==================== design 1
==> design_1/clock_map.png <==
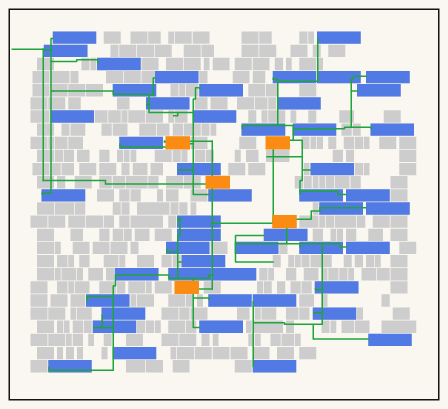

`src/rtl/mips_isa_pkg.sv`:
```
// Package: mips_isa_pkg
// Shared MIPS subset definitions used by the control-unit decoder and by
// instr_encoder: mnemonic request codes, opcode/func constants, field bit
// positions, word-building helpers and the encoder FSM state type.
package mips_isa_pkg;

  // Mnemonic request codes. Codes 11..15 are illegal.
  typedef enum logic [3:0] {
    MN_NOP = 4'd0,
    MN_ADD = 4'd1,
    MN_SUB = 4'd2,
    MN_AND = 4'd3,
    MN_OR  = 4'd4,
    MN_NOR = 4'd5,
    MN_SLT = 4'd6,
    MN_LW  = 4'd7,
    MN_SW  = 4'd8,
    MN_BEQ = 4'd9,
    MN_J   = 4'd10
  } mnem_e;

  // Encoder sequencing states, kept here so checkers can decode the state.
  typedef enum logic [1:0] {
    ST_IDLE  = 2'd0,
    ST_LOAD  = 2'd1,
    ST_WRITE = 2'd2,
    ST_DONE  = 2'd3
  } enc_state_e;

  localparam logic [5:0] OP_RTYPE = 6'd0;
  localparam logic [5:0] OP_J     = 6'd2;
  localparam logic [5:0] OP_BEQ   = 6'd4;
  localparam logic [5:0] OP_LW    = 6'd35;
  localparam logic [5:0] OP_SW    = 6'd43;

  localparam logic [5:0] FN_ADD = 6'd32;
  localparam logic [5:0] FN_SUB = 6'd34;
  localparam logic [5:0] FN_AND = 6'd36;
  localparam logic [5:0] FN_OR  = 6'd37;
  localparam logic [5:0] FN_NOR = 6'd39;
  localparam logic [5:0] FN_SLT = 6'd42;

  // Field least-significant bit positions within the 32-bit word.
  localparam int OP_LSB  = 26;
  localparam int RS_LSB  = 21;
  localparam int RT_LSB  = 16;
  localparam int RD_LSB  = 11;
  localparam int FN_LSB  = 0;
  localparam int IMM_LSB = 0;
  localparam int TGT_LSB = 0;

  localparam logic [31:0] NOP_WORD = 32'h0000_0000;

  // R-type: shamt is always zero for this subset.
  function automatic logic [31:0] r_word(input logic [4:0] rs, input logic [4:0] rt,
                                         input logic [4:0] rd, input logic [5:0] fn);
    logic [31:0] w;
    w = '0;
    w[OP_LSB +: 6] = OP_RTYPE;
    w[RS_LSB +: 5] = rs;
    w[RT_LSB +: 5] = rt;
    w[RD_LSB +: 5] = rd;
    w[FN_LSB +: 6] = fn;
    return w;
  endfunction

  function automatic logic [31:0] i_word(input logic [5:0] op, input logic [4:0] rs,
                                         input logic [4:0] rt, input logic [15:0] imm);
    logic [31:0] w;
    w = '0;
    w[OP_LSB +: 6]   = op;
    w[RS_LSB +: 5]   = rs;
    w[RT_LSB +: 5]   = rt;
    w[IMM_LSB +: 16] = imm;
    return w;
  endfunction

  function automatic logic [31:0] j_word(input logic [5:0] op, input logic [25:0] target);
    logic [31:0] w;
    w = '0;
    w[OP_LSB +: 6]   = op;
    w[TGT_LSB +: 26] = target;
    return w;
  endfunction

endpackage

```
`src/rtl/instr_word_pack.sv`:
```
// Module: instr_word_pack
// Combinational packer: mnemonic code plus operand fields -> 32-bit MIPS word.
// Fields a format does not use are ignored. Illegal codes (11..15) give 0.
// Optional macro ENC_ILLEGAL_CHECK_EN adds the illegal flag output.
// Ports:
//   mnem    in  4   mnemonic code
//   rs/rt/rd in 5   register fields
//   imm     in  16  I-type immediate
//   target  in  26  J-type target
//   word    out 32  encoded word
//   illegal out 1   (ENC_ILLEGAL_CHECK_EN only) mnem is 11..15
module instr_word_pack (
  input  logic [3:0]  mnem,
  input  logic [4:0]  rs,
  input  logic [4:0]  rt,
  input  logic [4:0]  rd,
  input  logic [15:0] imm,
  input  logic [25:0] target,
`ifdef ENC_ILLEGAL_CHECK_EN
  output logic        illegal,
`endif
  output logic [31:0] word
);
  import mips_isa_pkg::*;

  always_comb begin
    word = NOP_WORD;
`ifdef ENC_ILLEGAL_CHECK_EN
    illegal = 1'b0;
`endif
    case (mnem)
      MN_NOP: word = NOP_WORD;
      MN_ADD: word = r_word(rs, rt, rd, FN_ADD);
      MN_SUB: word = r_word(rs, rt, rd, FN_SUB);
      MN_AND: word = r_word(rs, rt, rd, FN_AND);
      MN_OR:  word = r_word(rs, rt, rd, FN_OR);
      MN_NOR: word = r_word(rs, rt, rd, FN_NOR);
      MN_SLT: word = r_word(rs, rt, rd, FN_SLT);
      MN_LW:  word = i_word(OP_LW, rs, rt, imm);
      MN_SW:  word = i_word(OP_SW, rs, rt, imm);
      MN_BEQ: word = i_word(OP_BEQ, rs, rt, imm);
      MN_J:   word = j_word(OP_J, target);
      default: begin
        word = NOP_WORD;
`ifdef ENC_ILLEGAL_CHECK_EN
        illegal = 1'b1;
`endif
      end
    endcase
  end

endmodule

```
`src/rtl/instr_encoder.sv`:
```
// Module: instr_encoder
// Streams encoded MIPS words into instruction memory at consecutive word
// addresses starting from BASE_ADDR. A sequence begins with start, accepts one
// request per LOAD visit, writes it the following cycle, and ends after a
// request flagged in_last or after DEPTH words, with a one-cycle done pulse.
// Optional macro ENC_ILLEGAL_CHECK_EN adds the illegal output.
//
// Handshake: a request transfers on a rising edge where in_valid and
// in_ready are both high; in_ready is high only in LOAD, so at most one
// request is taken per write and the requester must hold its fields until
// that edge. The accepted word appears with imem_we high for exactly the
// next cycle.
//
// Ports:
//   clk, rst_n             clock, async active-low reset
//   start                  begin sequence (only honoured when idle)
//   in_valid / in_ready    request handshake
//   in_mnem, in_rs, in_rt, in_rd, in_imm, in_target, in_last  request
//   imem_we, imem_addr, imem_wdata   instruction-memory write port
//   busy, done, count      status: not idle, end pulse, words written
//   illegal                (ENC_ILLEGAL_CHECK_EN only) flags written word
// The FSM state is visible as the internal signal `state` (enc_state_e).
module instr_encoder #(
  parameter int ADDR_W    = 6,
  parameter int DEPTH     = 64,
  parameter int BASE_ADDR = 0
) (
  input  logic              clk,
  input  logic              rst_n,
  input  logic              start,
  input  logic              in_valid,
  output logic              in_ready,
  input  logic [3:0]        in_mnem,
  input  logic [4:0]        in_rs,
  input  logic [4:0]        in_rt,
  input  logic [4:0]        in_rd,
  input  logic [15:0]       in_imm,
  input  logic [25:0]       in_target,
  input  logic              in_last,
  output logic              imem_we,
  output logic [ADDR_W-1:0] imem_addr,
  output logic [31:0]       imem_wdata,
  output logic              busy,
  output logic              done,
`ifdef ENC_ILLEGAL_CHECK_EN
  output logic              illegal,
`endif
  output logic [ADDR_W:0]   count
);
  import mips_isa_pkg::*;

  localparam logic [ADDR_W-1:0] BASE  = BASE_ADDR[ADDR_W-1:0];
  localparam logic [ADDR_W:0]   LIMIT = DEPTH[ADDR_W:0];

  enc_state_e  state;
  logic        last_r;
  logic [31:0] word;
`ifdef ENC_ILLEGAL_CHECK_EN
  logic        word_illegal;
`endif

  instr_word_pack u_pack (
    .mnem    (in_mnem),
    .rs      (in_rs),
    .rt      (in_rt),
    .rd      (in_rd),
    .imm     (in_imm),
    .target  (in_target),
`ifdef ENC_ILLEGAL_CHECK_EN
    .illegal (word_illegal),
`endif
    .word    (word)
  );

  always_ff @(posedge clk or negedge rst_n) begin
    if (!rst_n) begin
      state      <= ST_IDLE;
      in_ready   <= 1'b0;
      imem_we    <= 1'b0;
      imem_addr  <= BASE;
      imem_wdata <= '0;
      busy       <= 1'b0;
      done       <= 1'b0;
      count      <= '0;
      last_r     <= 1'b0;
`ifdef ENC_ILLEGAL_CHECK_EN
      illegal    <= 1'b0;
`endif
    end else begin
      case (state)
        ST_IDLE: begin
          if (start) begin
            state     <= ST_LOAD;
            in_ready  <= 1'b1;
            busy      <= 1'b1;
            imem_addr <= BASE;
            count     <= '0;
          end
        end
        ST_LOAD: begin
          if (in_valid && in_ready) begin
            state      <= ST_WRITE;
            in_ready   <= 1'b0;
            imem_we    <= 1'b1;
            imem_wdata <= word;
            last_r     <= in_last;
`ifdef ENC_ILLEGAL_CHECK_EN
            illegal    <= word_illegal;
`endif
          end
        end
        ST_WRITE: begin
          imem_we   <= 1'b0;
`ifdef ENC_ILLEGAL_CHECK_EN
          illegal   <= 1'b0;
`endif
          // Address and count move on once the write has been presented;
          // the address wraps naturally at 2**ADDR_W.
          imem_addr <= imem_addr + 1'b1;
          count     <= count + 1'b1;
          // count still holds the pre-write value here, so +1 is the total.
          if (last_r || (count + 1'b1 == LIMIT)) begin
            state <= ST_DONE;
            done  <= 1'b1;
          end else begin
            state    <= ST_LOAD;
            in_ready <= 1'b1;
          end
        end
        ST_DONE: begin
          done  <= 1'b0;
          busy  <= 1'b0;
          state <= ST_IDLE;
        end
        default: state <= ST_IDLE;
      endcase
    end
  end

endmodule

```
`config.mk`:
```
export PLATFORM = sky130hd
export DESIGN_NAME = instr_encoder
export DESIGN_NICKNAME = d
export VERILOG_FILES = /design/src/rtl/mips_isa_pkg.sv /design/src/rtl/instr_word_pack.sv /design/src/rtl/instr_encoder.sv
export SDC_FILE = /design/constraint.sdc
export NUM_CORES = 1
export LEC_CHECK = 0
export CAP_MARGIN = 0
export CORE_ASPECT_RATIO = 0.9
export CORE_MARGIN = 4
export CORE_UTILIZATION = 46
export CTS_CLUSTER_DIAMETER = 200
export DETAILED_ROUTE_END_ITERATION = 12
export GPL_TIMING_DRIVEN = 0
export PLACE_DENSITY = 0.86
export REMOVE_ABC_BUFFERS = 1
export SLEW_MARGIN = 10
export SYNTH_ARGS = -nofsm -noshare
export SYNTH_HDL_FRONTEND = slang
export SYNTH_SLANG_ARGS = --single-unit
```
`constraint.sdc`:
```
create_clock -name clk -period 2.8 [get_ports clk]
set_clock_uncertainty 0.1 [all_clocks]
set_input_delay 0.84 -clock clk [delete_from_list [all_inputs] [get_ports clk]]
set_output_delay 0.84 -clock clk [all_outputs]
set_load 0.02 [all_outputs]
```
==================== design 2
**src/rtl/pc_sequencer.sv**
```systemverilog
`default_nettype none
// pc_sequencer: program counter sequencer with run/halt control and a return-address stack.
// Optional macro PC_SEQ_BRANCH_COUNT_EN adds a saturating redirect counter output.
module pc_sequencer #(
  parameter int D           = 12,
  parameter int STACK_DEPTH = 4
) (
  input  logic         clk,
  input  logic         reset,
  input  logic         start,
  input  logic [D-1:0] start_address,
  input  logic         branch,
  input  logic         taken,
  input  logic [D-1:0] target,
  input  logic         call,
  input  logic         ret,
  input  logic         halt,
  output logic [D-1:0] prog_ctr,
  output logic         running,
  output logic         done,
`ifdef PC_SEQ_BRANCH_COUNT_EN
  output logic [15:0]  redirect_count,
`endif
  output logic         stack_err
);

  localparam int AW  = $clog2(STACK_DEPTH);
  localparam int SPW = AW + 1;

  typedef enum logic [1:0] {
    IDLE = 2'd0,
    LOAD = 2'd1,
    RUN  = 2'd2,
    DONE = 2'd3
  } state_t;

  state_t         state_q, state_d;
  logic [D-1:0]   pc_q, pc_d;
  logic [SPW-1:0] sp_q, sp_d;
  logic           err_q, err_d;
  logic           push;
  logic [D-1:0]   stack_q [STACK_DEPTH];

  logic [D-1:0]   pc_inc;
  logic [SPW-1:0] sp_dec;
  logic           stk_empty, stk_full;

  assign pc_inc    = pc_q + D'(1);
  assign sp_dec    = sp_q - SPW'(1);
  assign stk_empty = (sp_q == '0);
  assign stk_full  = (sp_q == SPW'(STACK_DEPTH));

  always_comb begin
    state_d = state_q;
    pc_d    = pc_q;
    sp_d    = sp_q;
    err_d   = err_q;
    push    = 1'b0;
    case (state_q)
      IDLE: begin
        if (start) begin
          pc_d    = start_address;
          state_d = LOAD;
        end
      end
      LOAD: begin
        if (start) pc_d = start_address;
        else       state_d = RUN;
      end
      RUN: begin
        if (start) begin
          pc_d    = start_address;
          sp_d    = '0;
          err_d   = 1'b0;
          state_d = LOAD;
        end else if (halt) begin
          state_d = DONE;
        end else if (ret) begin
          // ret outranks call when both strobes are present
          if (stk_empty) begin
            err_d   = 1'b1;
            state_d = DONE;
          end else begin
            sp_d = sp_dec;
            pc_d = stack_q[sp_dec[AW-1:0]];
          end
        end else if (call) begin
          if (stk_full) begin
            err_d   = 1'b1;
            state_d = DONE;
          end else begin
            push = 1'b1;
            sp_d = sp_q + SPW'(1);
            pc_d = target;
          end
        end else if (branch && taken) begin
          pc_d = target;
        end else begin
          pc_d = pc_inc;
        end
      end
      DONE: begin
        if (start) begin
          pc_d    = start_address;
          sp_d    = '0;
          err_d   = 1'b0;
          state_d = LOAD;
        end
      end
      default: state_d = IDLE;
    endcase
  end

  always_ff @(posedge clk or posedge reset) begin
    if (reset) begin
      state_q <= IDLE;
      pc_q    <= '0;
      sp_q    <= '0;
      err_q   <= 1'b0;
    end else begin
      state_q <= state_d;
      pc_q    <= pc_d;
      sp_q    <= sp_d;
      err_q   <= err_d;
    end
  end

  // Stack contents are don't-care after reset, so the storage has no reset.
  always_ff @(posedge clk) begin
    if (push) stack_q[sp_q[AW-1:0]] <= pc_inc;
  end

  assign prog_ctr  = pc_q;
  assign running   = (state_q == RUN);
  assign done      = (state_q == DONE);
  assign stack_err = err_q;

`ifdef PC_SEQ_BRANCH_COUNT_EN
  logic        redirect;
  logic [15:0] cnt_q;

  assign redirect = (state_q == RUN) && !start && !halt &&
                    ((ret && !stk_empty) ||
                     (!ret && call && !stk_full) ||
                     (!ret && !call && branch && taken));

  // Every state loads start_address on start, so start alone clears the count.
  always_ff @(posedge clk or posedge reset) begin
    if (reset)                              cnt_q <= 16'd0;
    else if (start)                         cnt_q <= 16'd0;
    else if (redirect && cnt_q != 16'hFFFF) cnt_q <= cnt_q + 16'd1;
  end

  assign redirect_count = cnt_q;
`endif

endmodule
`default_nettype wire
```
**config.mk**
```make
export PLATFORM = sky130hd
export DESIGN_NAME = pc_sequencer
export DESIGN_NICKNAME = d
export VERILOG_FILES = /design/src/rtl/pc_sequencer.sv
export SDC_FILE = /design/constraint.sdc
export NUM_CORES = 1
export LEC_CHECK = 0
export CORE_MARGIN = 4
export CORE_UTILIZATION = 35
export CTS_BUF_LIST = sky130_fd_sc_hd__clkbuf_16
export CTS_CLUSTER_SIZE = 12
export DETAILED_ROUTE_END_ITERATION = 8
export HOLD_SLACK_MARGIN = 0.08
export SETUP_SLACK_MARGIN = 0.05
export SLEW_MARGIN = 0
export SYNTH_ARGS = -nofsm -noshare
export SYNTH_HDL_FRONTEND = slang
export SYNTH_SLANG_ARGS = --single-unit
export TNS_END_PERCENT = 100
```
**constraint.sdc**
```tcl
create_clock -name clk -period 2.15 [get_ports clk]
set_input_delay 0.3225 -clock clk [delete_from_list [all_inputs] [get_ports clk]]
set_output_delay 0.3225 -clock clk [all_outputs]
set_load 0.02 [all_outputs]
```
==================== design 3
`src/rtl/divider_s_c3x2_9bits_9bits_sequential.sv`:
```
// Iterative restoring divider, 9x9 full mode or two independent 4-bit/5-bit lane divisions.
// One quotient bit per lane per clock; start/ready request and valid/ack result handshake.
module divider_s_c3x2_9bits_9bits_sequential #(
    parameter int unsigned A_chop_size = 9,
    parameter int unsigned B_chop_size = 9,
    parameter int unsigned LOW_LANE_W  = 4
) (
    input  logic                   clk,
    input  logic                   reset_n,
    input  logic                   start,
    input  logic [A_chop_size-1:0] A,
    input  logic [B_chop_size-1:0] B,
    input  logic                   A_sign,
    input  logic                   B_sign,
    input  logic                   HALF_1,
    output logic                   ready,
    output logic                   valid,
    input  logic                   ack,
    output logic [A_chop_size-1:0] Q,
    output logic [A_chop_size-1:0] R,
    output logic [1:0]             div_by_zero
);

    localparam int unsigned W  = A_chop_size;
    localparam int unsigned LW = LOW_LANE_W;
    localparam int unsigned HW = A_chop_size - LOW_LANE_W;
    localparam int unsigned CW = 4;
    localparam logic [CW-1:0] N_FULL = CW'(W);
    localparam logic [CW-1:0] N_HALF = CW'(HW);

    typedef enum logic [1:0] {
        S_IDLE,
        S_ITER,
        S_FIX,
        S_DONE
    } state_t;

    state_t         state_q, state_d;
    logic [CW-1:0]  cnt_q, cnt_d;
    logic           half_q, half_d;
    logic [W-1:0]   a_q, a_d;
    logic           an0_q, an0_d, bn0_q, bn0_d, an1_q, an1_d, bn1_q, bn1_d;
    // Lane 0 serves full mode and the low lane; lane 1 is the high lane.
    logic [W-1:0]   rem0_q, rem0_d, quo0_q, quo0_d, div0_q, div0_d;
    logic [HW-1:0]  rem1_q, rem1_d, quo1_q, quo1_d, div1_q, div1_d;
    logic [W-1:0]   q_q, q_d, r_q, r_d;
    logic [1:0]     dbz_q, dbz_d;
    logic           ready_q, ready_d, valid_q, valid_d;

    logic [W:0]     t0;
    logic [HW:0]    t1;
    logic [LW-1:0]  am_lo, bm_lo, ql, rl;
    logic [HW-1:0]  am_hi, bm_hi, qh, rh;
    logic [W-1:0]   qf, rf;

    always_ff @(posedge clk or negedge reset_n) begin
        if (!reset_n) begin
            state_q <= S_IDLE;
            cnt_q   <= '0;
            half_q  <= 1'b0;
            a_q     <= '0;
            an0_q   <= 1'b0;
            bn0_q   <= 1'b0;
            an1_q   <= 1'b0;
            bn1_q   <= 1'b0;
            rem0_q  <= '0;
            quo0_q  <= '0;
            div0_q  <= '0;
            rem1_q  <= '0;
            quo1_q  <= '0;
            div1_q  <= '0;
            q_q     <= '0;
            r_q     <= '0;
            dbz_q   <= '0;
            ready_q <= 1'b1;
            valid_q <= 1'b0;
        end else begin
            state_q <= state_d;
            cnt_q   <= cnt_d;
            half_q  <= half_d;
            a_q     <= a_d;
            an0_q   <= an0_d;
            bn0_q   <= bn0_d;
            an1_q   <= an1_d;
            bn1_q   <= bn1_d;
            rem0_q  <= rem0_d;
            quo0_q  <= quo0_d;
            div0_q  <= div0_d;
            rem1_q  <= rem1_d;
            quo1_q  <= quo1_d;
            div1_q  <= div1_d;
            q_q     <= q_d;
            r_q     <= r_d;
            dbz_q   <= dbz_d;
            ready_q <= ready_d;
            valid_q <= valid_d;
        end
    end

    always_comb begin
        state_d = state_q;
        cnt_d   = cnt_q;
        half_d  = half_q;
        a_d     = a_q;
        an0_d   = an0_q;
        bn0_d   = bn0_q;
        an1_d   = an1_q;
        bn1_d   = bn1_q;
        rem0_d  = rem0_q;
        quo0_d  = quo0_q;
        div0_d  = div0_q;
        rem1_d  = rem1_q;
        quo1_d  = quo1_q;
        div1_d  = div1_q;
        q_d     = q_q;
        r_d     = r_q;
        dbz_d   = dbz_q;
        t0      = '0;
        t1      = '0;
        am_lo   = '0;
        bm_lo   = '0;
        am_hi   = '0;
        bm_hi   = '0;
        ql      = '0;
        rl      = '0;
        qh      = '0;
        rh      = '0;
        qf      = '0;
        rf      = '0;

        unique case (state_q)
            S_IDLE: begin
                if (start && ready_q) begin
                    state_d = S_ITER;
                    half_d  = HALF_1;
                    a_d     = A;
                    rem0_d  = '0;
                    rem1_d  = '0;
                    if (HALF_1) begin
                        cnt_d  = N_HALF;
                        an0_d  = A_sign & A[LW-1];
                        bn0_d  = B_sign & B[LW-1];
                        an1_d  = A_sign & A[W-1];
                        bn1_d  = B_sign & B[W-1];
                        am_lo  = an0_d ? -A[LW-1:0] : A[LW-1:0];
                        bm_lo  = bn0_d ? -B[LW-1:0] : B[LW-1:0];
                        am_hi  = an1_d ? -A[W-1:LW] : A[W-1:LW];
                        bm_hi  = bn1_d ? -B[W-1:LW] : B[W-1:LW];
                        // Low-lane dividend sits at the top so its MSB shifts out first.
                        quo0_d = {am_lo, {(W-LW){1'b0}}};
                        div0_d = W'(bm_lo);
                        quo1_d = am_hi;
                        div1_d = bm_hi;
                    end else begin
                        cnt_d  = N_FULL;
                        an0_d  = A_sign & A[W-1];
                        bn0_d  = B_sign & B[W-1];
                        an1_d  = 1'b0;
                        bn1_d  = 1'b0;
                        quo0_d = an0_d ? -A : A;
                        div0_d = bn0_d ? -B : B;
                        quo1_d = '0;
                        div1_d = '0;
                    end
                end
            end

            S_ITER: begin
                // Low lane finishes LW iterations before the high lane and holds.
                if (!half_q || (cnt_q > CW'(HW - LW))) begin
                    t0 = {rem0_q, quo0_q[W-1]};
                    if (t0 >= {1'b0, div0_q}) begin
                        rem0_d = W'(t0 - {1'b0, div0_q});
                        quo0_d = {quo0_q[W-2:0], 1'b1};
                    end else begin
                        rem0_d = W'(t0);
                        quo0_d = {quo0_q[W-2:0], 1'b0};
                    end
                end
                if (half_q) begin
                    t1 = {rem1_q, quo1_q[HW-1]};
                    if (t1 >= {1'b0, div1_q}) begin
                        rem1_d = HW'(t1 - {1'b0, div1_q});
                        quo1_d = {quo1_q[HW-2:0], 1'b1};
                    end else begin
                        rem1_d = HW'(t1);
                        quo1_d = {quo1_q[HW-2:0], 1'b0};
                    end
                end
                cnt_d = cnt_q - CW'(1);
                if (cnt_q == CW'(1)) begin
                    state_d = S_FIX;
                end
            end

            S_FIX: begin
                state_d = S_DONE;
                if (half_q) begin
                    ql = (an0_q ^ bn0_q) ? -quo0_q[LW-1:0] : quo0_q[LW-1:0];
                    rl = an0_q ? -rem0_q[LW-1:0] : rem0_q[LW-1:0];
                    qh = (an1_q ^ bn1_q) ? -quo1_q : quo1_q;
                    rh = an1_q ? -rem1_q : rem1_q;
                    dbz_d = 2'b00;
                    if (div0_q == '0) begin
                        ql       = '1;
                        rl       = a_q[LW-1:0];
                        dbz_d[0] = 1'b1;
                    end
                    if (div1_q == '0) begin
                        qh       = '1;
                        rh       = a_q[W-1:LW];
                        dbz_d[1] = 1'b1;
                    end
                    q_d = {qh, ql};
                    r_d = {rh, rl};
                end else begin
                    qf    = (an0_q ^ bn0_q) ? -quo0_q : quo0_q;
                    rf    = an0_q ? -rem0_q : rem0_q;
                    dbz_d = 2'b00;
                    if (div0_q == '0) begin
                        qf    = '1;
                        rf    = a_q;
                        dbz_d = 2'b01;
                    end
                    q_d = qf;
                    r_d = rf;
                end
            end

            S_DONE: begin
                if (ack) begin
                    state_d = S_IDLE;
                end
            end

            default: state_d = S_IDLE;
        endcase

        ready_d = (state_d == S_IDLE);
        valid_d = (state_d == S_DONE);
    end

    assign ready       = ready_q;
    assign valid       = valid_q;
    assign Q           = q_q;
    assign R           = r_q;
    assign div_by_zero = dbz_q;

endmodule
```
`config.mk`:
```
export PLATFORM = sky130hd
export DESIGN_NAME = divider_s_c3x2_9bits_9bits_sequential
export DESIGN_NICKNAME = d
export VERILOG_FILES = /design/src/rtl/divider_s_c3x2_9bits_9bits_sequential.sv
export SDC_FILE = /design/constraint.sdc
export NUM_CORES = 1
export LEC_CHECK = 0
export ABC_CLOCK_PERIOD_IN_PS = 3300
export CAP_MARGIN = 15
export CORE_ASPECT_RATIO = 1.5
export CORE_MARGIN = 1
export CORE_UTILIZATION = 47
export CTS_BUF_LIST = sky130_fd_sc_hd__clkbuf_8 sky130_fd_sc_hd__clkbuf_16
export DETAILED_ROUTE_END_ITERATION = 16
export PLACE_DENSITY = 0.67
export SLEW_MARGIN = 20
export SYNTH_ARGS = -nofsm -noshare
export SYNTH_HDL_FRONTEND = slang
export SYNTH_SLANG_ARGS = --single-unit
```
`constraint.sdc`:
```
create_clock -name clk -period 3.3 [get_ports clk]
set_input_delay 0.33 -clock clk [delete_from_list [all_inputs] [get_ports clk]]
set_output_delay 0.33 -clock clk [all_outputs]
set_load 0.02 [all_outputs]
```
==> design_3/clock_map.png <==
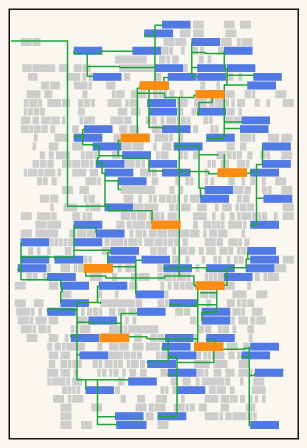
Key: orange = cells driving clock nets [count 9]; blue = flip-flops [count 84]; green = clock wires [length 1090 µm]
There are 10 routed clock nets. Position of the flops: all over the die.
Clk network pwr share: 16.0%
clk latency late pin: 340 ps
skew final: 7.87 ps

==> design_3/metal_stack.png <==
Only two layers are drawn.
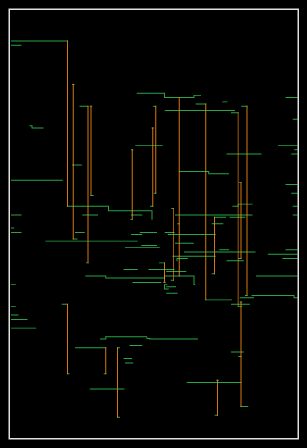
Key: green = met3 [wire length 616 µm]; orange = met4 [wire length 652 µm]
total routed wirelength: 14800 µm
Vias: 4843

==> flow_summary_export.csv, design 3 <==
group,metric,value,unit
detailed_routing,drtAntennaViolNets,0,
timing,layout_min_cycle_time,2580,ps
detailed_routing,remaining_drc_errors,0,
layout,sh_comb_area,47.3,%
layout,final_cell_mix,"dfrtp_1, nand2_1, nor2_1",
detailed_routing,wl_met2,7500,µm
clock_network,path_clk_slew,60,ps
power,fin_total_pwr,7.35,mW
clock_network,cts_setup_buffers,0,
synthesis,ys.flops,84,
setup_path,endpoint_kind,"register",
synthesis,synth_area_per_cell,8.69,µm²
timing,setup_tns,0,ps
power,p_int,4.03,mW
setup_path,ff2ff_path_depth,7,
global_routing,antenna_found_initial,0,
synthesis,mux_area_share,2.85,%
synthesis,area_leaders,"dfrtp_1, nand2_1, ha_1",
timing,setup_viol,0,
detailed_routing,drt-met1-wl,6050,µm
synthesis,synthXorXnorAreaFrac,6.60,%
layout,fin_area,6390,µm²
die,die_width,89.9,µm
setup_path,path_max_fanout,37,
power,swShare,45.2,%
global_routing,grt-ovfl-total,0,
layout,buf_share,8.73,%
detailed_routing,viasPerCell,5.94,
die,initial_core_util,48.7,%
synthesis,top_cell_area_share,38.2,%
setup_path,crit_path_end,"quo0_q[4]",
detailed_routing,wl_per_cell,18.2,µm
worst_hold_path,hold_path_class,"in2async",
setup_path,crit_buf_inv,1,
synthesis,synthAoiAreaFrac,22.7,%
global_routing,track_usage,26.2,%
timing,tightest_slew,814,ps
synthesis,yosysWarnings,0,
timing,slew_headroom,45.7,%
layout,inv_count,46,
global_routing,grt_pass1_wl,24600,µm
synthesis,ff_type,"dfrtp_1",
status,status,"complete, no violations",
power,leakagePower,2.82,nW
==> design_2/cell_classes.png <==
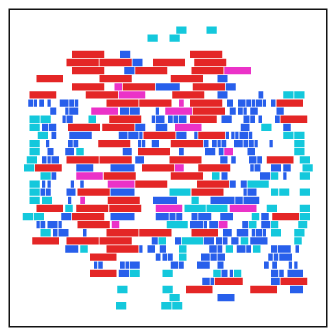
Key: magenta = clock drivers and dummy loads [cells 16, share of their area 6.4%]; red = flip-flops [cells 66, share of their area 44%]; blue = all other logic [cells 197, share of their area 33%]; cyan = other buffers and delay cells [cells 72, share of their area 17%]
core area: 9280 µm²
flop share of the area: 42.1%

==> flow_summary_export.csv, design 2 <==
group,metric,value,unit
status,status,"complete, no violations",
global_routing,grt-ovfl-total,0,
detailed_routing,finalWirelength,8780,µm
setup_path,crit_type,"reg2out",
synthesis,synth_area,3360,µm²
global_routing,track_usage,16.5,%
timing,grt_setup_unrepaired,"no",
layout,buffers_excl_clock,72,
power,swShare,35.1,%
synthesis,synth_top_cell_by_area,"edfxtp_1",
layout,drive_above_1_share,17.7,%
synthesis,yosys.area_share.simple,12.3,%
power,pg_clk,1.34,mW
die,nWellTaps,129,
synthesis,ys_cells,276,
power,power.group.top,"combinational cells",
placed_design,dp.cells,464,
synthesis,adder_share,3.72,%
power,switching_power,1.76,mW
synthesis,logic_family,"AND-OR/OR-AND gates",
die,die_width,106,µm
power,vdd_drop_max,0.694,mV
global_routing,grt_use_met1,21.3,%
clock_network,h-tree-depth,3,
timing,drv_slew,0,
power,leakagePower,1.65,nW
==> design_1/final_congestion.png <==
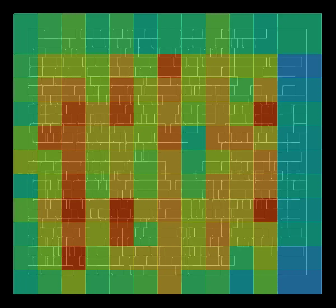
GR Layer Usage met2: 35.9%
routed wire length per instance: 16.1 µm

About design_1/clock_map.png:
Key: blue = flip-flops [count 50]; orange = cells driving clock nets [count 5]; green = clock wires [length 627 µm]
Position of the flops: all over the die. There are 6 routed clock nets.
Clk network pwr share: 14.3%
Power Clock: 0.437 mW

==> flow_summary_export.csv, design 1 <==
group,metric,value,unit
detailed_routing,drtAntennaViolNets,0,
layout,clkCellAreaFrac,2.33,%
synthesis,synthAoiAreaFrac,26.6,%
placed_design,dp_hpwl,5470,µm
setup_path,crit_path_end,"imem_wdata[1]",
detailed_routing,drt-initial-drc-count,114,
global_routing,track_usage,21.0,%
clock_network,clock-sinks,50,
clock_network,h-tree-depth,2,
power,leakagePower,1.62,nW
layout,sh_comb_area,33.6,%
synthesis,yosys.area_share.simple,18.8,%
die,dieArea,7130,µm²
power,power.group.top,"combinational cells",
timing,setup_slack,162,ps
power,p_int,1.87,mW
power,power.density,780,nW/µm²
synthesis,ff_type,"dfrtp_1",
detailed_routing,wl_met2,3740,µm
clock_network,path_clk_slew,90,ps
clock_network,cts_resized,4,
layout,inv_count,3,
timing,tightest_slew,926,ps
clock_network,cts_tree,"yes",
worst_hold_path,min_path_cells,2,
setup_path,cp_slowest_cell,"clkdlybuf4s50_1",
timing,layout_min_cycle_time,2640,ps
detailed_routing,via_count,2628,
setup_path,crit_cells,5,
detailed_routing,drt_pass1_iterations,4,
timing,slew_headroom,38.2,%
power,vdd_drop_max,0.430,mV
global_routing,antenna_found_initial,0,
synthesis,mux_area_share,1.68,%
synthesis,ys_cells,294,
setup_path,ff2ff_path_depth,3,
synthesis,area_leaders,"dfrtp_1, nand2_1, o21ai_0",
status,status,"complete, no violations",
layout,drive_above_1_share,5.84,%
power,swShare,39.0,%
die,die_h,80.5,µm
die,nWellTaps,70,

## Gallery

Pin map.
Pins as bars across the die edge, other pins in grey.
image #1
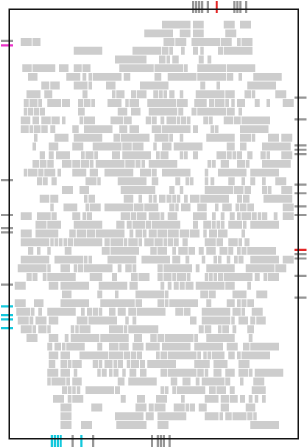
image #2
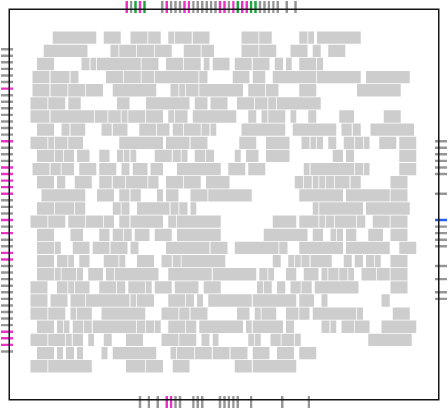
image #3
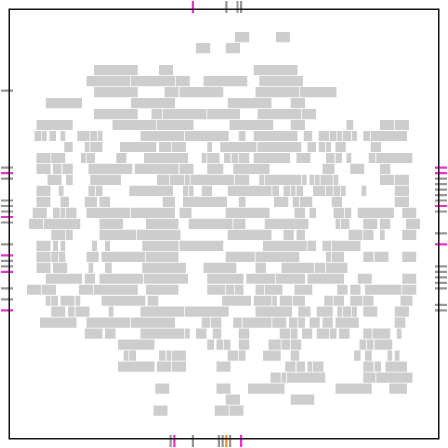
design 3: image #1
design 1: image #2
design 2: image #3
- most pins: image #2

Key to image #3:
Key: orange = branch [pins 1, direction input, edge bottom]; magenta = target [pins 12, direction input, edge 5 left, 4 right, 2 bottom, 1 top]


==================== design 4
`src/rtl/seven_segs_scan_decoder.sv`:
```
// Snoops a multiplexed active-low seven-segment bus, debounces each digit dwell,
// decodes segments back to BCD and hands complete frames out over valid/ready.
//
// state    | meaning
// S_IDLE   | no legal digit select on the bus
// S_TRACK  | counting consecutive identical samples of the current digit
// S_ACCEPT | dwell is stable: write the decoded nibble (one cycle)
// S_HOLD   | digit already taken for this dwell, wait for the bus to move on
module seven_segs_scan_decoder #(
    parameter int NDIGITS    = 4,
    parameter int STABLE_CNT = 4
) (
    input  logic                   Clk,
    input  logic                   Rst_n,
    input  logic [6:0]             SevenSegs,
    input  logic [NDIGITS-1:0]     DigitEn,
    output logic [4*NDIGITS-1:0]   BcdOut,
    output logic                   ErrOut,
    output logic                   Valid,
    input  logic                   Ready,
    output logic                   Overrun
);

    localparam int         DW       = (NDIGITS > 1) ? $clog2(NDIGITS) : 1;
    localparam logic [7:0] CNT_LAST = 8'(STABLE_CNT - 1);
    localparam bit         ONE_SHOT = (STABLE_CNT == 1);

    typedef enum logic [1:0] {S_IDLE, S_TRACK, S_ACCEPT, S_HOLD} state_t;

    state_t                     state_q, state_d;
    logic [6:0]                 seg_m, seg_s, seg_q;
    logic [NDIGITS-1:0]         en_m, en_s, en_low;
    logic                       sel_ok, changed;
    logic [DW-1:0]              sel_idx, d_q;
    logic [7:0]                 cnt_q;
    logic                       load, inc, accept;
    logic [3:0]                 dec_nib;
    logic                       dec_err;
    logic [NDIGITS-1:0][3:0]    digits_q;
    logic [NDIGITS-1:0]         err_q, mask_q;
    logic                       frame_done;

    // Synchronizers come out of reset showing a blank, deselected bus so an
    // idle display never looks like a legal digit select.
    always_ff @(posedge Clk or negedge Rst_n) begin
        if (!Rst_n) begin
            seg_m <= '1;
            seg_s <= '1;
            en_m  <= '1;
            en_s  <= '1;
        end else begin
            seg_m <= SevenSegs;
            seg_s <= seg_m;
            en_m  <= DigitEn;
            en_s  <= en_m;
        end
    end

    always_comb begin
        en_low  = ~en_s;
        sel_ok  = (en_low != '0) && ((en_low & (en_low - NDIGITS'(1))) == '0);
        sel_idx = '0;
        for (int i = 0; i < NDIGITS; i++) begin
            if (en_low[i]) sel_idx = DW'(i);
        end
        changed = (sel_idx != d_q) || (seg_s != seg_q);
    end

    always_ff @(posedge Clk or negedge Rst_n) begin
        if (!Rst_n) state_q <= S_IDLE;
        else        state_q <= state_d;
    end

    always_comb begin
        state_d = state_q;
        case (state_q)
            S_IDLE: begin
                if (sel_ok) state_d = ONE_SHOT ? S_ACCEPT : S_TRACK;
            end
            S_TRACK: begin
                if (!sel_ok)               state_d = S_IDLE;
                else if (changed)          state_d = S_TRACK;
                else if (cnt_q == CNT_LAST) state_d = S_ACCEPT;
            end
            S_ACCEPT: state_d = S_HOLD;
            S_HOLD: begin
                if (!sel_ok)      state_d = S_IDLE;
                else if (changed) state_d = ONE_SHOT ? S_ACCEPT : S_TRACK;
            end
            default: state_d = S_IDLE;
        endcase
    end

    always_comb begin
        load   = 1'b0;
        inc    = 1'b0;
        accept = 1'b0;
        case (state_q)
            S_IDLE:   load = sel_ok;
            S_TRACK: begin
                load = sel_ok && changed;
                inc  = sel_ok && !changed;
            end
            S_ACCEPT: accept = 1'b1;
            S_HOLD:   load = sel_ok && changed;
            default:  ;
        endcase
    end

    always_ff @(posedge Clk or negedge Rst_n) begin
        if (!Rst_n) begin
            d_q   <= '0;
            seg_q <= '0;
            cnt_q <= '0;
        end else if (load) begin
            d_q   <= sel_idx;
            seg_q <= seg_s;
            cnt_q <= 8'd1;
        end else if (inc) begin
            cnt_q <= cnt_q + 8'd1;
        end
    end

    always_comb begin
        dec_err = 1'b0;
        case (seg_q)
            7'h40:   dec_nib = 4'h0;
            7'h79:   dec_nib = 4'h1;
            7'h24:   dec_nib = 4'h2;
            7'h30:   dec_nib = 4'h3;
            7'h19:   dec_nib = 4'h4;
            7'h12:   dec_nib = 4'h5;
            7'h02:   dec_nib = 4'h6;
            7'h78:   dec_nib = 4'h7;
            7'h00:   dec_nib = 4'h8;
            7'h18:   dec_nib = 4'h9;
            7'h7F:   dec_nib = 4'hA;
            default: begin
                dec_nib = 4'hF;
                dec_err = 1'b1;
            end
        endcase
    end

    assign frame_done = &mask_q;

    // Accept cannot coincide with frame_done: S_ACCEPT is always followed by S_HOLD.
    always_ff @(posedge Clk or negedge Rst_n) begin
        if (!Rst_n) begin
            digits_q <= '0;
            err_q    <= '0;
            mask_q   <= '0;
        end else begin
            if (frame_done) begin
                err_q  <= '0;
                mask_q <= '0;
            end
            if (accept) begin
                digits_q[d_q] <= dec_nib;
                err_q[d_q]    <= dec_err;
                mask_q[d_q]   <= 1'b1;
            end
        end
    end

    always_ff @(posedge Clk or negedge Rst_n) begin
        if (!Rst_n) begin
            BcdOut  <= '0;
            ErrOut  <= 1'b0;
            Valid   <= 1'b0;
            Overrun <= 1'b0;
        end else if (frame_done) begin
            if (!Valid || Ready) begin
                BcdOut <= digits_q;
                ErrOut <= |err_q;
                Valid  <= 1'b1;
            end else begin
                Overrun <= 1'b1;
            end
        end else if (Valid && Ready) begin
            Valid <= 1'b0;
        end
    end

endmodule

```
`config.mk`:
```
export PLATFORM = sky130hd
export DESIGN_NAME = seven_segs_scan_decoder
export DESIGN_NICKNAME = d
export VERILOG_FILES = /design/src/rtl/seven_segs_scan_decoder.sv
export SDC_FILE = /design/constraint.sdc
export NUM_CORES = 1
export LEC_CHECK = 0
export CAP_MARGIN = 10
export CORE_UTILIZATION = 55
export DETAILED_ROUTE_END_ITERATION = 8
export GPL_TIMING_DRIVEN = 0
export PLACE_DENSITY = 0.8
export SYNTH_ARGS = -nofsm -noshare
export SYNTH_HDL_FRONTEND = slang
export SYNTH_SLANG_ARGS = --single-unit
```
`constraint.sdc`:
```
create_clock -name Clk -period 2.3 [get_ports Clk]
set_input_delay 0.69 -clock Clk [delete_from_list [all_inputs] [get_ports Clk]]
set_output_delay 0.69 -clock Clk [all_outputs]
set_load 0.01 [all_outputs]
```
==================== design 5
### src/rtl/alu_exec_unit_if.sv
// Issue-side and CDB-side signal bundle of the integer execution unit.
// The slave modport is the execution unit. The master modport is the queue/arbiter side.
interface alu_exec_unit_if #(
  parameter int DATA_W = 32,
  parameter int TAG_W  = 6
);
  logic              issue_valid;
  logic [DATA_W-1:0] op1_data;
  logic [DATA_W-1:0] op2_data;
  logic [2:0]        funct3;
  logic [2:0]        alu_ext;
  logic [TAG_W-1:0]  rd_tag;
  logic              rd_tag_valid;
  logic              ex_done;
  logic              cdb_req;
  logic [TAG_W-1:0]  cdb_tag;
  logic [DATA_W-1:0] cdb_data;
  logic              cdb_grant;
  logic              busy;

  modport master (
    output issue_valid, op1_data, op2_data, funct3, alu_ext, rd_tag, rd_tag_valid,
    output cdb_grant,
    input  ex_done, cdb_req, cdb_tag, cdb_data, busy
  );

  modport slave (
    input  issue_valid, op1_data, op2_data, funct3, alu_ext, rd_tag, rd_tag_valid,
    input  cdb_grant,
    output ex_done, cdb_req, cdb_tag, cdb_data, busy
  );
endinterface

### src/rtl/alu_exec_unit.sv
// RV32I ALU stage feeding an in-order result buffer that publishes on the CDB via req/grant.
// Result visible on the CDB one cycle after issue; a full, ungranted buffer holds off ex_done.
module alu_exec_unit #(
  parameter int DEPTH  = 2,
  parameter int DATA_W = 32,
  parameter int TAG_W  = 6
) (
  input  logic           clk,
  input  logic           rst,
  alu_exec_unit_if.slave bus
);

  localparam int PTR_W = (DEPTH > 1) ? $clog2(DEPTH) : 1;
  localparam int CNT_W = $clog2(DEPTH + 1);

  typedef struct packed {
    logic [TAG_W-1:0]  tag;
    logic [DATA_W-1:0] data;
  } ent_t;

  ent_t              r_mem [DEPTH];
  logic [PTR_W-1:0]  r_wr_ptr;
  logic [PTR_W-1:0]  r_rd_ptr;
  logic [CNT_W-1:0]  r_count;

  logic [DATA_W-1:0] w_result;
  logic [4:0]        w_shamt;
  logic              w_alt;
  logic              w_req;
  logic              w_pop;
  logic              w_accept;
  logic              w_done;
  logic              w_push;
  ent_t              w_head;

  always_comb begin
    w_shamt  = bus.op2_data[4:0];
    w_alt    = (bus.alu_ext == 3'b001);
    w_result = '0;
    case (bus.funct3)
      3'b000:  w_result = w_alt ? (bus.op1_data - bus.op2_data)
                                : (bus.op1_data + bus.op2_data);
      3'b001:  w_result = bus.op1_data << w_shamt;
      3'b010:  w_result = {{(DATA_W-1){1'b0}},
                           ($signed(bus.op1_data) < $signed(bus.op2_data))};
      3'b011:  w_result = {{(DATA_W-1){1'b0}}, (bus.op1_data < bus.op2_data)};
      3'b100:  w_result = bus.op1_data ^ bus.op2_data;
      3'b101:  w_result = w_alt ? $unsigned($signed(bus.op1_data) >>> w_shamt)
                                : (bus.op1_data >> w_shamt);
      3'b110:  w_result = bus.op1_data | bus.op2_data;
      default: w_result = bus.op1_data & bus.op2_data;
    endcase
    // LUI-style pass-through wins over whatever funct3 selected
    if (bus.alu_ext == 3'b010) begin
      w_result = bus.op2_data;
    end
  end

  // A granted head frees its slot in the same cycle, so a full buffer can still accept.
  assign w_req    = (r_count != '0);
  assign w_pop    = w_req & bus.cdb_grant;
  assign w_accept = (r_count < CNT_W'(DEPTH)) | w_pop;
  assign w_done   = rst & bus.issue_valid & w_accept;
  assign w_push   = w_done & bus.rd_tag_valid;
  assign w_head   = r_mem[r_rd_ptr];

  always_ff @(posedge clk) begin
    if (w_push) begin
      r_mem[r_wr_ptr] <= '{tag: bus.rd_tag, data: w_result};
    end
  end

  always_ff @(posedge clk) begin
    if (!rst) begin
      r_wr_ptr <= '0;
      r_rd_ptr <= '0;
      r_count  <= '0;
    end else begin
      if (w_push) begin
        r_wr_ptr <= r_wr_ptr + PTR_W'(1);
      end
      if (w_pop) begin
        r_rd_ptr <= r_rd_ptr + PTR_W'(1);
      end
      case ({w_push, w_pop})
        2'b10:   r_count <= r_count + CNT_W'(1);
        2'b01:   r_count <= r_count - CNT_W'(1);
        default: r_count <= r_count;
      endcase
    end
  end

  assign bus.ex_done  = w_done;
  assign bus.cdb_req  = w_req;
  assign bus.busy     = w_req;
  assign bus.cdb_tag  = w_req ? w_head.tag  : '0;
  assign bus.cdb_data = w_req ? w_head.data : '0;

  a_count_bound: assert property (@(posedge clk) disable iff (!rst)
    r_count <= CNT_W'(DEPTH));

  a_head_stable: assert property (@(posedge clk) disable iff (!rst)
    (w_req && !bus.cdb_grant) |=> ($stable(bus.cdb_tag) && $stable(bus.cdb_data)));

endmodule

### src/flat_wrapper.sv
// flat-port wrapper written by rule: the top's interface ports become plain ports
module alu_exec_unit_flat 
#(
  parameter int DEPTH  = 2,
  parameter int DATA_W = 32,
  parameter int TAG_W  = 6
)
  (clk, rst, bus_issue_valid, bus_op1_data, bus_op2_data, bus_funct3, bus_alu_ext, bus_rd_tag, bus_rd_tag_valid, bus_cdb_grant, bus_ex_done, bus_cdb_req, bus_cdb_tag, bus_cdb_data, bus_busy);
  alu_exec_unit_if #(.DATA_W(DATA_W), .TAG_W(TAG_W)) bus_i ();
  input  logic clk;
  input  logic rst;
  input wire logic [$bits(bus_i.issue_valid)-1:0] bus_issue_valid;
  input wire logic [$bits(bus_i.op1_data)-1:0] bus_op1_data;
  input wire logic [$bits(bus_i.op2_data)-1:0] bus_op2_data;
  input wire logic [$bits(bus_i.funct3)-1:0] bus_funct3;
  input wire logic [$bits(bus_i.alu_ext)-1:0] bus_alu_ext;
  input wire logic [$bits(bus_i.rd_tag)-1:0] bus_rd_tag;
  input wire logic [$bits(bus_i.rd_tag_valid)-1:0] bus_rd_tag_valid;
  input wire logic [$bits(bus_i.cdb_grant)-1:0] bus_cdb_grant;
  output wire logic [$bits(bus_i.ex_done)-1:0] bus_ex_done;
  output wire logic [$bits(bus_i.cdb_req)-1:0] bus_cdb_req;
  output wire logic [$bits(bus_i.cdb_tag)-1:0] bus_cdb_tag;
  output wire logic [$bits(bus_i.cdb_data)-1:0] bus_cdb_data;
  output wire logic [$bits(bus_i.busy)-1:0] bus_busy;
  assign bus_i.issue_valid = bus_issue_valid;
  assign bus_i.op1_data = bus_op1_data;
  assign bus_i.op2_data = bus_op2_data;
  assign bus_i.funct3 = bus_funct3;
  assign bus_i.alu_ext = bus_alu_ext;
  assign bus_i.rd_tag = bus_rd_tag;
  assign bus_i.rd_tag_valid = bus_rd_tag_valid;
  assign bus_i.cdb_grant = bus_cdb_grant;
  assign bus_ex_done = bus_i.ex_done;
  assign bus_cdb_req = bus_i.cdb_req;
  assign bus_cdb_tag = bus_i.cdb_tag;
  assign bus_cdb_data = bus_i.cdb_data;
  assign bus_busy = bus_i.busy;
  alu_exec_unit #(.DEPTH(DEPTH), .DATA_W(DATA_W), .TAG_W(TAG_W)) u_core (.clk(clk), .rst(rst), .bus(bus_i));
endmodule
### config.mk
export PLATFORM = sky130hd
export DESIGN_NAME = alu_exec_unit_flat
export DESIGN_NICKNAME = d
export VERILOG_FILES = /design/src/rtl/alu_exec_unit_if.sv /design/src/rtl/alu_exec_unit.sv /design/src/flat_wrapper.sv
export SDC_FILE = /design/constraint.sdc
export NUM_CORES = 1
export LEC_CHECK = 0
export CAP_MARGIN = 20
export CORE_MARGIN = 2
export CORE_UTILIZATION = 54
export CTS_BUF_LIST = sky130_fd_sc_hd__clkbuf_16
export DETAILED_ROUTE_END_ITERATION = 10
export PLACE_DENSITY = 0.9
export SETUP_SLACK_MARGIN = 0.4
export SYNTH_ARGS = -nofsm -noshare
export SYNTH_HDL_FRONTEND = slang
export SYNTH_SLANG_ARGS = --single-unit
### constraint.sdc
create_clock -name clk -period 4.1 [get_ports clk]
set_clock_uncertainty 0.15 [all_clocks]
set_input_delay 0.82 -clock clk [delete_from_list [all_inputs] [get_ports clk]]
set_output_delay 0.82 -clock clk [all_outputs]
set_load 0.01 [all_outputs]
==================== design 6
File: src/rtl/cpu_pkg.sv
// Shared encodings for the lab6 CPU controller: FSM states, decoder
// opcode/op values and datapath select constants.
package cpu_pkg;

  typedef enum logic [2:0] {
    WAIT      = 3'd0,
    DECODE    = 3'd1,
    GET_A     = 3'd2,
    GET_B     = 3'd3,
    EXEC      = 3'd4,
    WRITE_REG = 3'd5,
    WRITE_IMM = 3'd6
  } state_t;

  // Decoder opcodes
  localparam logic [2:0] OPC_MOV = 3'b110;
  localparam logic [2:0] OPC_ALU = 3'b101;

  // ALU op field
  localparam logic [1:0] OP_ADD  = 2'b00;
  localparam logic [1:0] OP_CMP  = 2'b01;
  localparam logic [1:0] OP_AND  = 2'b10;
  localparam logic [1:0] OP_MVN  = 2'b11;

  // MOV op field
  localparam logic [1:0] OP_MOVI = 2'b10;
  localparam logic [1:0] OP_MOVR = 2'b00;

  // One-hot register-file select
  localparam logic [2:0] NSEL_NONE = 3'b000;
  localparam logic [2:0] NSEL_RM   = 3'b001;
  localparam logic [2:0] NSEL_RD   = 3'b010;
  localparam logic [2:0] NSEL_RN   = 3'b100;

  // Writeback source select
  localparam logic [1:0] VSEL_C    = 2'b00;
  localparam logic [1:0] VSEL_IMM8 = 2'b10;

  // MOV accepts only the immediate and register forms; every ALU op is defined.
  function automatic logic is_legal(input logic [2:0] opcode, input logic [1:0] op);
    return (opcode == OPC_ALU) ||
           (opcode == OPC_MOV && (op == OP_MOVI || op == OP_MOVR));
  endfunction

endpackage

File: src/rtl/cpu_controller_fsm_if.sv
// Decoder-to-controller inputs and controller-to-datapath strobes.
// master = surrounding CPU top / decoder side, slave = the controller FSM.
interface cpu_controller_fsm_if;

  logic       s;
  logic [2:0] opcode;
  logic [1:0] op;

  logic [2:0] nsel;
  logic [1:0] vsel;
  logic       loada;
  logic       loadb;
  logic       asel;
  logic       bsel;
  logic       loadc;
  logic       loads;
  logic       write;
  logic       w;
  logic       illegal;

  modport master (
    output s, opcode, op,
    input  nsel, vsel, loada, loadb, asel, bsel, loadc, loads, write, w, illegal
  );

  modport slave (
    input  s, opcode, op,
    output nsel, vsel, loada, loadb, asel, bsel, loadc, loads, write, w, illegal
  );

endinterface

File: src/rtl/cpu_controller_fsm.sv
// Moore control FSM for the lab6 CPU: sequences one MOV/ALU instruction per
// start pulse and drives register-file, A/B/C and status strobes.
module cpu_controller_fsm
  import cpu_pkg::*;
(
  input  logic             clk,
  input  logic             reset,
  cpu_controller_fsm_if.slave bus
);

  state_t state;
  state_t state_next;

  logic is_alu;
  logic is_movr;
  logic is_cmp;

  assign is_alu  = (bus.opcode == OPC_ALU);
  assign is_movr = (bus.opcode == OPC_MOV) && (bus.op == OP_MOVR);
  assign is_cmp  = is_alu && (bus.op == OP_CMP);

  // State register: synchronous reset returns to WAIT, abandoning any instruction.
  always_ff @(posedge clk) begin
    // NOTE: sequential state uses non-blocking assignment so every flop samples
    // pre-edge values regardless of process ordering.
    if (reset) begin
      state <= WAIT;
    end else begin
      state <= state_next;
    end
  end

  // Next-state logic: start accepted only in WAIT; decode routes by opcode/op.
  always_comb begin
    // NOTE: default assignment first so no path leaves state_next unassigned
    // (which would infer a latch).
    state_next = WAIT;
    unique case (state)
      WAIT:      state_next = bus.s ? DECODE : WAIT;
      DECODE: begin
        if (!is_legal(bus.opcode, bus.op))           state_next = WAIT;
        else if (bus.opcode == OPC_MOV && bus.op == OP_MOVI) state_next = WRITE_IMM;
        else if (is_movr || (is_alu && bus.op == OP_MVN))    state_next = GET_B;
        else                                          state_next = GET_A;
      end
      GET_A:     state_next = GET_B;
      GET_B:     state_next = EXEC;
      EXEC:      state_next = is_cmp ? WAIT : WRITE_REG;
      WRITE_REG: state_next = WAIT;
      WRITE_IMM: state_next = WAIT;
      default:   state_next = WAIT;  // unused encoding recovers to idle
    endcase
  end

  // Output decode: strobes from state, with opcode/op qualifying EXEC and DECODE.
  always_comb begin
    bus.nsel    = NSEL_NONE;
    bus.vsel    = VSEL_C;
    bus.loada   = 1'b0;
    bus.loadb   = 1'b0;
    bus.asel    = 1'b0;
    bus.bsel    = 1'b0;
    bus.loadc   = 1'b0;
    bus.loads   = 1'b0;
    bus.write   = 1'b0;
    bus.w       = 1'b0;
    bus.illegal = 1'b0;
    unique case (state)
      WAIT:   bus.w = 1'b1;
      DECODE: bus.illegal = !is_legal(bus.opcode, bus.op);
      GET_A: begin
        bus.nsel  = NSEL_RN;
        bus.loada = 1'b1;
      end
      GET_B: begin
        bus.nsel  = NSEL_RM;
        bus.loadb = 1'b1;
      end
      EXEC: begin
        // MOV reg and MVN pass B through, so the A operand is forced to zero.
        bus.asel  = is_movr || (is_alu && bus.op == OP_MVN);
        bus.loads = is_alu;
        bus.loadc = !is_cmp;
      end
      WRITE_REG: begin
        bus.nsel  = NSEL_RD;
        bus.vsel  = VSEL_C;
        bus.write = 1'b1;
      end
      WRITE_IMM: begin
        bus.nsel  = NSEL_RN;
        bus.vsel  = VSEL_IMM8;
        bus.write = 1'b1;
      end
      default: ;
    endcase
  end

endmodule

File: src/flat_wrapper.sv
// flat-port wrapper written by rule: the top's interface ports become plain ports
module cpu_controller_fsm_flat import cpu_pkg::*;
  (clk, reset, bus_s, bus_opcode, bus_op, bus_nsel, bus_vsel, bus_loada, bus_loadb, bus_asel, bus_bsel, bus_loadc, bus_loads, bus_write, bus_w, bus_illegal);
  cpu_controller_fsm_if bus_i ();
  input  logic clk;
  input  logic reset;
  input wire logic [$bits(bus_i.s)-1:0] bus_s;
  input wire logic [$bits(bus_i.opcode)-1:0] bus_opcode;
  input wire logic [$bits(bus_i.op)-1:0] bus_op;
  output wire logic [$bits(bus_i.nsel)-1:0] bus_nsel;
  output wire logic [$bits(bus_i.vsel)-1:0] bus_vsel;
  output wire logic [$bits(bus_i.loada)-1:0] bus_loada;
  output wire logic [$bits(bus_i.loadb)-1:0] bus_loadb;
  output wire logic [$bits(bus_i.asel)-1:0] bus_asel;
  output wire logic [$bits(bus_i.bsel)-1:0] bus_bsel;
  output wire logic [$bits(bus_i.loadc)-1:0] bus_loadc;
  output wire logic [$bits(bus_i.loads)-1:0] bus_loads;
  output wire logic [$bits(bus_i.write)-1:0] bus_write;
  output wire logic [$bits(bus_i.w)-1:0] bus_w;
  output wire logic [$bits(bus_i.illegal)-1:0] bus_illegal;
  assign bus_i.s = bus_s;
  assign bus_i.opcode = bus_opcode;
  assign bus_i.op = bus_op;
  assign bus_nsel = bus_i.nsel;
  assign bus_vsel = bus_i.vsel;
  assign bus_loada = bus_i.loada;
  assign bus_loadb = bus_i.loadb;
  assign bus_asel = bus_i.asel;
  assign bus_bsel = bus_i.bsel;
  assign bus_loadc = bus_i.loadc;
  assign bus_loads = bus_i.loads;
  assign bus_write = bus_i.write;
  assign bus_w = bus_i.w;
  assign bus_illegal = bus_i.illegal;
  cpu_controller_fsm u_core (.clk(clk), .reset(reset), .bus(bus_i));
endmodule
File: config.mk
export PLATFORM = sky130hd
export DESIGN_NAME = cpu_controller_fsm_flat
export DESIGN_NICKNAME = d
export VERILOG_FILES = /design/src/rtl/cpu_pkg.sv /design/src/rtl/cpu_controller_fsm_if.sv /design/src/rtl/cpu_controller_fsm.sv /design/src/flat_wrapper.sv
export SDC_FILE = /design/constraint.sdc
export NUM_CORES = 1
export LEC_CHECK = 0
export CAP_MARGIN = 20
export CORE_AREA = 5 5 42 44
export CTS_BUF_LIST = sky130_fd_sc_hd__clkbuf_2 sky130_fd_sc_hd__clkbuf_4 sky130_fd_sc_hd__clkbuf_8
export DETAILED_ROUTE_END_ITERATION = 8
export DIE_AREA = 0 0 47 49
export PLACE_DENSITY_LB_ADDON = 0.1
export REMOVE_ABC_BUFFERS = 1
export SLEW_MARGIN = 20
export SYNTH_ARGS = -nofsm -noshare
export SYNTH_HDL_FRONTEND = slang
export SYNTH_SLANG_ARGS = --single-unit
File: constraint.sdc
create_clock -name clk -period 1.01 [get_ports clk]
set_input_delay 0.202 -clock clk [delete_from_list [all_inputs] [get_ports clk]]
set_output_delay 0.202 -clock clk [all_outputs]
set_load 0.005 [all_outputs]
==> design_4/cell_classes.png <==
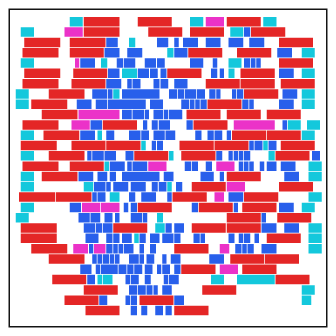
Key: cyan = other buffers and delay cells [cells 53, share of their area 11%]; magenta = clock drivers and dummy loads [cells 16, share of their area 5.2%]; red = flip-flops [cells 84, share of their area 50%]; blue = all other logic [cells 213, share of their area 34%]

==> flow_summary_export.csv, design 4 <==
group,metric,value,unit
status,status,"complete, no violations",
detailed_routing,finalWirelength,6350,µm
timing,timing.hold.ws,187,ps
timing,setup_viol,0,
synthesis,synthAoiAreaFrac,9.69,%
power,pwr-share-comb,14.2,%
clock_network,numCtsBuffers,9,
timing,finalCritPeriodShare,93.9,%
clock_network,cts_hold_buf,0,
timing,layout_min_cycle_time,2160,ps
timing,clock_skew,8.26,ps
placed_design,portBuffers,32,
die,core_area,6390,µm²
synthesis,area_leaders,"dfrtp_1, dfstp_2, mux2_2",
synthesis,yosys.area_share.simple,16.8,%
synthesis,ys_area,3640,µm²
timing,slew_headroom,67.1,%
setup_path,crit_required,2510,ps
global_routing,gr-usage-met3,5.27,%
setup_path,cp-startpoint,"seg_q[4]",
layout,seq_cells,84,
layout,nets,376,
setup_path,cp_slowest_stage_delay,510,ps
clock_network,clk_latency,350,ps
die,nWellTaps,77,
setup_path,crit_cells,6,
die,io_pins,33,
layout,sh_comb_area,32.2,%
clock_network,cts_max_path_buffers,2,
layout,buffers_excl_clock,53,
setup_path,crit_buf_inv,1,
clock_network,cts_tree,"yes",
detailed_routing,wl_met3,209,µm
layout,regArea,2130,µm²
setup_path,r2r-end,"digits_q[9]",
synthesis,synthCells,314,
detailed_routing,wl_per_cell,14.3,µm
clock_network,path_clk_slew,90,ps
==> design_5/pins.png <==
Pins as bars across the die edge, other pins in grey.
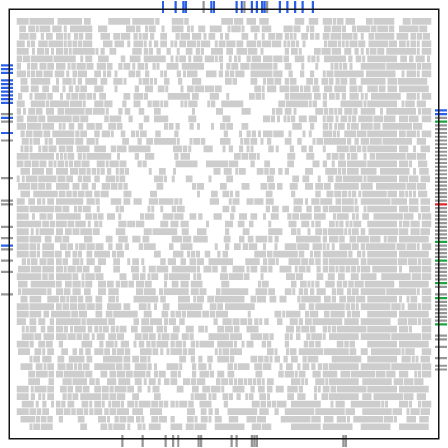
Key: green = bus_rd_tag [pins 6, direction input, edge right]; red = bus_busy [pins 1, direction output, edge right]; blue = bus_op1_data [pins 32, direction input, edge 17 top, 13 left, 2 right]

==> flow_summary_export.csv, design 5 <==
group,metric,value,unit
status,status,"complete, no violations",
synthesis,synthTopCellsByCount,"nor2_1, a21oi_1, nand2_1",
global_routing,grt_pass1_vias,13800,
global_routing,grt_max_degree,76,
setup_path,cp_slowest_stage_delay,600,ps
power,pg_clk,0.806,mW
synthesis,synthCells,1585,
die,dieArea,24000,µm²
layout,final_util,74.5,%
layout,dominant_cells,"combinational gates",
layout,final_cell_mix,"buf_4, nor2_1, a21oi_1",
synthesis,synth_top_cell_by_count,"nor2_1",
power,fin_total_pwr,4.13,mW
detailed_routing,wl_met2,25300,µm
synthesis,mux_area_share,14.1,%
timing,layout_min_cycle_time,3810,ps
synthesis,synthXorXnorAreaFrac,1.56,%
power,power.density,246,nW/µm²
clock_network,clk_latency,340,ps
setup_path,crit_arrival,3740,ps
clock_network,path_clk_slew,70,ps
power,pwr.group.sequential,0.972,mW
synthesis,edf_count,76,
==> design_6/clock_map.png <==
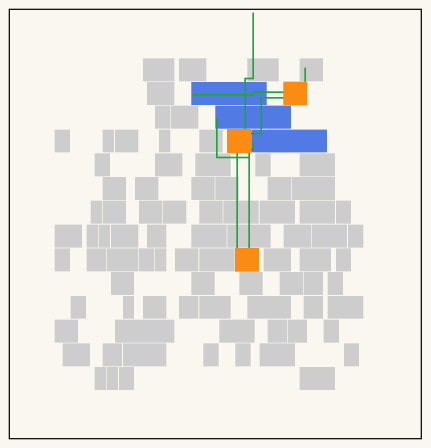
Key: green = clock wires [length 77.7 µm]; blue = flip-flops [count 3]; orange = cells driving clock nets [count 3]
There are 4 routed clock nets.
Power Clock: 0.241 mW
Clk network pwr share: 42.0%
clk latency late pin: 230 ps
skew final: 3.44 ps

==> design_6/pins.png <==
Pins as bars across the die edge, other pins in grey.
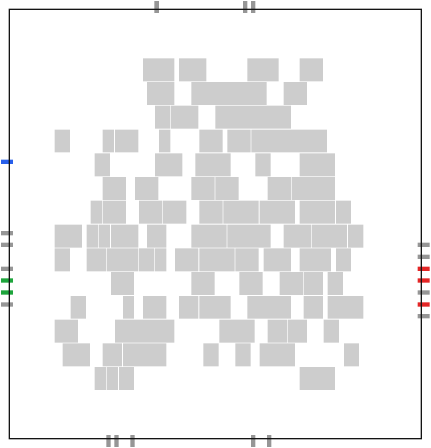
Key: red = bus_nsel [pins 3, direction output, edge right]; blue = bus_loadc [pins 1, direction output, edge left]; green = bus_op [pins 2, direction input, edge left]
All pins by edge: 7 left, 7 right, 5 bottom, 3 top.
Die Wd: 47 µm
die height: 49 µm
# port buffers: 19

==> flow_summary_export.csv, design 6 <==
group,metric,value,unit
status,status,"finished, violations left",
status,violations,"setup timing",
layout,syn_to_final_growth,150,%
power,swShare,25.8,%
layout,largest_reg_flops,3,
synthesis,logic_family,"simple AND/OR/NAND/NOR gates",
worst_hold_path,whs_endpoint,"u_core.state[2]",
layout,regArea,71.3,µm²
die,io_pins,22,
layout,buffers_excl_clock,44,
clock_network,root_buffer,"clkbuf_4",
clock_network,cts_max_path_buffers,2,
setup_path,cp_top_family,"flip-flops",
timing,setup_viol,15,
layout,fin_area,758,µm²
layout,logic_gates,35,
layout,sh_comb_area,37.0,%
layout,final_cell_mix,"buf_4, buf_2, buf_6",
timing,max_freq,741,MHz
synthesis,edf_count,0,
setup_path,cp_slowest_stage_delay,350,ps
power,switching_power,0.148,mW
setup_path,r2r-end,"u_core.state[0]",
synthesis,mux_area_share,0,%
detailed_routing,wl_met2,653,µm
setup_path,crit_chain,"buf_6, nand2b_4, inv_4, and2_1, buf_2",
placed_design,place_ws,-975,ps
synthesis,synth_area,303,µm²
setup_path,crit_buf_inv,3,
timing,setup_slack,-339,ps
worst_hold_path,min_from,"bus_op[0]",
global_routing,antenna_found_initial,0,
power,leakagePower,0.387,nW

==================== design 7
==> design_7/pins.png <==
Pins as bars across the die edge, other pins in grey.
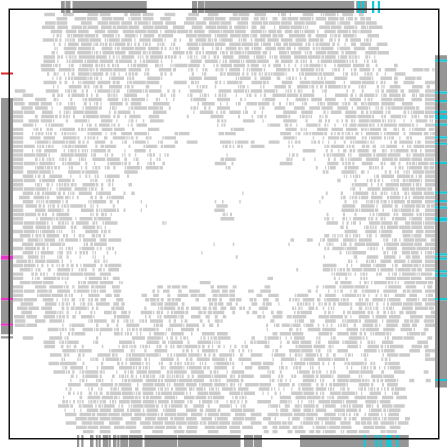

`src/rtl/regfile_pkg.sv`:
```
// Shared sizing constants for the 16 x 32-bit general register file.
package regfile_pkg;
    localparam int                  RF_WIDTH    = 32;
    localparam int                  RF_NREGS    = 16;
    localparam int                  RF_IDX_W    = 4;
    localparam logic [RF_IDX_W-1:0] RF_PC_IDX   = 4'd15;
    localparam logic [RF_WIDTH-1:0] RF_PC_RESET = 32'h0000_0000;
endpackage

```
`src/rtl/dec_4x16_en.sv`:
```
// 4-to-16 one-hot decoder with enable; all-zero output while the enable is low.
module dec_4x16_en
    import regfile_pkg::*;
(
    input  logic                i_en,
    input  logic [RF_IDX_W-1:0] i_idx,
    output logic [RF_NREGS-1:0] o_onehot
);

    always_comb begin
        o_onehot = '0;
        if (i_en) begin
            o_onehot[i_idx] = 1'b1;
        end
    end

endmodule

```
`src/rtl/reg_bank_write_16x32.sv`:
```
// Write side and storage of the 16-entry general register file; every register
// is presented in parallel straight from its flop for the external read muxes.
module reg_bank_write_16x32
    import regfile_pkg::*;
#(
    parameter int                  WIDTH    = RF_WIDTH,
    parameter logic [RF_IDX_W-1:0] PC_IDX   = RF_PC_IDX,
    parameter logic [WIDTH-1:0]    PC_RESET = RF_PC_RESET
) (
    input  logic                Clk,
    input  logic                Rst_n,
    input  logic                LE_A,
    input  logic [RF_IDX_W-1:0] WA,
    input  logic [WIDTH-1:0]    DA,
    input  logic                LE_B,
    input  logic [RF_IDX_W-1:0] WB,
    input  logic [WIDTH-1:0]    DB,
    input  logic                PC_LE,
    input  logic [WIDTH-1:0]    PC_D,
    output logic [WIDTH-1:0]    Q0,
    output logic [WIDTH-1:0]    Q1,
    output logic [WIDTH-1:0]    Q2,
    output logic [WIDTH-1:0]    Q3,
    output logic [WIDTH-1:0]    Q4,
    output logic [WIDTH-1:0]    Q5,
    output logic [WIDTH-1:0]    Q6,
    output logic [WIDTH-1:0]    Q7,
    output logic [WIDTH-1:0]    Q8,
    output logic [WIDTH-1:0]    Q9,
    output logic [WIDTH-1:0]    Q10,
    output logic [WIDTH-1:0]    Q11,
    output logic [WIDTH-1:0]    Q12,
    output logic [WIDTH-1:0]    Q13,
    output logic [WIDTH-1:0]    Q14,
    output logic [WIDTH-1:0]    Q15,
    output logic                WR_CONF
);

    logic [RF_NREGS-1:0] w_sel_a;
    logic [RF_NREGS-1:0] w_sel_b;
    logic [WIDTH-1:0]    w_next [RF_NREGS];
    logic [WIDTH-1:0]    r_regs [RF_NREGS];
    logic                r_wr_conf;

    dec_4x16_en u_dec_a (
        .i_en     (LE_A),
        .i_idx    (WA),
        .o_onehot (w_sel_a)
    );

    dec_4x16_en u_dec_b (
        .i_en     (LE_B),
        .i_idx    (WB),
        .o_onehot (w_sel_b)
    );

    // Port A beats port B, and both beat the PC increment leg on the PC register.
    always_comb begin
        for (int n = 0; n < RF_NREGS; n++) begin
            w_next[n] = r_regs[n];
            if (w_sel_a[n]) begin
                w_next[n] = DA;
            end else if (w_sel_b[n]) begin
                w_next[n] = DB;
            end else if (PC_LE && (RF_IDX_W'(n) == PC_IDX)) begin
                w_next[n] = PC_D;
            end
        end
    end

    always_ff @(posedge Clk) begin
        if (!Rst_n) begin
            for (int n = 0; n < RF_NREGS; n++) begin
                r_regs[n] <= (RF_IDX_W'(n) == PC_IDX) ? PC_RESET : '0;
            end
            r_wr_conf <= 1'b0;
        end else begin
            for (int n = 0; n < RF_NREGS; n++) begin
                r_regs[n] <= w_next[n];
            end
            r_wr_conf <= LE_A && LE_B && (WA == WB);
        end
    end

    assign Q0      = r_regs[0];
    assign Q1      = r_regs[1];
    assign Q2      = r_regs[2];
    assign Q3      = r_regs[3];
    assign Q4      = r_regs[4];
    assign Q5      = r_regs[5];
    assign Q6      = r_regs[6];
    assign Q7      = r_regs[7];
    assign Q8      = r_regs[8];
    assign Q9      = r_regs[9];
    assign Q10     = r_regs[10];
    assign Q11     = r_regs[11];
    assign Q12     = r_regs[12];
    assign Q13     = r_regs[13];
    assign Q14     = r_regs[14];
    assign Q15     = r_regs[15];
    assign WR_CONF = r_wr_conf;

endmodule

```
`config.mk`:
```
export PLATFORM = sky130hd
export DESIGN_NAME = reg_bank_write_16x32
export DESIGN_NICKNAME = d
export VERILOG_FILES = /design/src/rtl/regfile_pkg.sv /design/src/rtl/dec_4x16_en.sv /design/src/rtl/reg_bank_write_16x32.sv
export SDC_FILE = /design/constraint.sdc
export NUM_CORES = 1
export LEC_CHECK = 0
export ABC_CLOCK_PERIOD_IN_PS = 1900
export CAP_MARGIN = 20
export CORE_UTILIZATION = 30
export DETAILED_ROUTE_END_ITERATION = 10
export GPL_TIMING_DRIVEN = 0
export PLACE_DENSITY = 0.64
export SLEW_MARGIN = 10
export SYNTH_ARGS = -nofsm -noshare
export SYNTH_HDL_FRONTEND = slang
export SYNTH_SLANG_ARGS = --single-unit
```
`constraint.sdc`:
```
create_clock -name Clk -period 1.9 [get_ports Clk]
set_clock_uncertainty 0.15 [all_clocks]
set_input_delay 0.57 -clock Clk [delete_from_list [all_inputs] [get_ports Clk]]
set_output_delay 0.57 -clock Clk [all_outputs]
set_load 0.1 [all_outputs]
```
==================== design 8
File: src/rtl/fft_bitrev_reorder.sv
// Ping-pong reorder buffer: collects one frame of complex samples arriving in
// bit-reversed order and replays it in natural order while the next frame fills.
module fft_bitrev_reorder #(
  parameter int LOG2N = 3,
  parameter int WIDTH = 16
) (
  input  logic                    clk,
  input  logic                    rst,
  input  logic                    din_valid,
  input  logic signed [WIDTH-1:0] din_real,
  input  logic signed [WIDTH-1:0] din_imag,
  output logic                    dout_valid,
  output logic signed [WIDTH-1:0] dout_real,
  output logic signed [WIDTH-1:0] dout_imag,
  output logic                    dout_sof,
  output logic                    dout_eof
);

  localparam int N = 2 ** LOG2N;

  typedef logic [LOG2N-1:0] idx_t;

  localparam idx_t IDX_LAST = '1;
  localparam idx_t IDX_ONE  = idx_t'(1);

  logic [2*WIDTH-1:0] mem [2*N];

  idx_t               wr_cnt;
  idx_t               rd_cnt;
  logic               wr_bank;
  logic               rd_bank;
  logic               rd_active;
  logic               frame_done;
  logic [2*WIDTH-1:0] rd_word;

  function automatic idx_t bitrev(input idx_t v);
    idx_t r;
    r = '0;
    for (int i = 0; i < LOG2N; i++) begin
      r[i] = v[LOG2N-1-i];
    end
    return r;
  endfunction

  assign frame_done = din_valid && (wr_cnt == IDX_LAST);
  assign rd_word    = mem[{rd_bank, rd_cnt}];

  // Write stage: scatter each sample to its natural-order slot in the fill bank
  always_ff @(posedge clk) begin
    if (din_valid) begin
      mem[{wr_bank, bitrev(wr_cnt)}] <= {din_real, din_imag};
    end
  end

  always_ff @(posedge clk or posedge rst) begin
    if (rst) begin
      wr_cnt  <= '0;
      wr_bank <= 1'b0;
    end else if (din_valid) begin
      wr_cnt <= wr_cnt + IDX_ONE;
      if (wr_cnt == IDX_LAST) begin
        wr_bank <= ~wr_bank;
      end
    end
  end

  // Read stage: sequential replay of the completed bank onto the output registers
  always_ff @(posedge clk or posedge rst) begin
    if (rst) begin
      rd_active  <= 1'b0;
      rd_cnt     <= '0;
      rd_bank    <= 1'b0;
      dout_valid <= 1'b0;
      dout_sof   <= 1'b0;
      dout_eof   <= 1'b0;
      dout_real  <= '0;
      dout_imag  <= '0;
    end else begin
      dout_valid <= rd_active;
      dout_sof   <= rd_active && (rd_cnt == '0);
      dout_eof   <= rd_active && (rd_cnt == IDX_LAST);
      if (rd_active) begin
        dout_real <= $signed(rd_word[2*WIDTH-1:WIDTH]);
        dout_imag <= $signed(rd_word[WIDTH-1:0]);
        rd_cnt    <= rd_cnt + IDX_ONE;
        if (rd_cnt == IDX_LAST) begin
          rd_active <= 1'b0;
        end
      end
      // A frame finishing on the same edge as the last readout restarts without a bubble
      if (frame_done) begin
        rd_active <= 1'b1;
        rd_cnt    <= '0;
        rd_bank   <= wr_bank;
      end
    end
  end

endmodule
File: config.mk
export PLATFORM = sky130hd
export DESIGN_NAME = fft_bitrev_reorder
export DESIGN_NICKNAME = d
export VERILOG_FILES = /design/src/rtl/fft_bitrev_reorder.sv
export SDC_FILE = /design/constraint.sdc
export NUM_CORES = 1
export LEC_CHECK = 0
export ABC_AREA = 0
export CORE_ASPECT_RATIO = 1.4
export CORE_MARGIN = 2
export CORE_UTILIZATION = 30
export DETAILED_ROUTE_END_ITERATION = 7
export GPL_TIMING_DRIVEN = 0
export PLACE_DENSITY = 0.54
export RECOVER_POWER = 50
export SYNTH_ARGS = -nofsm -noshare
export SYNTH_HDL_FRONTEND = slang
export SYNTH_SLANG_ARGS = --single-unit
File: constraint.sdc
create_clock -name clk -period 13 [get_ports clk]
set_clock_uncertainty 0.2 [all_clocks]
set_input_delay 2.6 -clock clk [delete_from_list [all_inputs] [get_ports clk]]
set_output_delay 2.6 -clock clk [all_outputs]
set_load 0.005 [all_outputs]
==================== design 9
<file path="src/rtl/ecc_point_add_ctrl_pkg.sv">
// ecc_ctrl_pkg: shared types for the point-add sequencer (GF op codes, operand sources, FSM states, microop record)
package ecc_ctrl_pkg;
  typedef enum logic [1:0] {OP_ADD, OP_SUB, OP_MUL, OP_DIV} gf_op_e;
  typedef enum logic [2:0] {SRC_X1, SRC_Y1, SRC_X2, SRC_Y2, SRC_T0, SRC_T1, SRC_T2} src_e;
  typedef enum logic [2:0] {S_IDLE, S_ISSUE, S_WAIT, S_FINISH, S_ERR} state_e;
  typedef struct packed {
    gf_op_e op;
    src_e   src_a;
    src_e   src_b;
    src_e   dst;
  } uop_t;
  localparam logic [3:0] LAST_STEP = 4'd8;
endpackage

</file>
<file path="src/rtl/ecc_point_add_ctrl_rom.sv">
// ecc_pa_rom: step -> microop lookup for the nine-operation affine point-add program
// Ports: i_step (4-bit step index), o_uop (op, srcA, srcB, dst); steps past 8 give ADD T0 = T0, T0
module ecc_pa_rom
  import ecc_ctrl_pkg::*;
(
  input  logic [3:0] i_step,
  output uop_t       o_uop
);
  always_comb begin
    o_uop = '{OP_ADD, SRC_T0, SRC_T0, SRC_T0};
    case (i_step)
      4'd0: o_uop = '{OP_SUB, SRC_Y2, SRC_Y1, SRC_T0};
      4'd1: o_uop = '{OP_SUB, SRC_X2, SRC_X1, SRC_T1};
      4'd2: o_uop = '{OP_DIV, SRC_T0, SRC_T1, SRC_T0};
      4'd3: o_uop = '{OP_MUL, SRC_T0, SRC_T0, SRC_T1};
      4'd4: o_uop = '{OP_SUB, SRC_T1, SRC_X1, SRC_T1};
      4'd5: o_uop = '{OP_SUB, SRC_T1, SRC_X2, SRC_T1};
      4'd6: o_uop = '{OP_SUB, SRC_X1, SRC_T1, SRC_T2};
      4'd7: o_uop = '{OP_MUL, SRC_T0, SRC_T2, SRC_T2};
      4'd8: o_uop = '{OP_SUB, SRC_T2, SRC_Y1, SRC_T2};
      default: o_uop = '{OP_ADD, SRC_T0, SRC_T0, SRC_T0};
    endcase
  end
endmodule

</file>
<file path="src/rtl/ecc_point_add_ctrl.sv">
// ecc_point_add_ctrl: sequences R = P1 + P2 (affine) through a shared GF unit via go/done handshake
// Ports: i_start/i_x1/i_y1/i_x2/i_y2/i_prime request; o_busy/o_done/o_err/o_x3/o_y3 status and result;
//        o_gf_in_0/o_gf_in_1/o_gf_prime/o_gf_op/o_gf_go drive the GF unit, i_gf_result/i_gf_done return from it
module ecc_point_add_ctrl
  import ecc_ctrl_pkg::*;
#(
  parameter int WIDTH   = 32,
  parameter int TIMEOUT = 1023
) (
  input  logic             i_clk,
  input  logic             i_rst,
  input  logic             i_start,
  input  logic [WIDTH-1:0] i_x1,
  input  logic [WIDTH-1:0] i_y1,
  input  logic [WIDTH-1:0] i_x2,
  input  logic [WIDTH-1:0] i_y2,
  input  logic [WIDTH-1:0] i_prime,
  output logic             o_busy,
  output logic             o_done,
  output logic             o_err,
  output logic [WIDTH-1:0] o_x3,
  output logic [WIDTH-1:0] o_y3,
  output logic [WIDTH-1:0] o_gf_in_0,
  output logic [WIDTH-1:0] o_gf_in_1,
  output logic [WIDTH-1:0] o_gf_prime,
  output logic [1:0]       o_gf_op,
  output logic             o_gf_go,
  input  logic [WIDTH-1:0] i_gf_result,
  input  logic             i_gf_done
);
  localparam int TW = $clog2(TIMEOUT + 1);
  state_e                  r_state, w_next;
  logic [WIDTH-1:0]        r_x1, r_y1, r_x2, r_y2, r_p, r_t0, r_t1, r_t2;
  logic [3:0]              r_step;
  logic [TW-1:0]           r_tmo;
  uop_t                    w_uop;
  logic [7:0][WIDTH-1:0]   w_src;
  logic                    w_idle;
  ecc_pa_rom u_rom (.i_step(r_step), .o_uop(w_uop));
  // packed index follows src_e encoding; slot 7 is unused and reads zero
  assign w_src  = {WIDTH'(0), r_t2, r_t1, r_t0, r_y2, r_x2, r_y1, r_x1};
  assign w_idle = r_state == S_IDLE;
  assign o_gf_prime = r_p;
  always_comb begin
    w_next    = r_state;
    o_busy    = !w_idle;
    o_done    = r_state == S_FINISH || r_state == S_ERR;
    o_err     = r_state == S_ERR;
    o_gf_go   = r_state == S_ISSUE;
    o_gf_op   = w_idle ? 2'd0 : w_uop.op;
    o_gf_in_0 = w_idle ? '0 : w_src[w_uop.src_a];
    o_gf_in_1 = w_idle ? '0 : w_src[w_uop.src_b];
    case (r_state)
      S_IDLE:  w_next = i_start ? (i_x1 == i_x2 ? S_ERR : S_ISSUE) : S_IDLE;
      S_ISSUE: w_next = S_WAIT;
      S_WAIT:  w_next = i_gf_done ? (r_step == LAST_STEP ? S_FINISH : S_ISSUE)
                                  : (r_tmo == TW'(TIMEOUT - 1) ? S_ERR : S_WAIT);
      default: w_next = S_IDLE;
    endcase
  end
  always_ff @(posedge i_clk or negedge i_rst) begin
    if (!i_rst) begin
      r_state <= S_IDLE;
      {r_x1, r_y1, r_x2, r_y2, r_p, r_t0, r_t1, r_t2} <= '0;
      r_step  <= '0;
      r_tmo   <= '0;
      o_x3    <= '0;
      o_y3    <= '0;
    end else begin
      r_state <= w_next;
      if (w_idle && i_start) begin
        {r_x1, r_y1, r_x2, r_y2, r_p} <= {i_x1, i_y1, i_x2, i_y2, i_prime};
        r_step <= '0;
      end
      if (r_state == S_ISSUE) r_tmo <= '0;
      if (r_state == S_WAIT) r_tmo <= r_tmo + TW'(1);
      if (r_state == S_WAIT && i_gf_done) begin
        if (w_uop.dst == SRC_T0) r_t0 <= i_gf_result;
        if (w_uop.dst == SRC_T1) r_t1 <= i_gf_result;
        if (w_uop.dst == SRC_T2) r_t2 <= i_gf_result;
        r_step <= r_step + 4'd1;
      end
      if (r_state == S_FINISH) begin
        o_x3 <= r_t1;
        o_y3 <= r_t2;
      end
    end
  end
endmodule

</file>
<file path="config.mk">
export PLATFORM = sky130hd
export DESIGN_NAME = ecc_point_add_ctrl
export DESIGN_NICKNAME = d
export VERILOG_FILES = /design/src/rtl/ecc_point_add_ctrl_pkg.sv /design/src/rtl/ecc_point_add_ctrl_rom.sv /design/src/rtl/ecc_point_add_ctrl.sv
export SDC_FILE = /design/constraint.sdc
export NUM_CORES = 1
export LEC_CHECK = 0
export CAP_MARGIN = 20
export CORE_UTILIZATION = 52
export DETAILED_ROUTE_END_ITERATION = 10
export PLACE_DENSITY = 0.77
export RECOVER_POWER = 50
export SKIP_LAST_GASP = 1
export SYNTH_ARGS = -nofsm -noshare
export SYNTH_HDL_FRONTEND = slang
export SYNTH_SLANG_ARGS = --single-unit
</file>
<file path="constraint.sdc">
create_clock -name i_clk -period 3.23 [get_ports i_clk]
set_input_delay 0.8075 -clock i_clk [delete_from_list [all_inputs] [get_ports i_clk]]
set_output_delay 0.8075 -clock i_clk [all_outputs]
set_load 0.05 [all_outputs]
</file>
==================== design 10
==> src/rtl/muldiv_pkg.sv <==
// Shared op encodings and controller state encoding for the multiply/divide unit.
package muldiv_pkg;

    localparam logic [1:0] OP_MULT  = 2'b00;
    localparam logic [1:0] OP_MULTU = 2'b01;
    localparam logic [1:0] OP_DIV   = 2'b10;
    localparam logic [1:0] OP_DIVU  = 2'b11;

    typedef enum logic [1:0] {
        StIdle = 2'b00,
        StMul  = 2'b01,
        StDiv  = 2'b10,
        StFix  = 2'b11
    } state_e;

    // MULT and DIV (op[0] == 0) treat operands as two's complement.
    function automatic logic op_is_signed(input logic [1:0] op);
        return ~op[0];
    endfunction

    function automatic logic op_is_div(input logic [1:0] op);
        return op[1];
    endfunction

endpackage

==> src/rtl/muldiv_unit.sv <==
// Iterative HI/LO multiply/divide unit: radix-2 shift-add multiply, restoring divide,
// sharing one {acc, q} shift register. Signs are stripped on entry and restored in FIX.
module muldiv_unit
    import muldiv_pkg::*;
#(
    parameter int unsigned WIDTH = 32
) (
    input  logic             clk,
    input  logic             rst,
    input  logic             start,
    input  logic [1:0]       op,
    input  logic [WIDTH-1:0] a,
    input  logic [WIDTH-1:0] b,
    input  logic             cancel,
    input  logic             mthi,
    input  logic             mtlo,
    input  logic [WIDTH-1:0] wdata,
    output logic             busy,
    output logic             done,
    output logic [WIDTH-1:0] hi,
    output logic [WIDTH-1:0] lo,
    output logic             div_by_zero
);

    localparam int unsigned CNT_W = $clog2(WIDTH + 1);
    localparam int unsigned PQ_W  = 2 * WIDTH + 1;

    state_e             state_q;
    logic [CNT_W-1:0]   count_q;
    // Upper WIDTH+1 bits: accumulator / partial remainder; lower WIDTH: multiplier / quotient.
    logic [PQ_W-1:0]    pq_q;
    logic [WIDTH-1:0]   opnd_q;      // multiplicand or divisor magnitude
    logic               is_div_q;
    logic               neg_lo_q;    // negate product / quotient in FIX
    logic               neg_hi_q;    // negate remainder in FIX
    logic               dz_q;

    logic               sgn;
    logic [WIDTH-1:0]   a_mag, b_mag;
    logic [WIDTH:0]     add_sum, sub_diff;
    logic [PQ_W-1:0]    shl, pq_step;
    logic [2*WIDTH-1:0] prod, prod_fix;
    logic [WIDTH-1:0]   quo_fix, rem_fix;

    assign busy = (state_q != StIdle);

    // Operand magnitudes for the entry cycle.
    always_comb begin
        sgn   = op_is_signed(op);
        a_mag = (sgn && a[WIDTH-1]) ? -a : a;
        b_mag = (sgn && b[WIDTH-1]) ? -b : b;
    end

    // One iteration step of the shared datapath, plus the sign-corrected results.
    always_comb begin
        add_sum  = pq_q[PQ_W-1:WIDTH] + (pq_q[0] ? {1'b0, opnd_q} : {(WIDTH+1){1'b0}});
        shl      = {pq_q[PQ_W-2:0], 1'b0};
        sub_diff = shl[PQ_W-1:WIDTH] - {1'b0, opnd_q};
        if (state_q == StMul) begin
            pq_step = {1'b0, add_sum, pq_q[WIDTH-1:1]};
        end else if (!sub_diff[WIDTH]) begin
            pq_step = {sub_diff, shl[WIDTH-1:1], 1'b1};
        end else begin
            pq_step = shl;
        end
        prod     = pq_q[2*WIDTH-1:0];
        prod_fix = neg_lo_q ? -prod : prod;
        // With a zero divisor every trial subtract succeeds, leaving |a| as the remainder.
        quo_fix  = dz_q ? {WIDTH{1'b1}} :
                   (neg_lo_q ? -pq_q[WIDTH-1:0] : pq_q[WIDTH-1:0]);
        rem_fix  = neg_hi_q ? -pq_q[2*WIDTH-1:WIDTH] : pq_q[2*WIDTH-1:WIDTH];
    end

    // Controller FSM, working registers and HI/LO with synchronous reset.
    always_ff @(posedge clk) begin
        if (rst) begin
            state_q     <= StIdle;
            count_q     <= '0;
            pq_q        <= '0;
            opnd_q      <= '0;
            is_div_q    <= 1'b0;
            neg_lo_q    <= 1'b0;
            neg_hi_q    <= 1'b0;
            dz_q        <= 1'b0;
            hi          <= '0;
            lo          <= '0;
            done        <= 1'b0;
            div_by_zero <= 1'b0;
        end else begin
            done        <= 1'b0;
            div_by_zero <= 1'b0;
            unique case (state_q)
                StIdle: begin
                    if (mthi) hi <= wdata;
                    if (mtlo) lo <= wdata;
                    if (start && !cancel) begin
                        pq_q     <= {{(WIDTH+1){1'b0}}, a_mag};
                        opnd_q   <= b_mag;
                        count_q  <= CNT_W'(WIDTH - 1);
                        is_div_q <= op_is_div(op);
                        neg_lo_q <= sgn & (a[WIDTH-1] ^ b[WIDTH-1]);
                        neg_hi_q <= sgn & a[WIDTH-1];
                        dz_q     <= op_is_div(op) & (b == '0);
                        state_q  <= op_is_div(op) ? StDiv : StMul;
                    end
                end
                StMul, StDiv: begin
                    if (cancel) begin
                        state_q <= StIdle;
                    end else begin
                        pq_q    <= pq_step;
                        count_q <= count_q - CNT_W'(1);
                        if (count_q == '0) state_q <= StFix;
                    end
                end
                StFix: begin
                    state_q <= StIdle;
                    if (!cancel) begin
                        if (is_div_q) begin
                            hi <= rem_fix;
                            lo <= quo_fix;
                        end else begin
                            hi <= prod_fix[2*WIDTH-1:WIDTH];
                            lo <= prod_fix[WIDTH-1:0];
                        end
                        done        <= 1'b1;
                        div_by_zero <= is_div_q & dz_q;
                    end
                end
                default: state_q <= StIdle;
            endcase
        end
    end

endmodule

==> config.mk <==
export PLATFORM = sky130hd
export DESIGN_NAME = muldiv_unit
export DESIGN_NICKNAME = d
export VERILOG_FILES = /design/src/rtl/muldiv_pkg.sv /design/src/rtl/muldiv_unit.sv
export SDC_FILE = /design/constraint.sdc
export NUM_CORES = 1
export LEC_CHECK = 0
export CAP_MARGIN = 20
export CELL_PAD_IN_SITES_DETAIL_PLACEMENT = 1
export CELL_PAD_IN_SITES_GLOBAL_PLACEMENT = 1
export CORE_MARGIN = 2
export CORE_UTILIZATION = 30
export CTS_CLUSTER_DIAMETER = 120
export DETAILED_ROUTE_END_ITERATION = 12
export PLACE_DENSITY = 0.74
export SKIP_LAST_GASP = 1
export SYNTH_ARGS = -nofsm -noshare
export SYNTH_HDL_FRONTEND = slang
export SYNTH_SLANG_ARGS = --single-unit
==> constraint.sdc <==
create_clock -name clk -period 3.89 [get_ports clk]
set_clock_uncertainty 0.05 [all_clocks]
set_input_delay 1.167 -clock clk [delete_from_list [all_inputs] [get_ports clk]]
set_output_delay 1.167 -clock clk [all_outputs]
set_load 0.05 [all_outputs]
==================== design 11
## src/rtl/cmp_pkg.sv

```systemverilog
// Shared result encoding and FSM state type for the serial magnitude comparators.
package cmp_pkg;

  localparam logic [1:0] CMP_NONE = 2'b00;
  localparam logic [1:0] CMP_GT   = 2'b01;
  localparam logic [1:0] CMP_LT   = 2'b10;
  localparam logic [1:0] CMP_EQ   = 2'b11;

  typedef enum logic {
    IDLE = 1'b0,
    SCAN = 1'b1
  } state_e;

endpackage

```

## src/rtl/compare_slice.sv

```systemverilog
// Combinational unsigned compare of one STEP-bit slice; eq is implied by !gt && !lt.
module compare_slice #(
  parameter int STEP = 4
) (
  input  logic [STEP-1:0] x,
  input  logic [STEP-1:0] y,
  output logic            gt,
  output logic            lt
);

  always_comb begin
    gt = (x > y);
    lt = (x < y);
  end

endmodule

```

## src/rtl/compare_serial_param.sv

```systemverilog
// Multi-cycle MSB-first magnitude comparator scanning STEP bits per cycle,
// exiting at the first differing slice; signed mode uses offset-binary capture.
module compare_serial_param
  import cmp_pkg::*;
#(
  parameter int WIDTH = 16,
  parameter int STEP  = 4
) (
  input  logic             clk,
  input  logic             rst_n,
  input  logic             start,
  input  logic             signed_mode,
  input  logic [WIDTH-1:0] a,
  input  logic [WIDTH-1:0] b,
  input  logic             abort,
  output logic             busy,
  output logic             done,
  output logic [1:0]       o
);

  localparam int NSLICE = WIDTH / STEP;
  localparam int CW     = (NSLICE > 1) ? $clog2(NSLICE) : 1;
  localparam logic [CW-1:0] LAST_IDX = CW'(NSLICE - 1);

  state_e           state_q, state_d;
  logic [WIDTH-1:0] ra_q, ra_d;
  logic [WIDTH-1:0] rb_q, rb_d;
  logic [CW-1:0]    idx_q, idx_d;
  logic             busy_q, busy_d;
  logic             done_q, done_d;
  logic [1:0]       o_q, o_d;

  logic [WIDTH-1:0] sh_a, sh_b;
  logic [31:0]      shamt;
  logic             sl_gt, sl_lt;

  // Shift the current slice up to the MSB end so a constant part-select picks it.
  always_comb begin
    shamt = 32'(idx_q) * 32'(STEP);
    sh_a  = ra_q << shamt;
    sh_b  = rb_q << shamt;
  end

  compare_slice #(.STEP(STEP)) u_slice (
    .x  (sh_a[WIDTH-1 -: STEP]),
    .y  (sh_b[WIDTH-1 -: STEP]),
    .gt (sl_gt),
    .lt (sl_lt)
  );

  always_comb begin
    state_d = state_q;
    ra_d    = ra_q;
    rb_d    = rb_q;
    idx_d   = idx_q;
    busy_d  = busy_q;
    done_d  = 1'b0;
    o_d     = o_q;

    unique case (state_q)
      IDLE: begin
        if (start) begin
          // Flipping both MSBs maps two's-complement order onto unsigned order.
          ra_d    = {a[WIDTH-1] ^ signed_mode, a[WIDTH-2:0]};
          rb_d    = {b[WIDTH-1] ^ signed_mode, b[WIDTH-2:0]};
          idx_d   = '0;
          busy_d  = 1'b1;
          o_d     = CMP_NONE;
          state_d = SCAN;
        end
      end
      SCAN: begin
        if (abort) begin
          busy_d  = 1'b0;
          o_d     = CMP_NONE;
          state_d = IDLE;
        end else if (sl_gt || sl_lt) begin
          o_d     = sl_gt ? CMP_GT : CMP_LT;
          done_d  = 1'b1;
          busy_d  = 1'b0;
          state_d = IDLE;
        end else if (idx_q == LAST_IDX) begin
          o_d     = CMP_EQ;
          done_d  = 1'b1;
          busy_d  = 1'b0;
          state_d = IDLE;
        end else begin
          idx_d = idx_q + 1'b1;
        end
      end
      default: state_d = IDLE;
    endcase
  end

  always_ff @(posedge clk or negedge rst_n) begin
    if (!rst_n) begin
      state_q <= IDLE;
      ra_q    <= '0;
      rb_q    <= '0;
      idx_q   <= '0;
      busy_q  <= 1'b0;
      done_q  <= 1'b0;
      o_q     <= CMP_NONE;
    end else begin
      state_q <= state_d;
      ra_q    <= ra_d;
      rb_q    <= rb_d;
      idx_q   <= idx_d;
      busy_q  <= busy_d;
      done_q  <= done_d;
      o_q     <= o_d;
    end
  end

  assign busy = busy_q;
  assign done = done_q;
  assign o    = o_q;

endmodule

```

## config.mk

```make
export PLATFORM = sky130hd
export DESIGN_NAME = compare_serial_param
export DESIGN_NICKNAME = d
export VERILOG_FILES = /design/src/rtl/cmp_pkg.sv /design/src/rtl/compare_slice.sv /design/src/rtl/compare_serial_param.sv
export SDC_FILE = /design/constraint.sdc
export NUM_CORES = 1
export LEC_CHECK = 0
export ABC_CLOCK_PERIOD_IN_PS = 3000
export CAP_MARGIN = 5
export CORE_ASPECT_RATIO = 0.8
export CORE_MARGIN = 5
export CORE_UTILIZATION = 50
export CTS_CLUSTER_DIAMETER = 30
export DETAILED_ROUTE_END_ITERATION = 7
export PLACE_DENSITY = 0.79
export SLEW_MARGIN = 20
export SYNTH_ARGS = -nofsm -noshare
export SYNTH_HDL_FRONTEND = slang
export SYNTH_SLANG_ARGS = --single-unit
```

## constraint.sdc

```tcl
create_clock -name clk -period 3 [get_ports clk]
set_input_delay 0.6 -clock clk [delete_from_list [all_inputs] [get_ports clk]]
set_output_delay 0.6 -clock clk [all_outputs]
set_load 0.02 [all_outputs]
```

==> design_10/metal_stack.png <==
Only two layers are drawn.
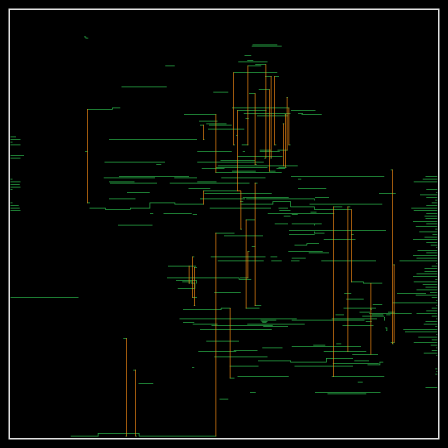
Key: orange = met4 [wire length 1300 µm]; green = met3 [wire length 3260 µm]
routed wire length per instance: 21.2 µm
total routed wirelength: 58800 µm
Vias: 15600

==> flow_summary_export.csv, design 10 <==
group,metric,value,unit
synthesis,async_reset_ff_share,0,%
setup_path,r2r-end,"pq_q[63]",
global_routing,grt_max_degree,113,
timing,max_freq,268,MHz
setup_path,crit_chain,"inv_1, ha_1, a21o_1, a31o_2, a22oi_1, o211ai_1, buf_4, o21ai_1, o21ai_2, a21o_1, a21o_1, ha_2, buf_4, nor2_1, a2111oi_0, o221a_2",
status,status,"complete, no violations",
power,vdd_drop_max,0.495,mV
layout,final_cell_mix,"nor2_1, a21oi_1, nand2_1, buf_4, dfxtp_1",
layout,fill_cells,5707,
synthesis,logic_family,"AND-OR/OR-AND gates",
layout,drive_above_1_share,12.9,%
die,io_pins,171,
synthesis,adder_share,6.84,%
placed_design,portBuffers,170,
layout,logic_gates,1529,
detailed_routing,wl_met2,27100,µm
power,power.group.top,"combinational cells",
synthesis,mux_area_share,4.21,%
global_routing,track_usage,23.5,%
layout,final_util,39.2,%
placed_design,gp_congestion,0.959,
power,p_int,7.44,mW
die,num_rows,79,
worst_hold_path,min_from,"lo[31]",
clock_network,path_clk_slew,80,ps
setup_path,ff2ff_path_depth,16,
worst_hold_path,whs_endpoint,"lo[31]",
setup_path,crit_buf_inv,3,
clock_network,cts_max_path_buffers,2,
layout,regArea,3500,µm²
clock_network,numCtsBuffers,17,
clock_network,h-tree-depth,4,
global_routing,antenna_found_initial,0,
layout,layout_top_cell,"nor2_1",
power,pwr-share-comb,70.0,%
power,power.density,846,nW/µm²
die,dieArea,48800,µm²
synthesis,ys_cells,1898,
synthesis,ff_type,"dfxtp_1",
synthesis,synthXorXnorAreaFrac,10.2,%
setup_path,crit_cells,16,
setup_path,ff2ff_setup_slack,160,ps
layout,largest_reg_flops,65,
synthesis,edf_count,0,
power,clock_power_share,11.3,%
==> design_11/final_congestion.png <==
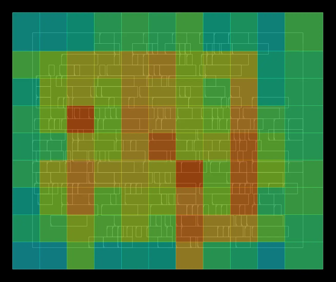
GR Layer Usage met2: 25.5%
routed wire length per instance: 13.1 µm
layer with the highest usage: met2
M1 GR Usage: 18.9%

==> flow_summary_export.csv, design 11 <==
group,metric,value,unit
status,status,"complete, no violations",
detailed_routing,finalWirelength,3620,µm
synthesis,synthAoiAreaFrac,5.11,%
synthesis,ys_seq_share,51.7,%
die,die_h,64.9,µm
placed_design,place_ws,520,ps
layout,final_cell_mix,"nand2_1, dfrtp_1, clkdlybuf4s50_1",
power,p_int,0.982,mW
setup_path,crit_cells,7,
timing,clock_skew,4.88,ps
setup_path,cp-startpoint,"idx_q[0]",
layout,syn_to_final_growth,27.5,%
timing,hold_violations,0,
timing,tightest_slew,852,ps
power,fin_total_pwr,1.36,mW
layout,final_util,64.5,%
placed_design,gp_congestion,0.838,
timing,finalCritPeriodShare,82.7,%
clock_network,numCtsBuffers,5,
power,pwr-share-seq,47.9,%
detailed_routing,remaining_drc_errors,0,
synthesis,async_reset_ff_share,100,%
layout,logic_area,833,µm²
global_routing,grt_pass1_vias,1362,
detailed_routing,wl_met3,250,µm
global_routing,gr-usage-met3,6.39,%
power,power.density,565,nW/µm²
synthesis,synth_nets,233,
detailed_routing,drt_pass1_iterations,4,
worst_hold_path,hold_path_class,"in2async",
run,drv_cap,0,
synthesis,adder_share,3.32,%
setup_path,cp_top_family,"multiplexers",
clock_network,clk_latency,290,ps
synthesis,ys.flops,39,
timing,setup_viol,0,
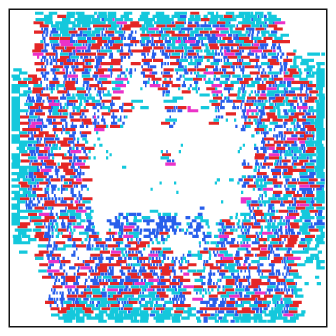
(design_7/cell_classes.png)
Key: red = flip-flops [cells 513, share of their area 30%]; magenta = clock drivers and dummy loads [cells 102, share of their area 5.1%]; blue = all other logic [cells 2127, share of their area 29%]; cyan = other buffers and delay cells [cells 1034, share of their area 36%]
Layout Utilization: 53.5%
post-route cell area: 39000 µm²
core area: 73000 µm²
FP Rows: 99
flop share of the area: 29.4%

## Picture notes: design_7/pins.png
Key: cyan = Q13 [pins 32, direction output, edge 21 right, 7 bottom, 4 top]; red = Clk [pins 1, direction input, edge left]; magenta = WB [pins 4, direction input, edge left]
# port buffers: 584
Die Wd: 273 µm

==> flow_summary_export.csv, design 7 <==
group,metric,value,unit
synthesis,area_leaders,"dfxtp_1, nand2_1, a31oi_1",
power,comb-power,6.85,mW
synthesis,ff_type,"dfxtp_1",
status,status,"finished, violations left",
setup_path,cp_slowest_stage_delay,860,ps
power,pwr-share-comb,22.8,%
setup_path,cp-startpoint,"DB[10]",
timing,setup_viol,56,
layout,nets,3844,
clock_network,cts_max_path_buffers,3,
timing,max_freq,481,MHz
placed_design,dp_hpwl,90700,µm
clock_network,path_clk_slew,60,ps
layout,nClkBuffers,87,
layout,clkCellAreaFrac,4.96,%
setup_path,cp_top_family,"buffers and inverters",
layout,fin_cells,4743,
placed_design,dp.cells,4540,
global_routing,grt_use_met1,38.5,%
global_routing,grt_pass1_wl,176000,µm
layout,buf_share,34.7,%
timing,setup_slack,-178,ps
status,violations,"setup timing",
setup_path,ff2ff_path_depth,4,
detailed_routing,remaining_drc_errors,0,
timing,drv_slew,0,
die,initial_core_util,30.3,%
==> design_9/final_congestion.png <==
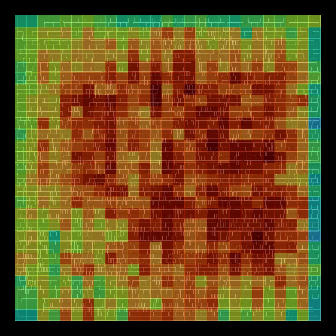
routed wire length per instance: 25.7 µm
GR Layer Usage met2: 57.9%
layer with the highest usage: met2
GR Util met3: 8.56%
Layout Utilization: 78.6%

==> flow_summary_export.csv, design 9 <==
group,metric,value,unit
timing,setup_slack,-345,ps
setup_path,worstReg2RegStart,"r_state[2]",
detailed_routing,top_layer_used,"met4",
status,violations,"capacitance limit, slew limit, setup timing",
status,status,"finished, violations left",
setup_path,crit_buf_inv,4,
timing,drv_slew,133,
detailed_routing,viasPerCell,6.36,
timing,setup_viol,65,
run,drv_cap,2,
synthesis,synth_nets,2126,
global_routing,grt_pass1_wl,100000,µm
global_routing,track_usage,36.9,%
layout,inv_count,8,
timing,slew_headroom,-47.3,%
detailed_routing,remaining_drc_errors,0,
placed_design,dp.cells,2657,
synthesis,yosys.area_share.simple,19.4,%
==> design_8/pins.png <==
Pins as bars across the die edge, other pins in grey.
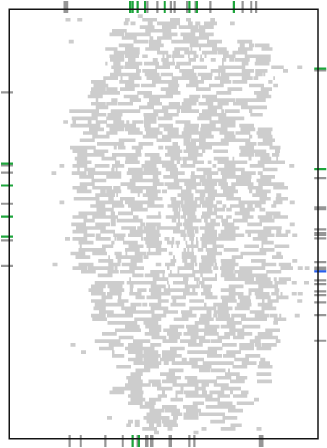
Key: green = dout_imag [pins 16, direction output, edge 8 top, 4 left, 2 right, 2 bottom]; blue = dout_valid [pins 1, direction output, edge right]
All pins by edge: 21 top, 21 right, 18 bottom, 10 left.
# port buffers: 68
Die Wd: 229 µm

==> flow_summary_export.csv, design 8 <==
group,metric,value,unit
layout,clkCellAreaFrac,6.75,%
synthesis,synth_top_cell_by_count,"edfxtp_1",
layout,regArea,16500,µm²
layout,final_cell_mix,"edfxtp_1, mux4_2, clkbuf_16",
placed_design,place_area,23800,µm²
setup_path,crit_type,"in2async",
power,pwr.group.sequential,2.27,mW
detailed_routing,via_count,9918,
detailed_routing,finalWirelength,50500,µm
global_routing,antenna_found_initial,5,
layout,antenna_cells,2,
global_routing,grt_max_degree,30,
die,core_area,70200,µm²
synthesis,ff_type,"edfxtp_1",
status,violations,"capacitance limit, slew limit",
timing,tightest_slew,2160,ps
die,num_rows,115,
timing,finalCritPeriodShare,41.1,%
detailed_routing,remaining_drc_errors,0,
layout,largest_reg_flops,512,
layout,inv_count,4,
detailed_routing,drt-met1-wl,19200,µm
detailed_routing,drt_pass1_iterations,4,
setup_path,cp_top_family,"buffers and inverters",
setup_path,path_max_fanout,29,
status,status,"finished, violations left",
timing,drv_slew,30,
power,clock_power_share,28.1,%
layout,layout_top_cell,"edfxtp_1",
run,drv_cap,1,
setup_path,cp-startpoint,"rst",
layout,fill_cells,6518,
setup_path,crit_buf_inv,3,
layout,seq_share,64.8,%
power,vdd_drop_max,0.0976,mV
power,switching_power,1.64,mW
clock_network,cts_setup_buffers,0,
timing,setup_slack,7660,ps
power,pwr-share-seq,41.4,%
synthesis,ys_cells,920,

==================== design 12
`config.mk`:
```
export PLATFORM = sky130hd
export DESIGN_NAME = cdb_arbiter
export DESIGN_NICKNAME = d
export VERILOG_FILES = /design/src/rtl/cdb_arbiter.sv
export SDC_FILE = /design/constraint.sdc
export NUM_CORES = 1
export LEC_CHECK = 0
export ABC_AREA = 1
export CELL_PAD_IN_SITES_DETAIL_PLACEMENT = 1
export CELL_PAD_IN_SITES_GLOBAL_PLACEMENT = 1
export CORE_ASPECT_RATIO = 1.5
export CORE_UTILIZATION = 30
export DETAILED_ROUTE_END_ITERATION = 7
export MAX_ROUTING_LAYER = met4
export PLACE_DENSITY = 0.61
export SKIP_CTS_REPAIR_TIMING = 1
export SLEW_MARGIN = 30
export SYNTH_ARGS = -nofsm -noshare
export SYNTH_HDL_FRONTEND = slang
export SYNTH_SLANG_ARGS = --single-unit
```
`constraint.sdc`:
```
create_clock -name clk -period 5.5 [get_ports clk]
set_input_delay 0.825 -clock clk [delete_from_list [all_inputs] [get_ports clk]]
set_output_delay 0.825 -clock clk [all_outputs]
set_load 0.005 [all_outputs]
```
`src/rtl/cdb_arbiter.sv`:
```
// Common data bus arbiter: per-producer result FIFOs feeding a round-robin
// selector that broadcasts one registered result per cycle to the CDB.

module cdb_fifo #(
    parameter int W     = 8,
    parameter int DEPTH = 2
) (
    input  logic         clk,
    input  logic         rst_n,
    input  logic         flush,
    input  logic         push,
    input  logic         pop,
    input  logic [W-1:0] wdata,
    output logic [W-1:0] rdata,
    output logic         ready,
    output logic         nonempty
);
    localparam int PW = (DEPTH > 1) ? $clog2(DEPTH) : 1;
    localparam int CW = $clog2(DEPTH) + 1;
    localparam logic [CW-1:0] FULL = CW'(DEPTH);

    logic [W-1:0]  mem [DEPTH];
    logic [PW-1:0] wr_ptr;
    logic [PW-1:0] rd_ptr;
    logic [CW-1:0] count;

    assign ready    = (count < FULL);
    assign nonempty = (count != '0);
    assign rdata    = mem[rd_ptr];

    // Pointers wrap naturally because DEPTH is a power of two.
    always_ff @(posedge clk or negedge rst_n) begin
        if (!rst_n) begin
            wr_ptr <= '0;
            rd_ptr <= '0;
            count  <= '0;
        end else if (flush) begin
            wr_ptr <= '0;
            rd_ptr <= '0;
            count  <= '0;
        end else begin
            if (push) begin
                wr_ptr <= wr_ptr + PW'(1);
            end
            if (pop) begin
                rd_ptr <= rd_ptr + PW'(1);
            end
            if (push && !pop) begin
                count <= count + CW'(1);
            end else if (pop && !push) begin
                count <= count - CW'(1);
            end
        end
    end

    always_ff @(posedge clk) begin
        if (push) begin
            mem[wr_ptr] <= wdata;
        end
    end
endmodule

module cdb_arbiter #(
    parameter int TAG_W = 4,
    parameter int DEPTH = 2
) (
    input  logic             clk,
    input  logic             rst_n,
    input  logic             flush,
    input  logic             alu_valid,
    output logic             alu_ready,
    input  logic [31:0]      alu_data,
    input  logic [TAG_W-1:0] alu_tag,
    input  logic             alu_changeFlow,
    input  logic [31:0]      alu_jb_addr,
    input  logic             lsq_valid,
    output logic             lsq_ready,
    input  logic [31:0]      lsq_data,
    input  logic [TAG_W-1:0] lsq_tag,
    output logic             cdb_valid,
    output logic [31:0]      cdb_data,
    output logic [TAG_W-1:0] cdb_tag,
    output logic             cdb_changeFlow,
    output logic [31:0]      cdb_jb_addr,
    output logic             cdb_src
);
    localparam int AW = 32 + TAG_W + 1 + 32;
    localparam int LW = 32 + TAG_W;
    localparam logic SRC_ALU = 1'b0;
    localparam logic SRC_LSQ = 1'b1;

    logic          alu_push, alu_pop, alu_nonempty;
    logic          lsq_push, lsq_pop, lsq_nonempty;
    logic [AW-1:0] alu_head;
    logic [LW-1:0] lsq_head;
    logic          grant_alu, grant_lsq;
    logic          last_grant;

    assign alu_push = alu_valid & alu_ready & ~flush;
    assign lsq_push = lsq_valid & lsq_ready & ~flush;

    cdb_fifo #(.W(AW), .DEPTH(DEPTH)) u_alu_fifo (
        .clk      (clk),
        .rst_n    (rst_n),
        .flush    (flush),
        .push     (alu_push),
        .pop      (alu_pop),
        .wdata    ({alu_data, alu_tag, alu_changeFlow, alu_jb_addr}),
        .rdata    (alu_head),
        .ready    (alu_ready),
        .nonempty (alu_nonempty)
    );

    cdb_fifo #(.W(LW), .DEPTH(DEPTH)) u_lsq_fifo (
        .clk      (clk),
        .rst_n    (rst_n),
        .flush    (flush),
        .push     (lsq_push),
        .pop      (lsq_pop),
        .wdata    ({lsq_data, lsq_tag}),
        .rdata    (lsq_head),
        .ready    (lsq_ready),
        .nonempty (lsq_nonempty)
    );

    // On a tie the source that did not win last time goes first.
    assign grant_alu = alu_nonempty & (~lsq_nonempty | (last_grant == SRC_LSQ));
    assign grant_lsq = lsq_nonempty & ~grant_alu;

    assign alu_pop = grant_alu & ~flush;
    assign lsq_pop = grant_lsq & ~flush;

    always_ff @(posedge clk or negedge rst_n) begin
        if (!rst_n) begin
            last_grant     <= SRC_LSQ;
            cdb_valid      <= 1'b0;
            cdb_data       <= '0;
            cdb_tag        <= '0;
            cdb_changeFlow <= 1'b0;
            cdb_jb_addr    <= '0;
            cdb_src        <= 1'b0;
        end else if (flush) begin
            last_grant <= SRC_LSQ;
            cdb_valid  <= 1'b0;
        end else if (grant_alu) begin
            last_grant     <= SRC_ALU;
            cdb_valid      <= 1'b1;
            {cdb_data, cdb_tag, cdb_changeFlow, cdb_jb_addr} <= alu_head;
            cdb_src        <= SRC_ALU;
        end else if (grant_lsq) begin
            last_grant     <= SRC_LSQ;
            cdb_valid      <= 1'b1;
            {cdb_data, cdb_tag} <= lsq_head;
            cdb_changeFlow <= 1'b0;
            cdb_jb_addr    <= '0;
            cdb_src        <= SRC_LSQ;
        end else begin
            cdb_valid <= 1'b0;
        end
    end
endmodule
```
==================== design 13
**src/rtl/ram_pkg.sv**
```systemverilog
// ram_pkg: shared types and helpers for the RAM responder slice.
// Provides the protocol FSM state type and the address-width derivation
// used by both the responder and its register file.
package ram_pkg;

    // Protocol tracker states, sequentially encoded.
    typedef enum logic [2:0] {
        IDLE  = 3'd0,
        ARMED = 3'd1,
        READ  = 3'd2,
        WRITE = 3'd3,
        FAULT = 3'd4
    } ram_state_t;

    // The address field is whatever is left of the word after the opcode.
    function automatic int calc_addr_w(input int word_w, input int op_w);
        return word_w - op_w;
    endfunction

endpackage

```
**src/rtl/ram_array.sv**
```systemverilog
// ram_array: plain register file with asynchronous read and synchronous,
// enabled write. Single shared address for read and write. Contents are
// not reset.
module ram_array #(
    parameter int WORD_W = 8,
    parameter int ADDR_W = 5
) (
    input  logic              clock,
    input  logic              we,
    input  logic [ADDR_W-1:0] addr,
    input  logic [WORD_W-1:0] wdata,
    output logic [WORD_W-1:0] rdata
);

    localparam int DEPTH = 1 << ADDR_W;

    logic [WORD_W-1:0] mem [DEPTH];

    // Commit the write word on the rising edge when enabled.
    always_ff @(posedge clock) begin
        if (we) begin
            mem[addr] <= wdata;
        end
    end

    assign rdata = mem[addr];

endmodule

```
**src/rtl/ram_responder.sv**
```systemverilog
// ram_responder: memory-side responder for the processor RAM strobe bus.
// Latches the address on RAM_ADDRCP low, serves zero-latency reads and
// edge-committed writes, and tracks strobe protocol in a small FSM that
// raises a sticky proto_err on uncaptured accesses or read/write conflicts.
// Optional feature macro: RAM_WPROT_EN -- suppresses writes below WP_LIMIT
// and raises a sticky wp_err; when undefined wp_err is tied low.
module ram_responder
    import ram_pkg::*;
#(
    parameter  int WORD_W   = 8,
    parameter  int OP_W     = 3,
    parameter  int WP_LIMIT = 16,
    localparam int ADDR_W   = calc_addr_w(WORD_W, OP_W)
) (
    input  logic              clock,
    input  logic              reset,
    input  logic              RAM_ADDRCP,
    input  logic              RAM_NCE,
    input  logic              RAM_NOE,
    input  logic              RAM_NWE,
    input  logic [ADDR_W-1:0] addr,
    input  logic [WORD_W-1:0] wdata,
    output logic [WORD_W-1:0] rdata,
    output logic              rdata_en,
    output logic              proto_err,
    output logic              wp_err
);

    localparam logic [ADDR_W:0] WP_BOUND = (ADDR_W + 1)'(WP_LIMIT);

`ifdef RAM_WPROT_EN
    localparam bit WPROT_ON = 1'b1;
`else
    localparam bit WPROT_ON = 1'b0;
`endif

    logic [ADDR_W-1:0] addr_q;
    ram_state_t        state;
    ram_state_t        state_nxt;
    logic              proto_err_q;
    logic              err_set;

    logic              cap;
    logic              rd_stb;
    logic              wr_stb;
    logic              conflict;
    logic              wp_hit;
    logic              wp_block;
    logic              mem_we;
    logic [WORD_W-1:0] mem_rdata;

    // Strobe decode; chip enable high masks everything else.
    assign cap      = ~RAM_ADDRCP;
    assign rd_stb   = ~RAM_NCE & ~RAM_NOE &  RAM_NWE;
    assign wr_stb   = ~RAM_NCE & ~RAM_NWE &  RAM_NOE;
    assign conflict = ~RAM_NCE & ~RAM_NOE & ~RAM_NWE;

    // Protection compares against the address already latched, since that
    // is the one the access actually targets.
    assign wp_hit   = ({1'b0, addr_q} < WP_BOUND);
    assign wp_block = WPROT_ON & wp_hit;

    // Reset on the edge discards any write in flight.
    assign mem_we   = wr_stb & ~reset & ~wp_block;

    ram_array #(
        .WORD_W (WORD_W),
        .ADDR_W (ADDR_W)
    ) u_array (
        .clock (clock),
        .we    (mem_we),
        .addr  (addr_q),
        .wdata (wdata),
        .rdata (mem_rdata)
    );

    // Read data is driven only during a clean read strobe, never under reset.
    assign rdata_en  = rd_stb & ~reset;
    assign rdata     = rdata_en ? mem_rdata : '0;
    assign proto_err = proto_err_q;

    // Next-state and error-raise decode for the protocol tracker.
    always_comb begin
        state_nxt = state;
        err_set   = 1'b0;
        if (state == FAULT) begin
            state_nxt = FAULT;
        end else if (conflict) begin
            state_nxt = FAULT;
            err_set   = 1'b1;
        end else begin
            // An access started with no fresh address is still served but flagged.
            if ((rd_stb | wr_stb) && (state == IDLE)) begin
                err_set = 1'b1;
            end
            if (cap) begin
                state_nxt = ARMED;
            end else if (rd_stb) begin
                state_nxt = READ;
            end else if (wr_stb) begin
                state_nxt = WRITE;
            end else if ((state == READ) || (state == WRITE)) begin
                state_nxt = IDLE;
            end
        end
    end

    // State, latched address and sticky protocol error.
    always_ff @(posedge clock) begin
        if (reset) begin
            state       <= IDLE;
            addr_q      <= '0;
            proto_err_q <= 1'b0;
        end else begin
            state <= state_nxt;
            if (cap) begin
                addr_q <= addr;
            end
            if (err_set) begin
                proto_err_q <= 1'b1;
            end
        end
    end

`ifdef RAM_WPROT_EN
    logic wp_err_q;

    // Sticky flag for any write attempted into the protected region.
    always_ff @(posedge clock) begin
        if (reset) begin
            wp_err_q <= 1'b0;
        end else if (wr_stb && wp_hit) begin
            wp_err_q <= 1'b1;
        end
    end

    assign wp_err = wp_err_q;
`else
    assign wp_err = 1'b0;
`endif

endmodule

```
**config.mk**
```make
export PLATFORM = sky130hd
export DESIGN_NAME = ram_responder
export DESIGN_NICKNAME = d
export VERILOG_FILES = /design/src/rtl/ram_pkg.sv /design/src/rtl/ram_array.sv /design/src/rtl/ram_responder.sv
export SDC_FILE = /design/constraint.sdc
export NUM_CORES = 1
export LEC_CHECK = 0
export CORE_UTILIZATION = 40
export DETAILED_ROUTE_END_ITERATION = 8
export SLEW_MARGIN = 25
export SYNTH_ARGS = -nofsm -noshare
export SYNTH_HDL_FRONTEND = slang
export SYNTH_SLANG_ARGS = --single-unit
```
**constraint.sdc**
```tcl
create_clock -name clock -period 3.9 [get_ports clock]
set_input_delay 0.585 -clock clock [delete_from_list [all_inputs] [get_ports clock]]
set_output_delay 0.585 -clock clock [all_outputs]
set_load 0.01 [all_outputs]
```

## Gallery

Metal layers overlaid.
Only two layers are drawn.
Plate I
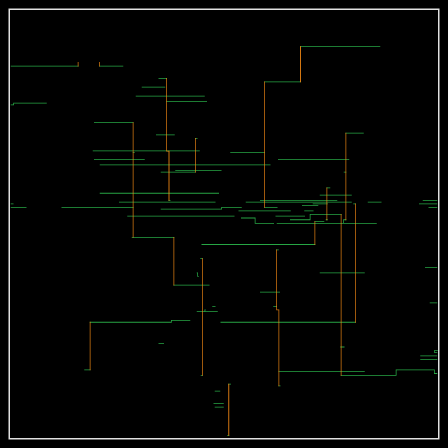
Plate II
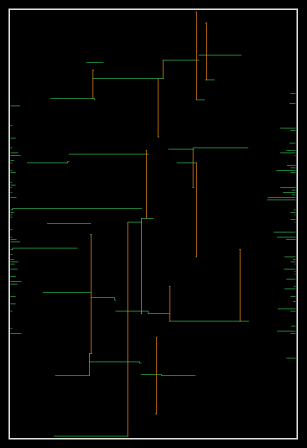
Design 12 is Plate II.
Design 13 is Plate I.
- most wire: Plate II

==> design_12/pins.png <==
Pins as bars across the die edge, other pins in grey.
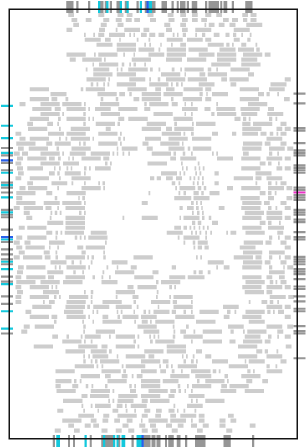
Key: magenta = lsq_ready [pins 1, direction output, edge right]; cyan = lsq_data [pins 32, direction input, edge 14 left, 11 bottom, 7 top]; blue = lsq_tag [pins 4, direction input, edge 2 left, 1 top, 1 bottom]
All pins by edge: 52 top, 50 bottom, 44 right, 37 left.

==> flow_summary_export.csv, design 12 <==
group,metric,value,unit
layout,sh_comb_area,15.7,%
placed_design,gp_congestion,0.760,
clock_network,numCtsBuffers,29,
layout,clkCellAreaFrac,7.00,%
layout,top_register,"u_alu_fifo.mem",
power,leakagePower,5.16,nW
layout,logic_gates,411,
placed_design,dp_hpwl,16900,µm
setup_path,worstReg2RegStart,"u_lsq_fifo.count[1]",
clock_network,cts_max_path_buffers,3,
setup_path,cp-startpoint,"u_lsq_fifo.count[1]",
die,initial_core_util,30.4,%
layout,top_regs,"u_alu_fifo.mem (138), u_lsq_fifo.mem (72)",
die,die_width,158,µm
timing,drv_slew,0,
detailed_routing,drt_pass1_iterations,4,
layout,buffers_excl_clock,193,
synthesis,yosysWarnings,0,
power,pwr.group.sequential,3.00,mW
die,die_h,235,µm
synthesis,async_reset_ff_share,27.6,%
synthesis,synthCells,786,
timing,timing.hold.ws,217,ps
detailed_routing,viasPerCell,4.44,
timing,clock_skew,9.00,ps
status,status,"complete, no violations",
clock_network,h-tree-depth,1,
layout,inv_count,48,
die,core_area,35800,µm²
run,warning_count,26,
die,nWellTaps,478,
layout,regArea,8310,µm²
synthesis,area_leaders,"edfxtp_1, dfrtp_1, mux2i_1",
global_routing,gr-usage-met2,27.9,%
setup_path,cp_top_family,"simple AND/OR/NAND/NOR gates",
detailed_routing,finalWirelength,26300,µm
synthesis,ys_area,10900,µm²
layout,logic_area,2230,µm²
clock_network,cts_tree,"yes",
==> design_13/cell_classes.png <==
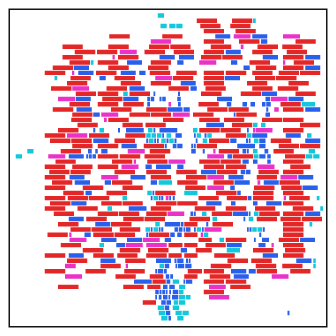
Key: magenta = clock drivers and dummy loads [cells 51, share of their area 7.8%]; red = flip-flops [cells 270, share of their area 67%]; blue = all other logic [cells 215, share of their area 20%]; cyan = other buffers and delay cells [cells 74, share of their area 5.3%]

==> design_13/clock_map.png <==
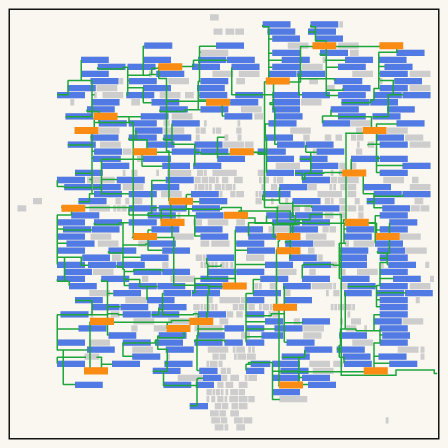
Key: blue = flip-flops [count 270]; orange = cells driving clock nets [count 28]; green = clock wires [length 2930 µm]
Position of the flops: all over the die.
Power Clock: 2.66 mW
clk latency late pin: 530 ps
skew final: 10.9 ps

==> flow_summary_export.csv, design 13 <==
group,metric,value,unit
status,status,"complete, no violations",
die,initial_core_util,40.7,%
setup_path,crit_arrival,3120,ps
setup_path,worstReg2RegStart,"addr_q[1]",
setup_path,cp_top_family,"buffers and inverters",
setup_path,crit_chain,"buf_12, buf_4, mux4_2, mux2i_1, a21oi_1, and3_1, clkdlybuf4s50_1",
layout,sh_comb_area,19.4,%
run,warning_count,26,
setup_path,crit_buf_inv,3,
detailed_routing,wl_met2,10900,µm
setup_path,cp-start-kind,"register",
timing,max_freq,270,MHz
global_routing,grt_use_met1,22.9,%
placed_design,dp.cells,894,
timing,layout_min_cycle_time,3700,ps
timing,timing.hold.ws,476,ps
timing,drv_slew,0,
die,io_pins,30,
power,pwr-share-comb,4.6,%
synthesis,synthXorXnorAreaFrac,0.0827,%
layout,drive_above_1_share,26.2,%
layout,logic_area,2400,µm²


==> gallery <==
Routed clock nets over the placement.
shot_01.png
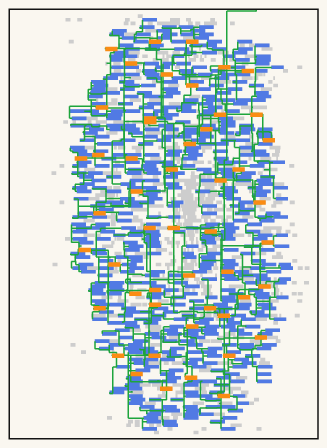
shot_02.png
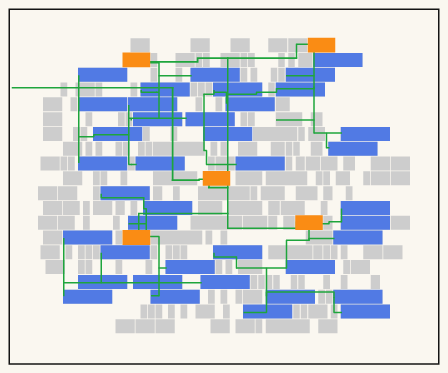
shot_03.png
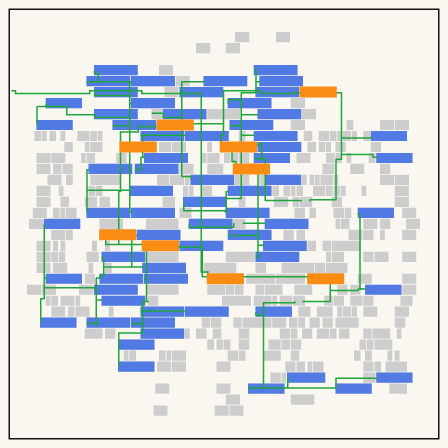
shot_04.png
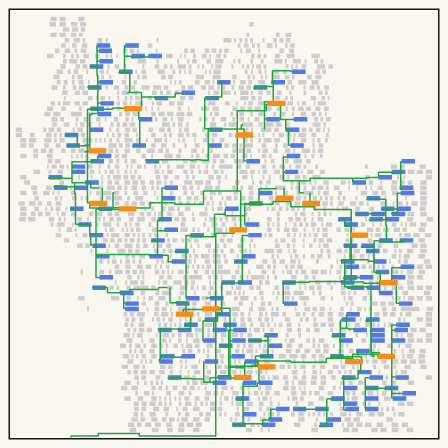
shot_05.png
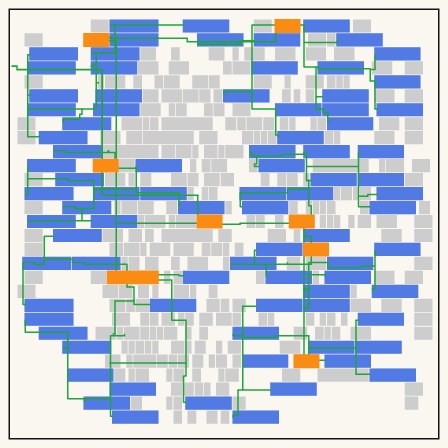
shot_06.png
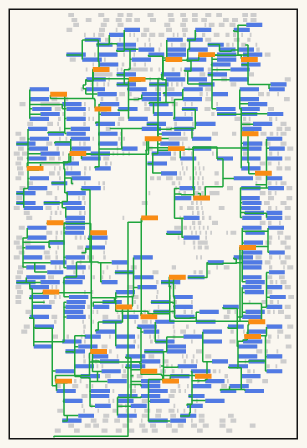
The one with the fewest sequential cells is shot_02.png.
The one with the most sequential cells is shot_01.png.
- design 4 = shot_05.png
- design 8 = shot_01.png
- design 12 = shot_06.png
- design 11 = shot_02.png
- design 2 = shot_03.png
- design 10 = shot_04.png


==> gallery <==
Pin map.
Pins as bars across the die edge, other pins in grey.
(a)
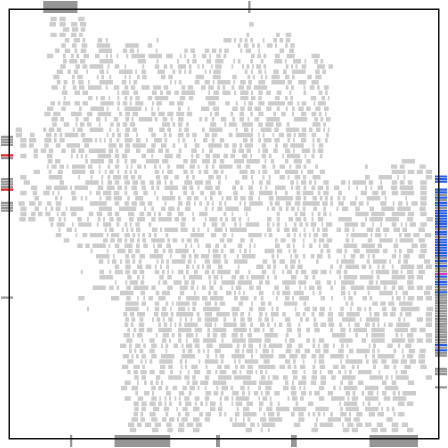
(b)
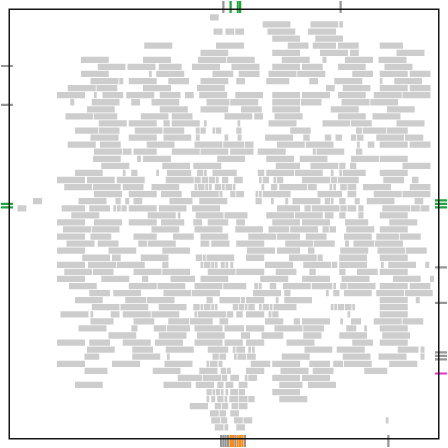
(c)
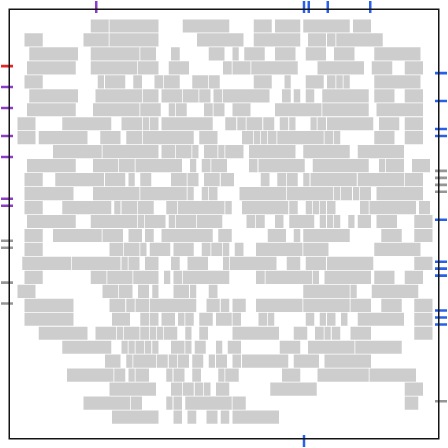
(d)
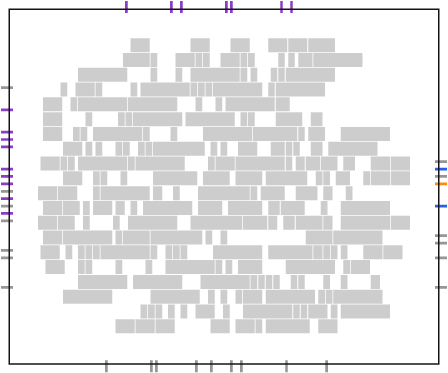
(e)
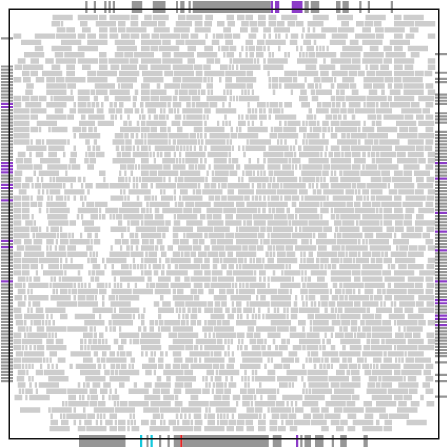
For design 4, see (c).
For design 13, see (b).
For design 9, see (e).
For design 10, see (a).
For design 11, see (d).
Of these, most pins: (e)

Key to (e):
Key: cyan = o_gf_op [pins 2, direction output, edge bottom]; purple = i_y1 [pins 32, direction input, edge 12 left, 11 right, 8 top, 1 bottom]; red = o_err [pins 1, direction output, edge bottom]
All pins by edge: 103 left, 91 bottom, 89 right, 79 top.

Power and IR drop assume default switching activity.
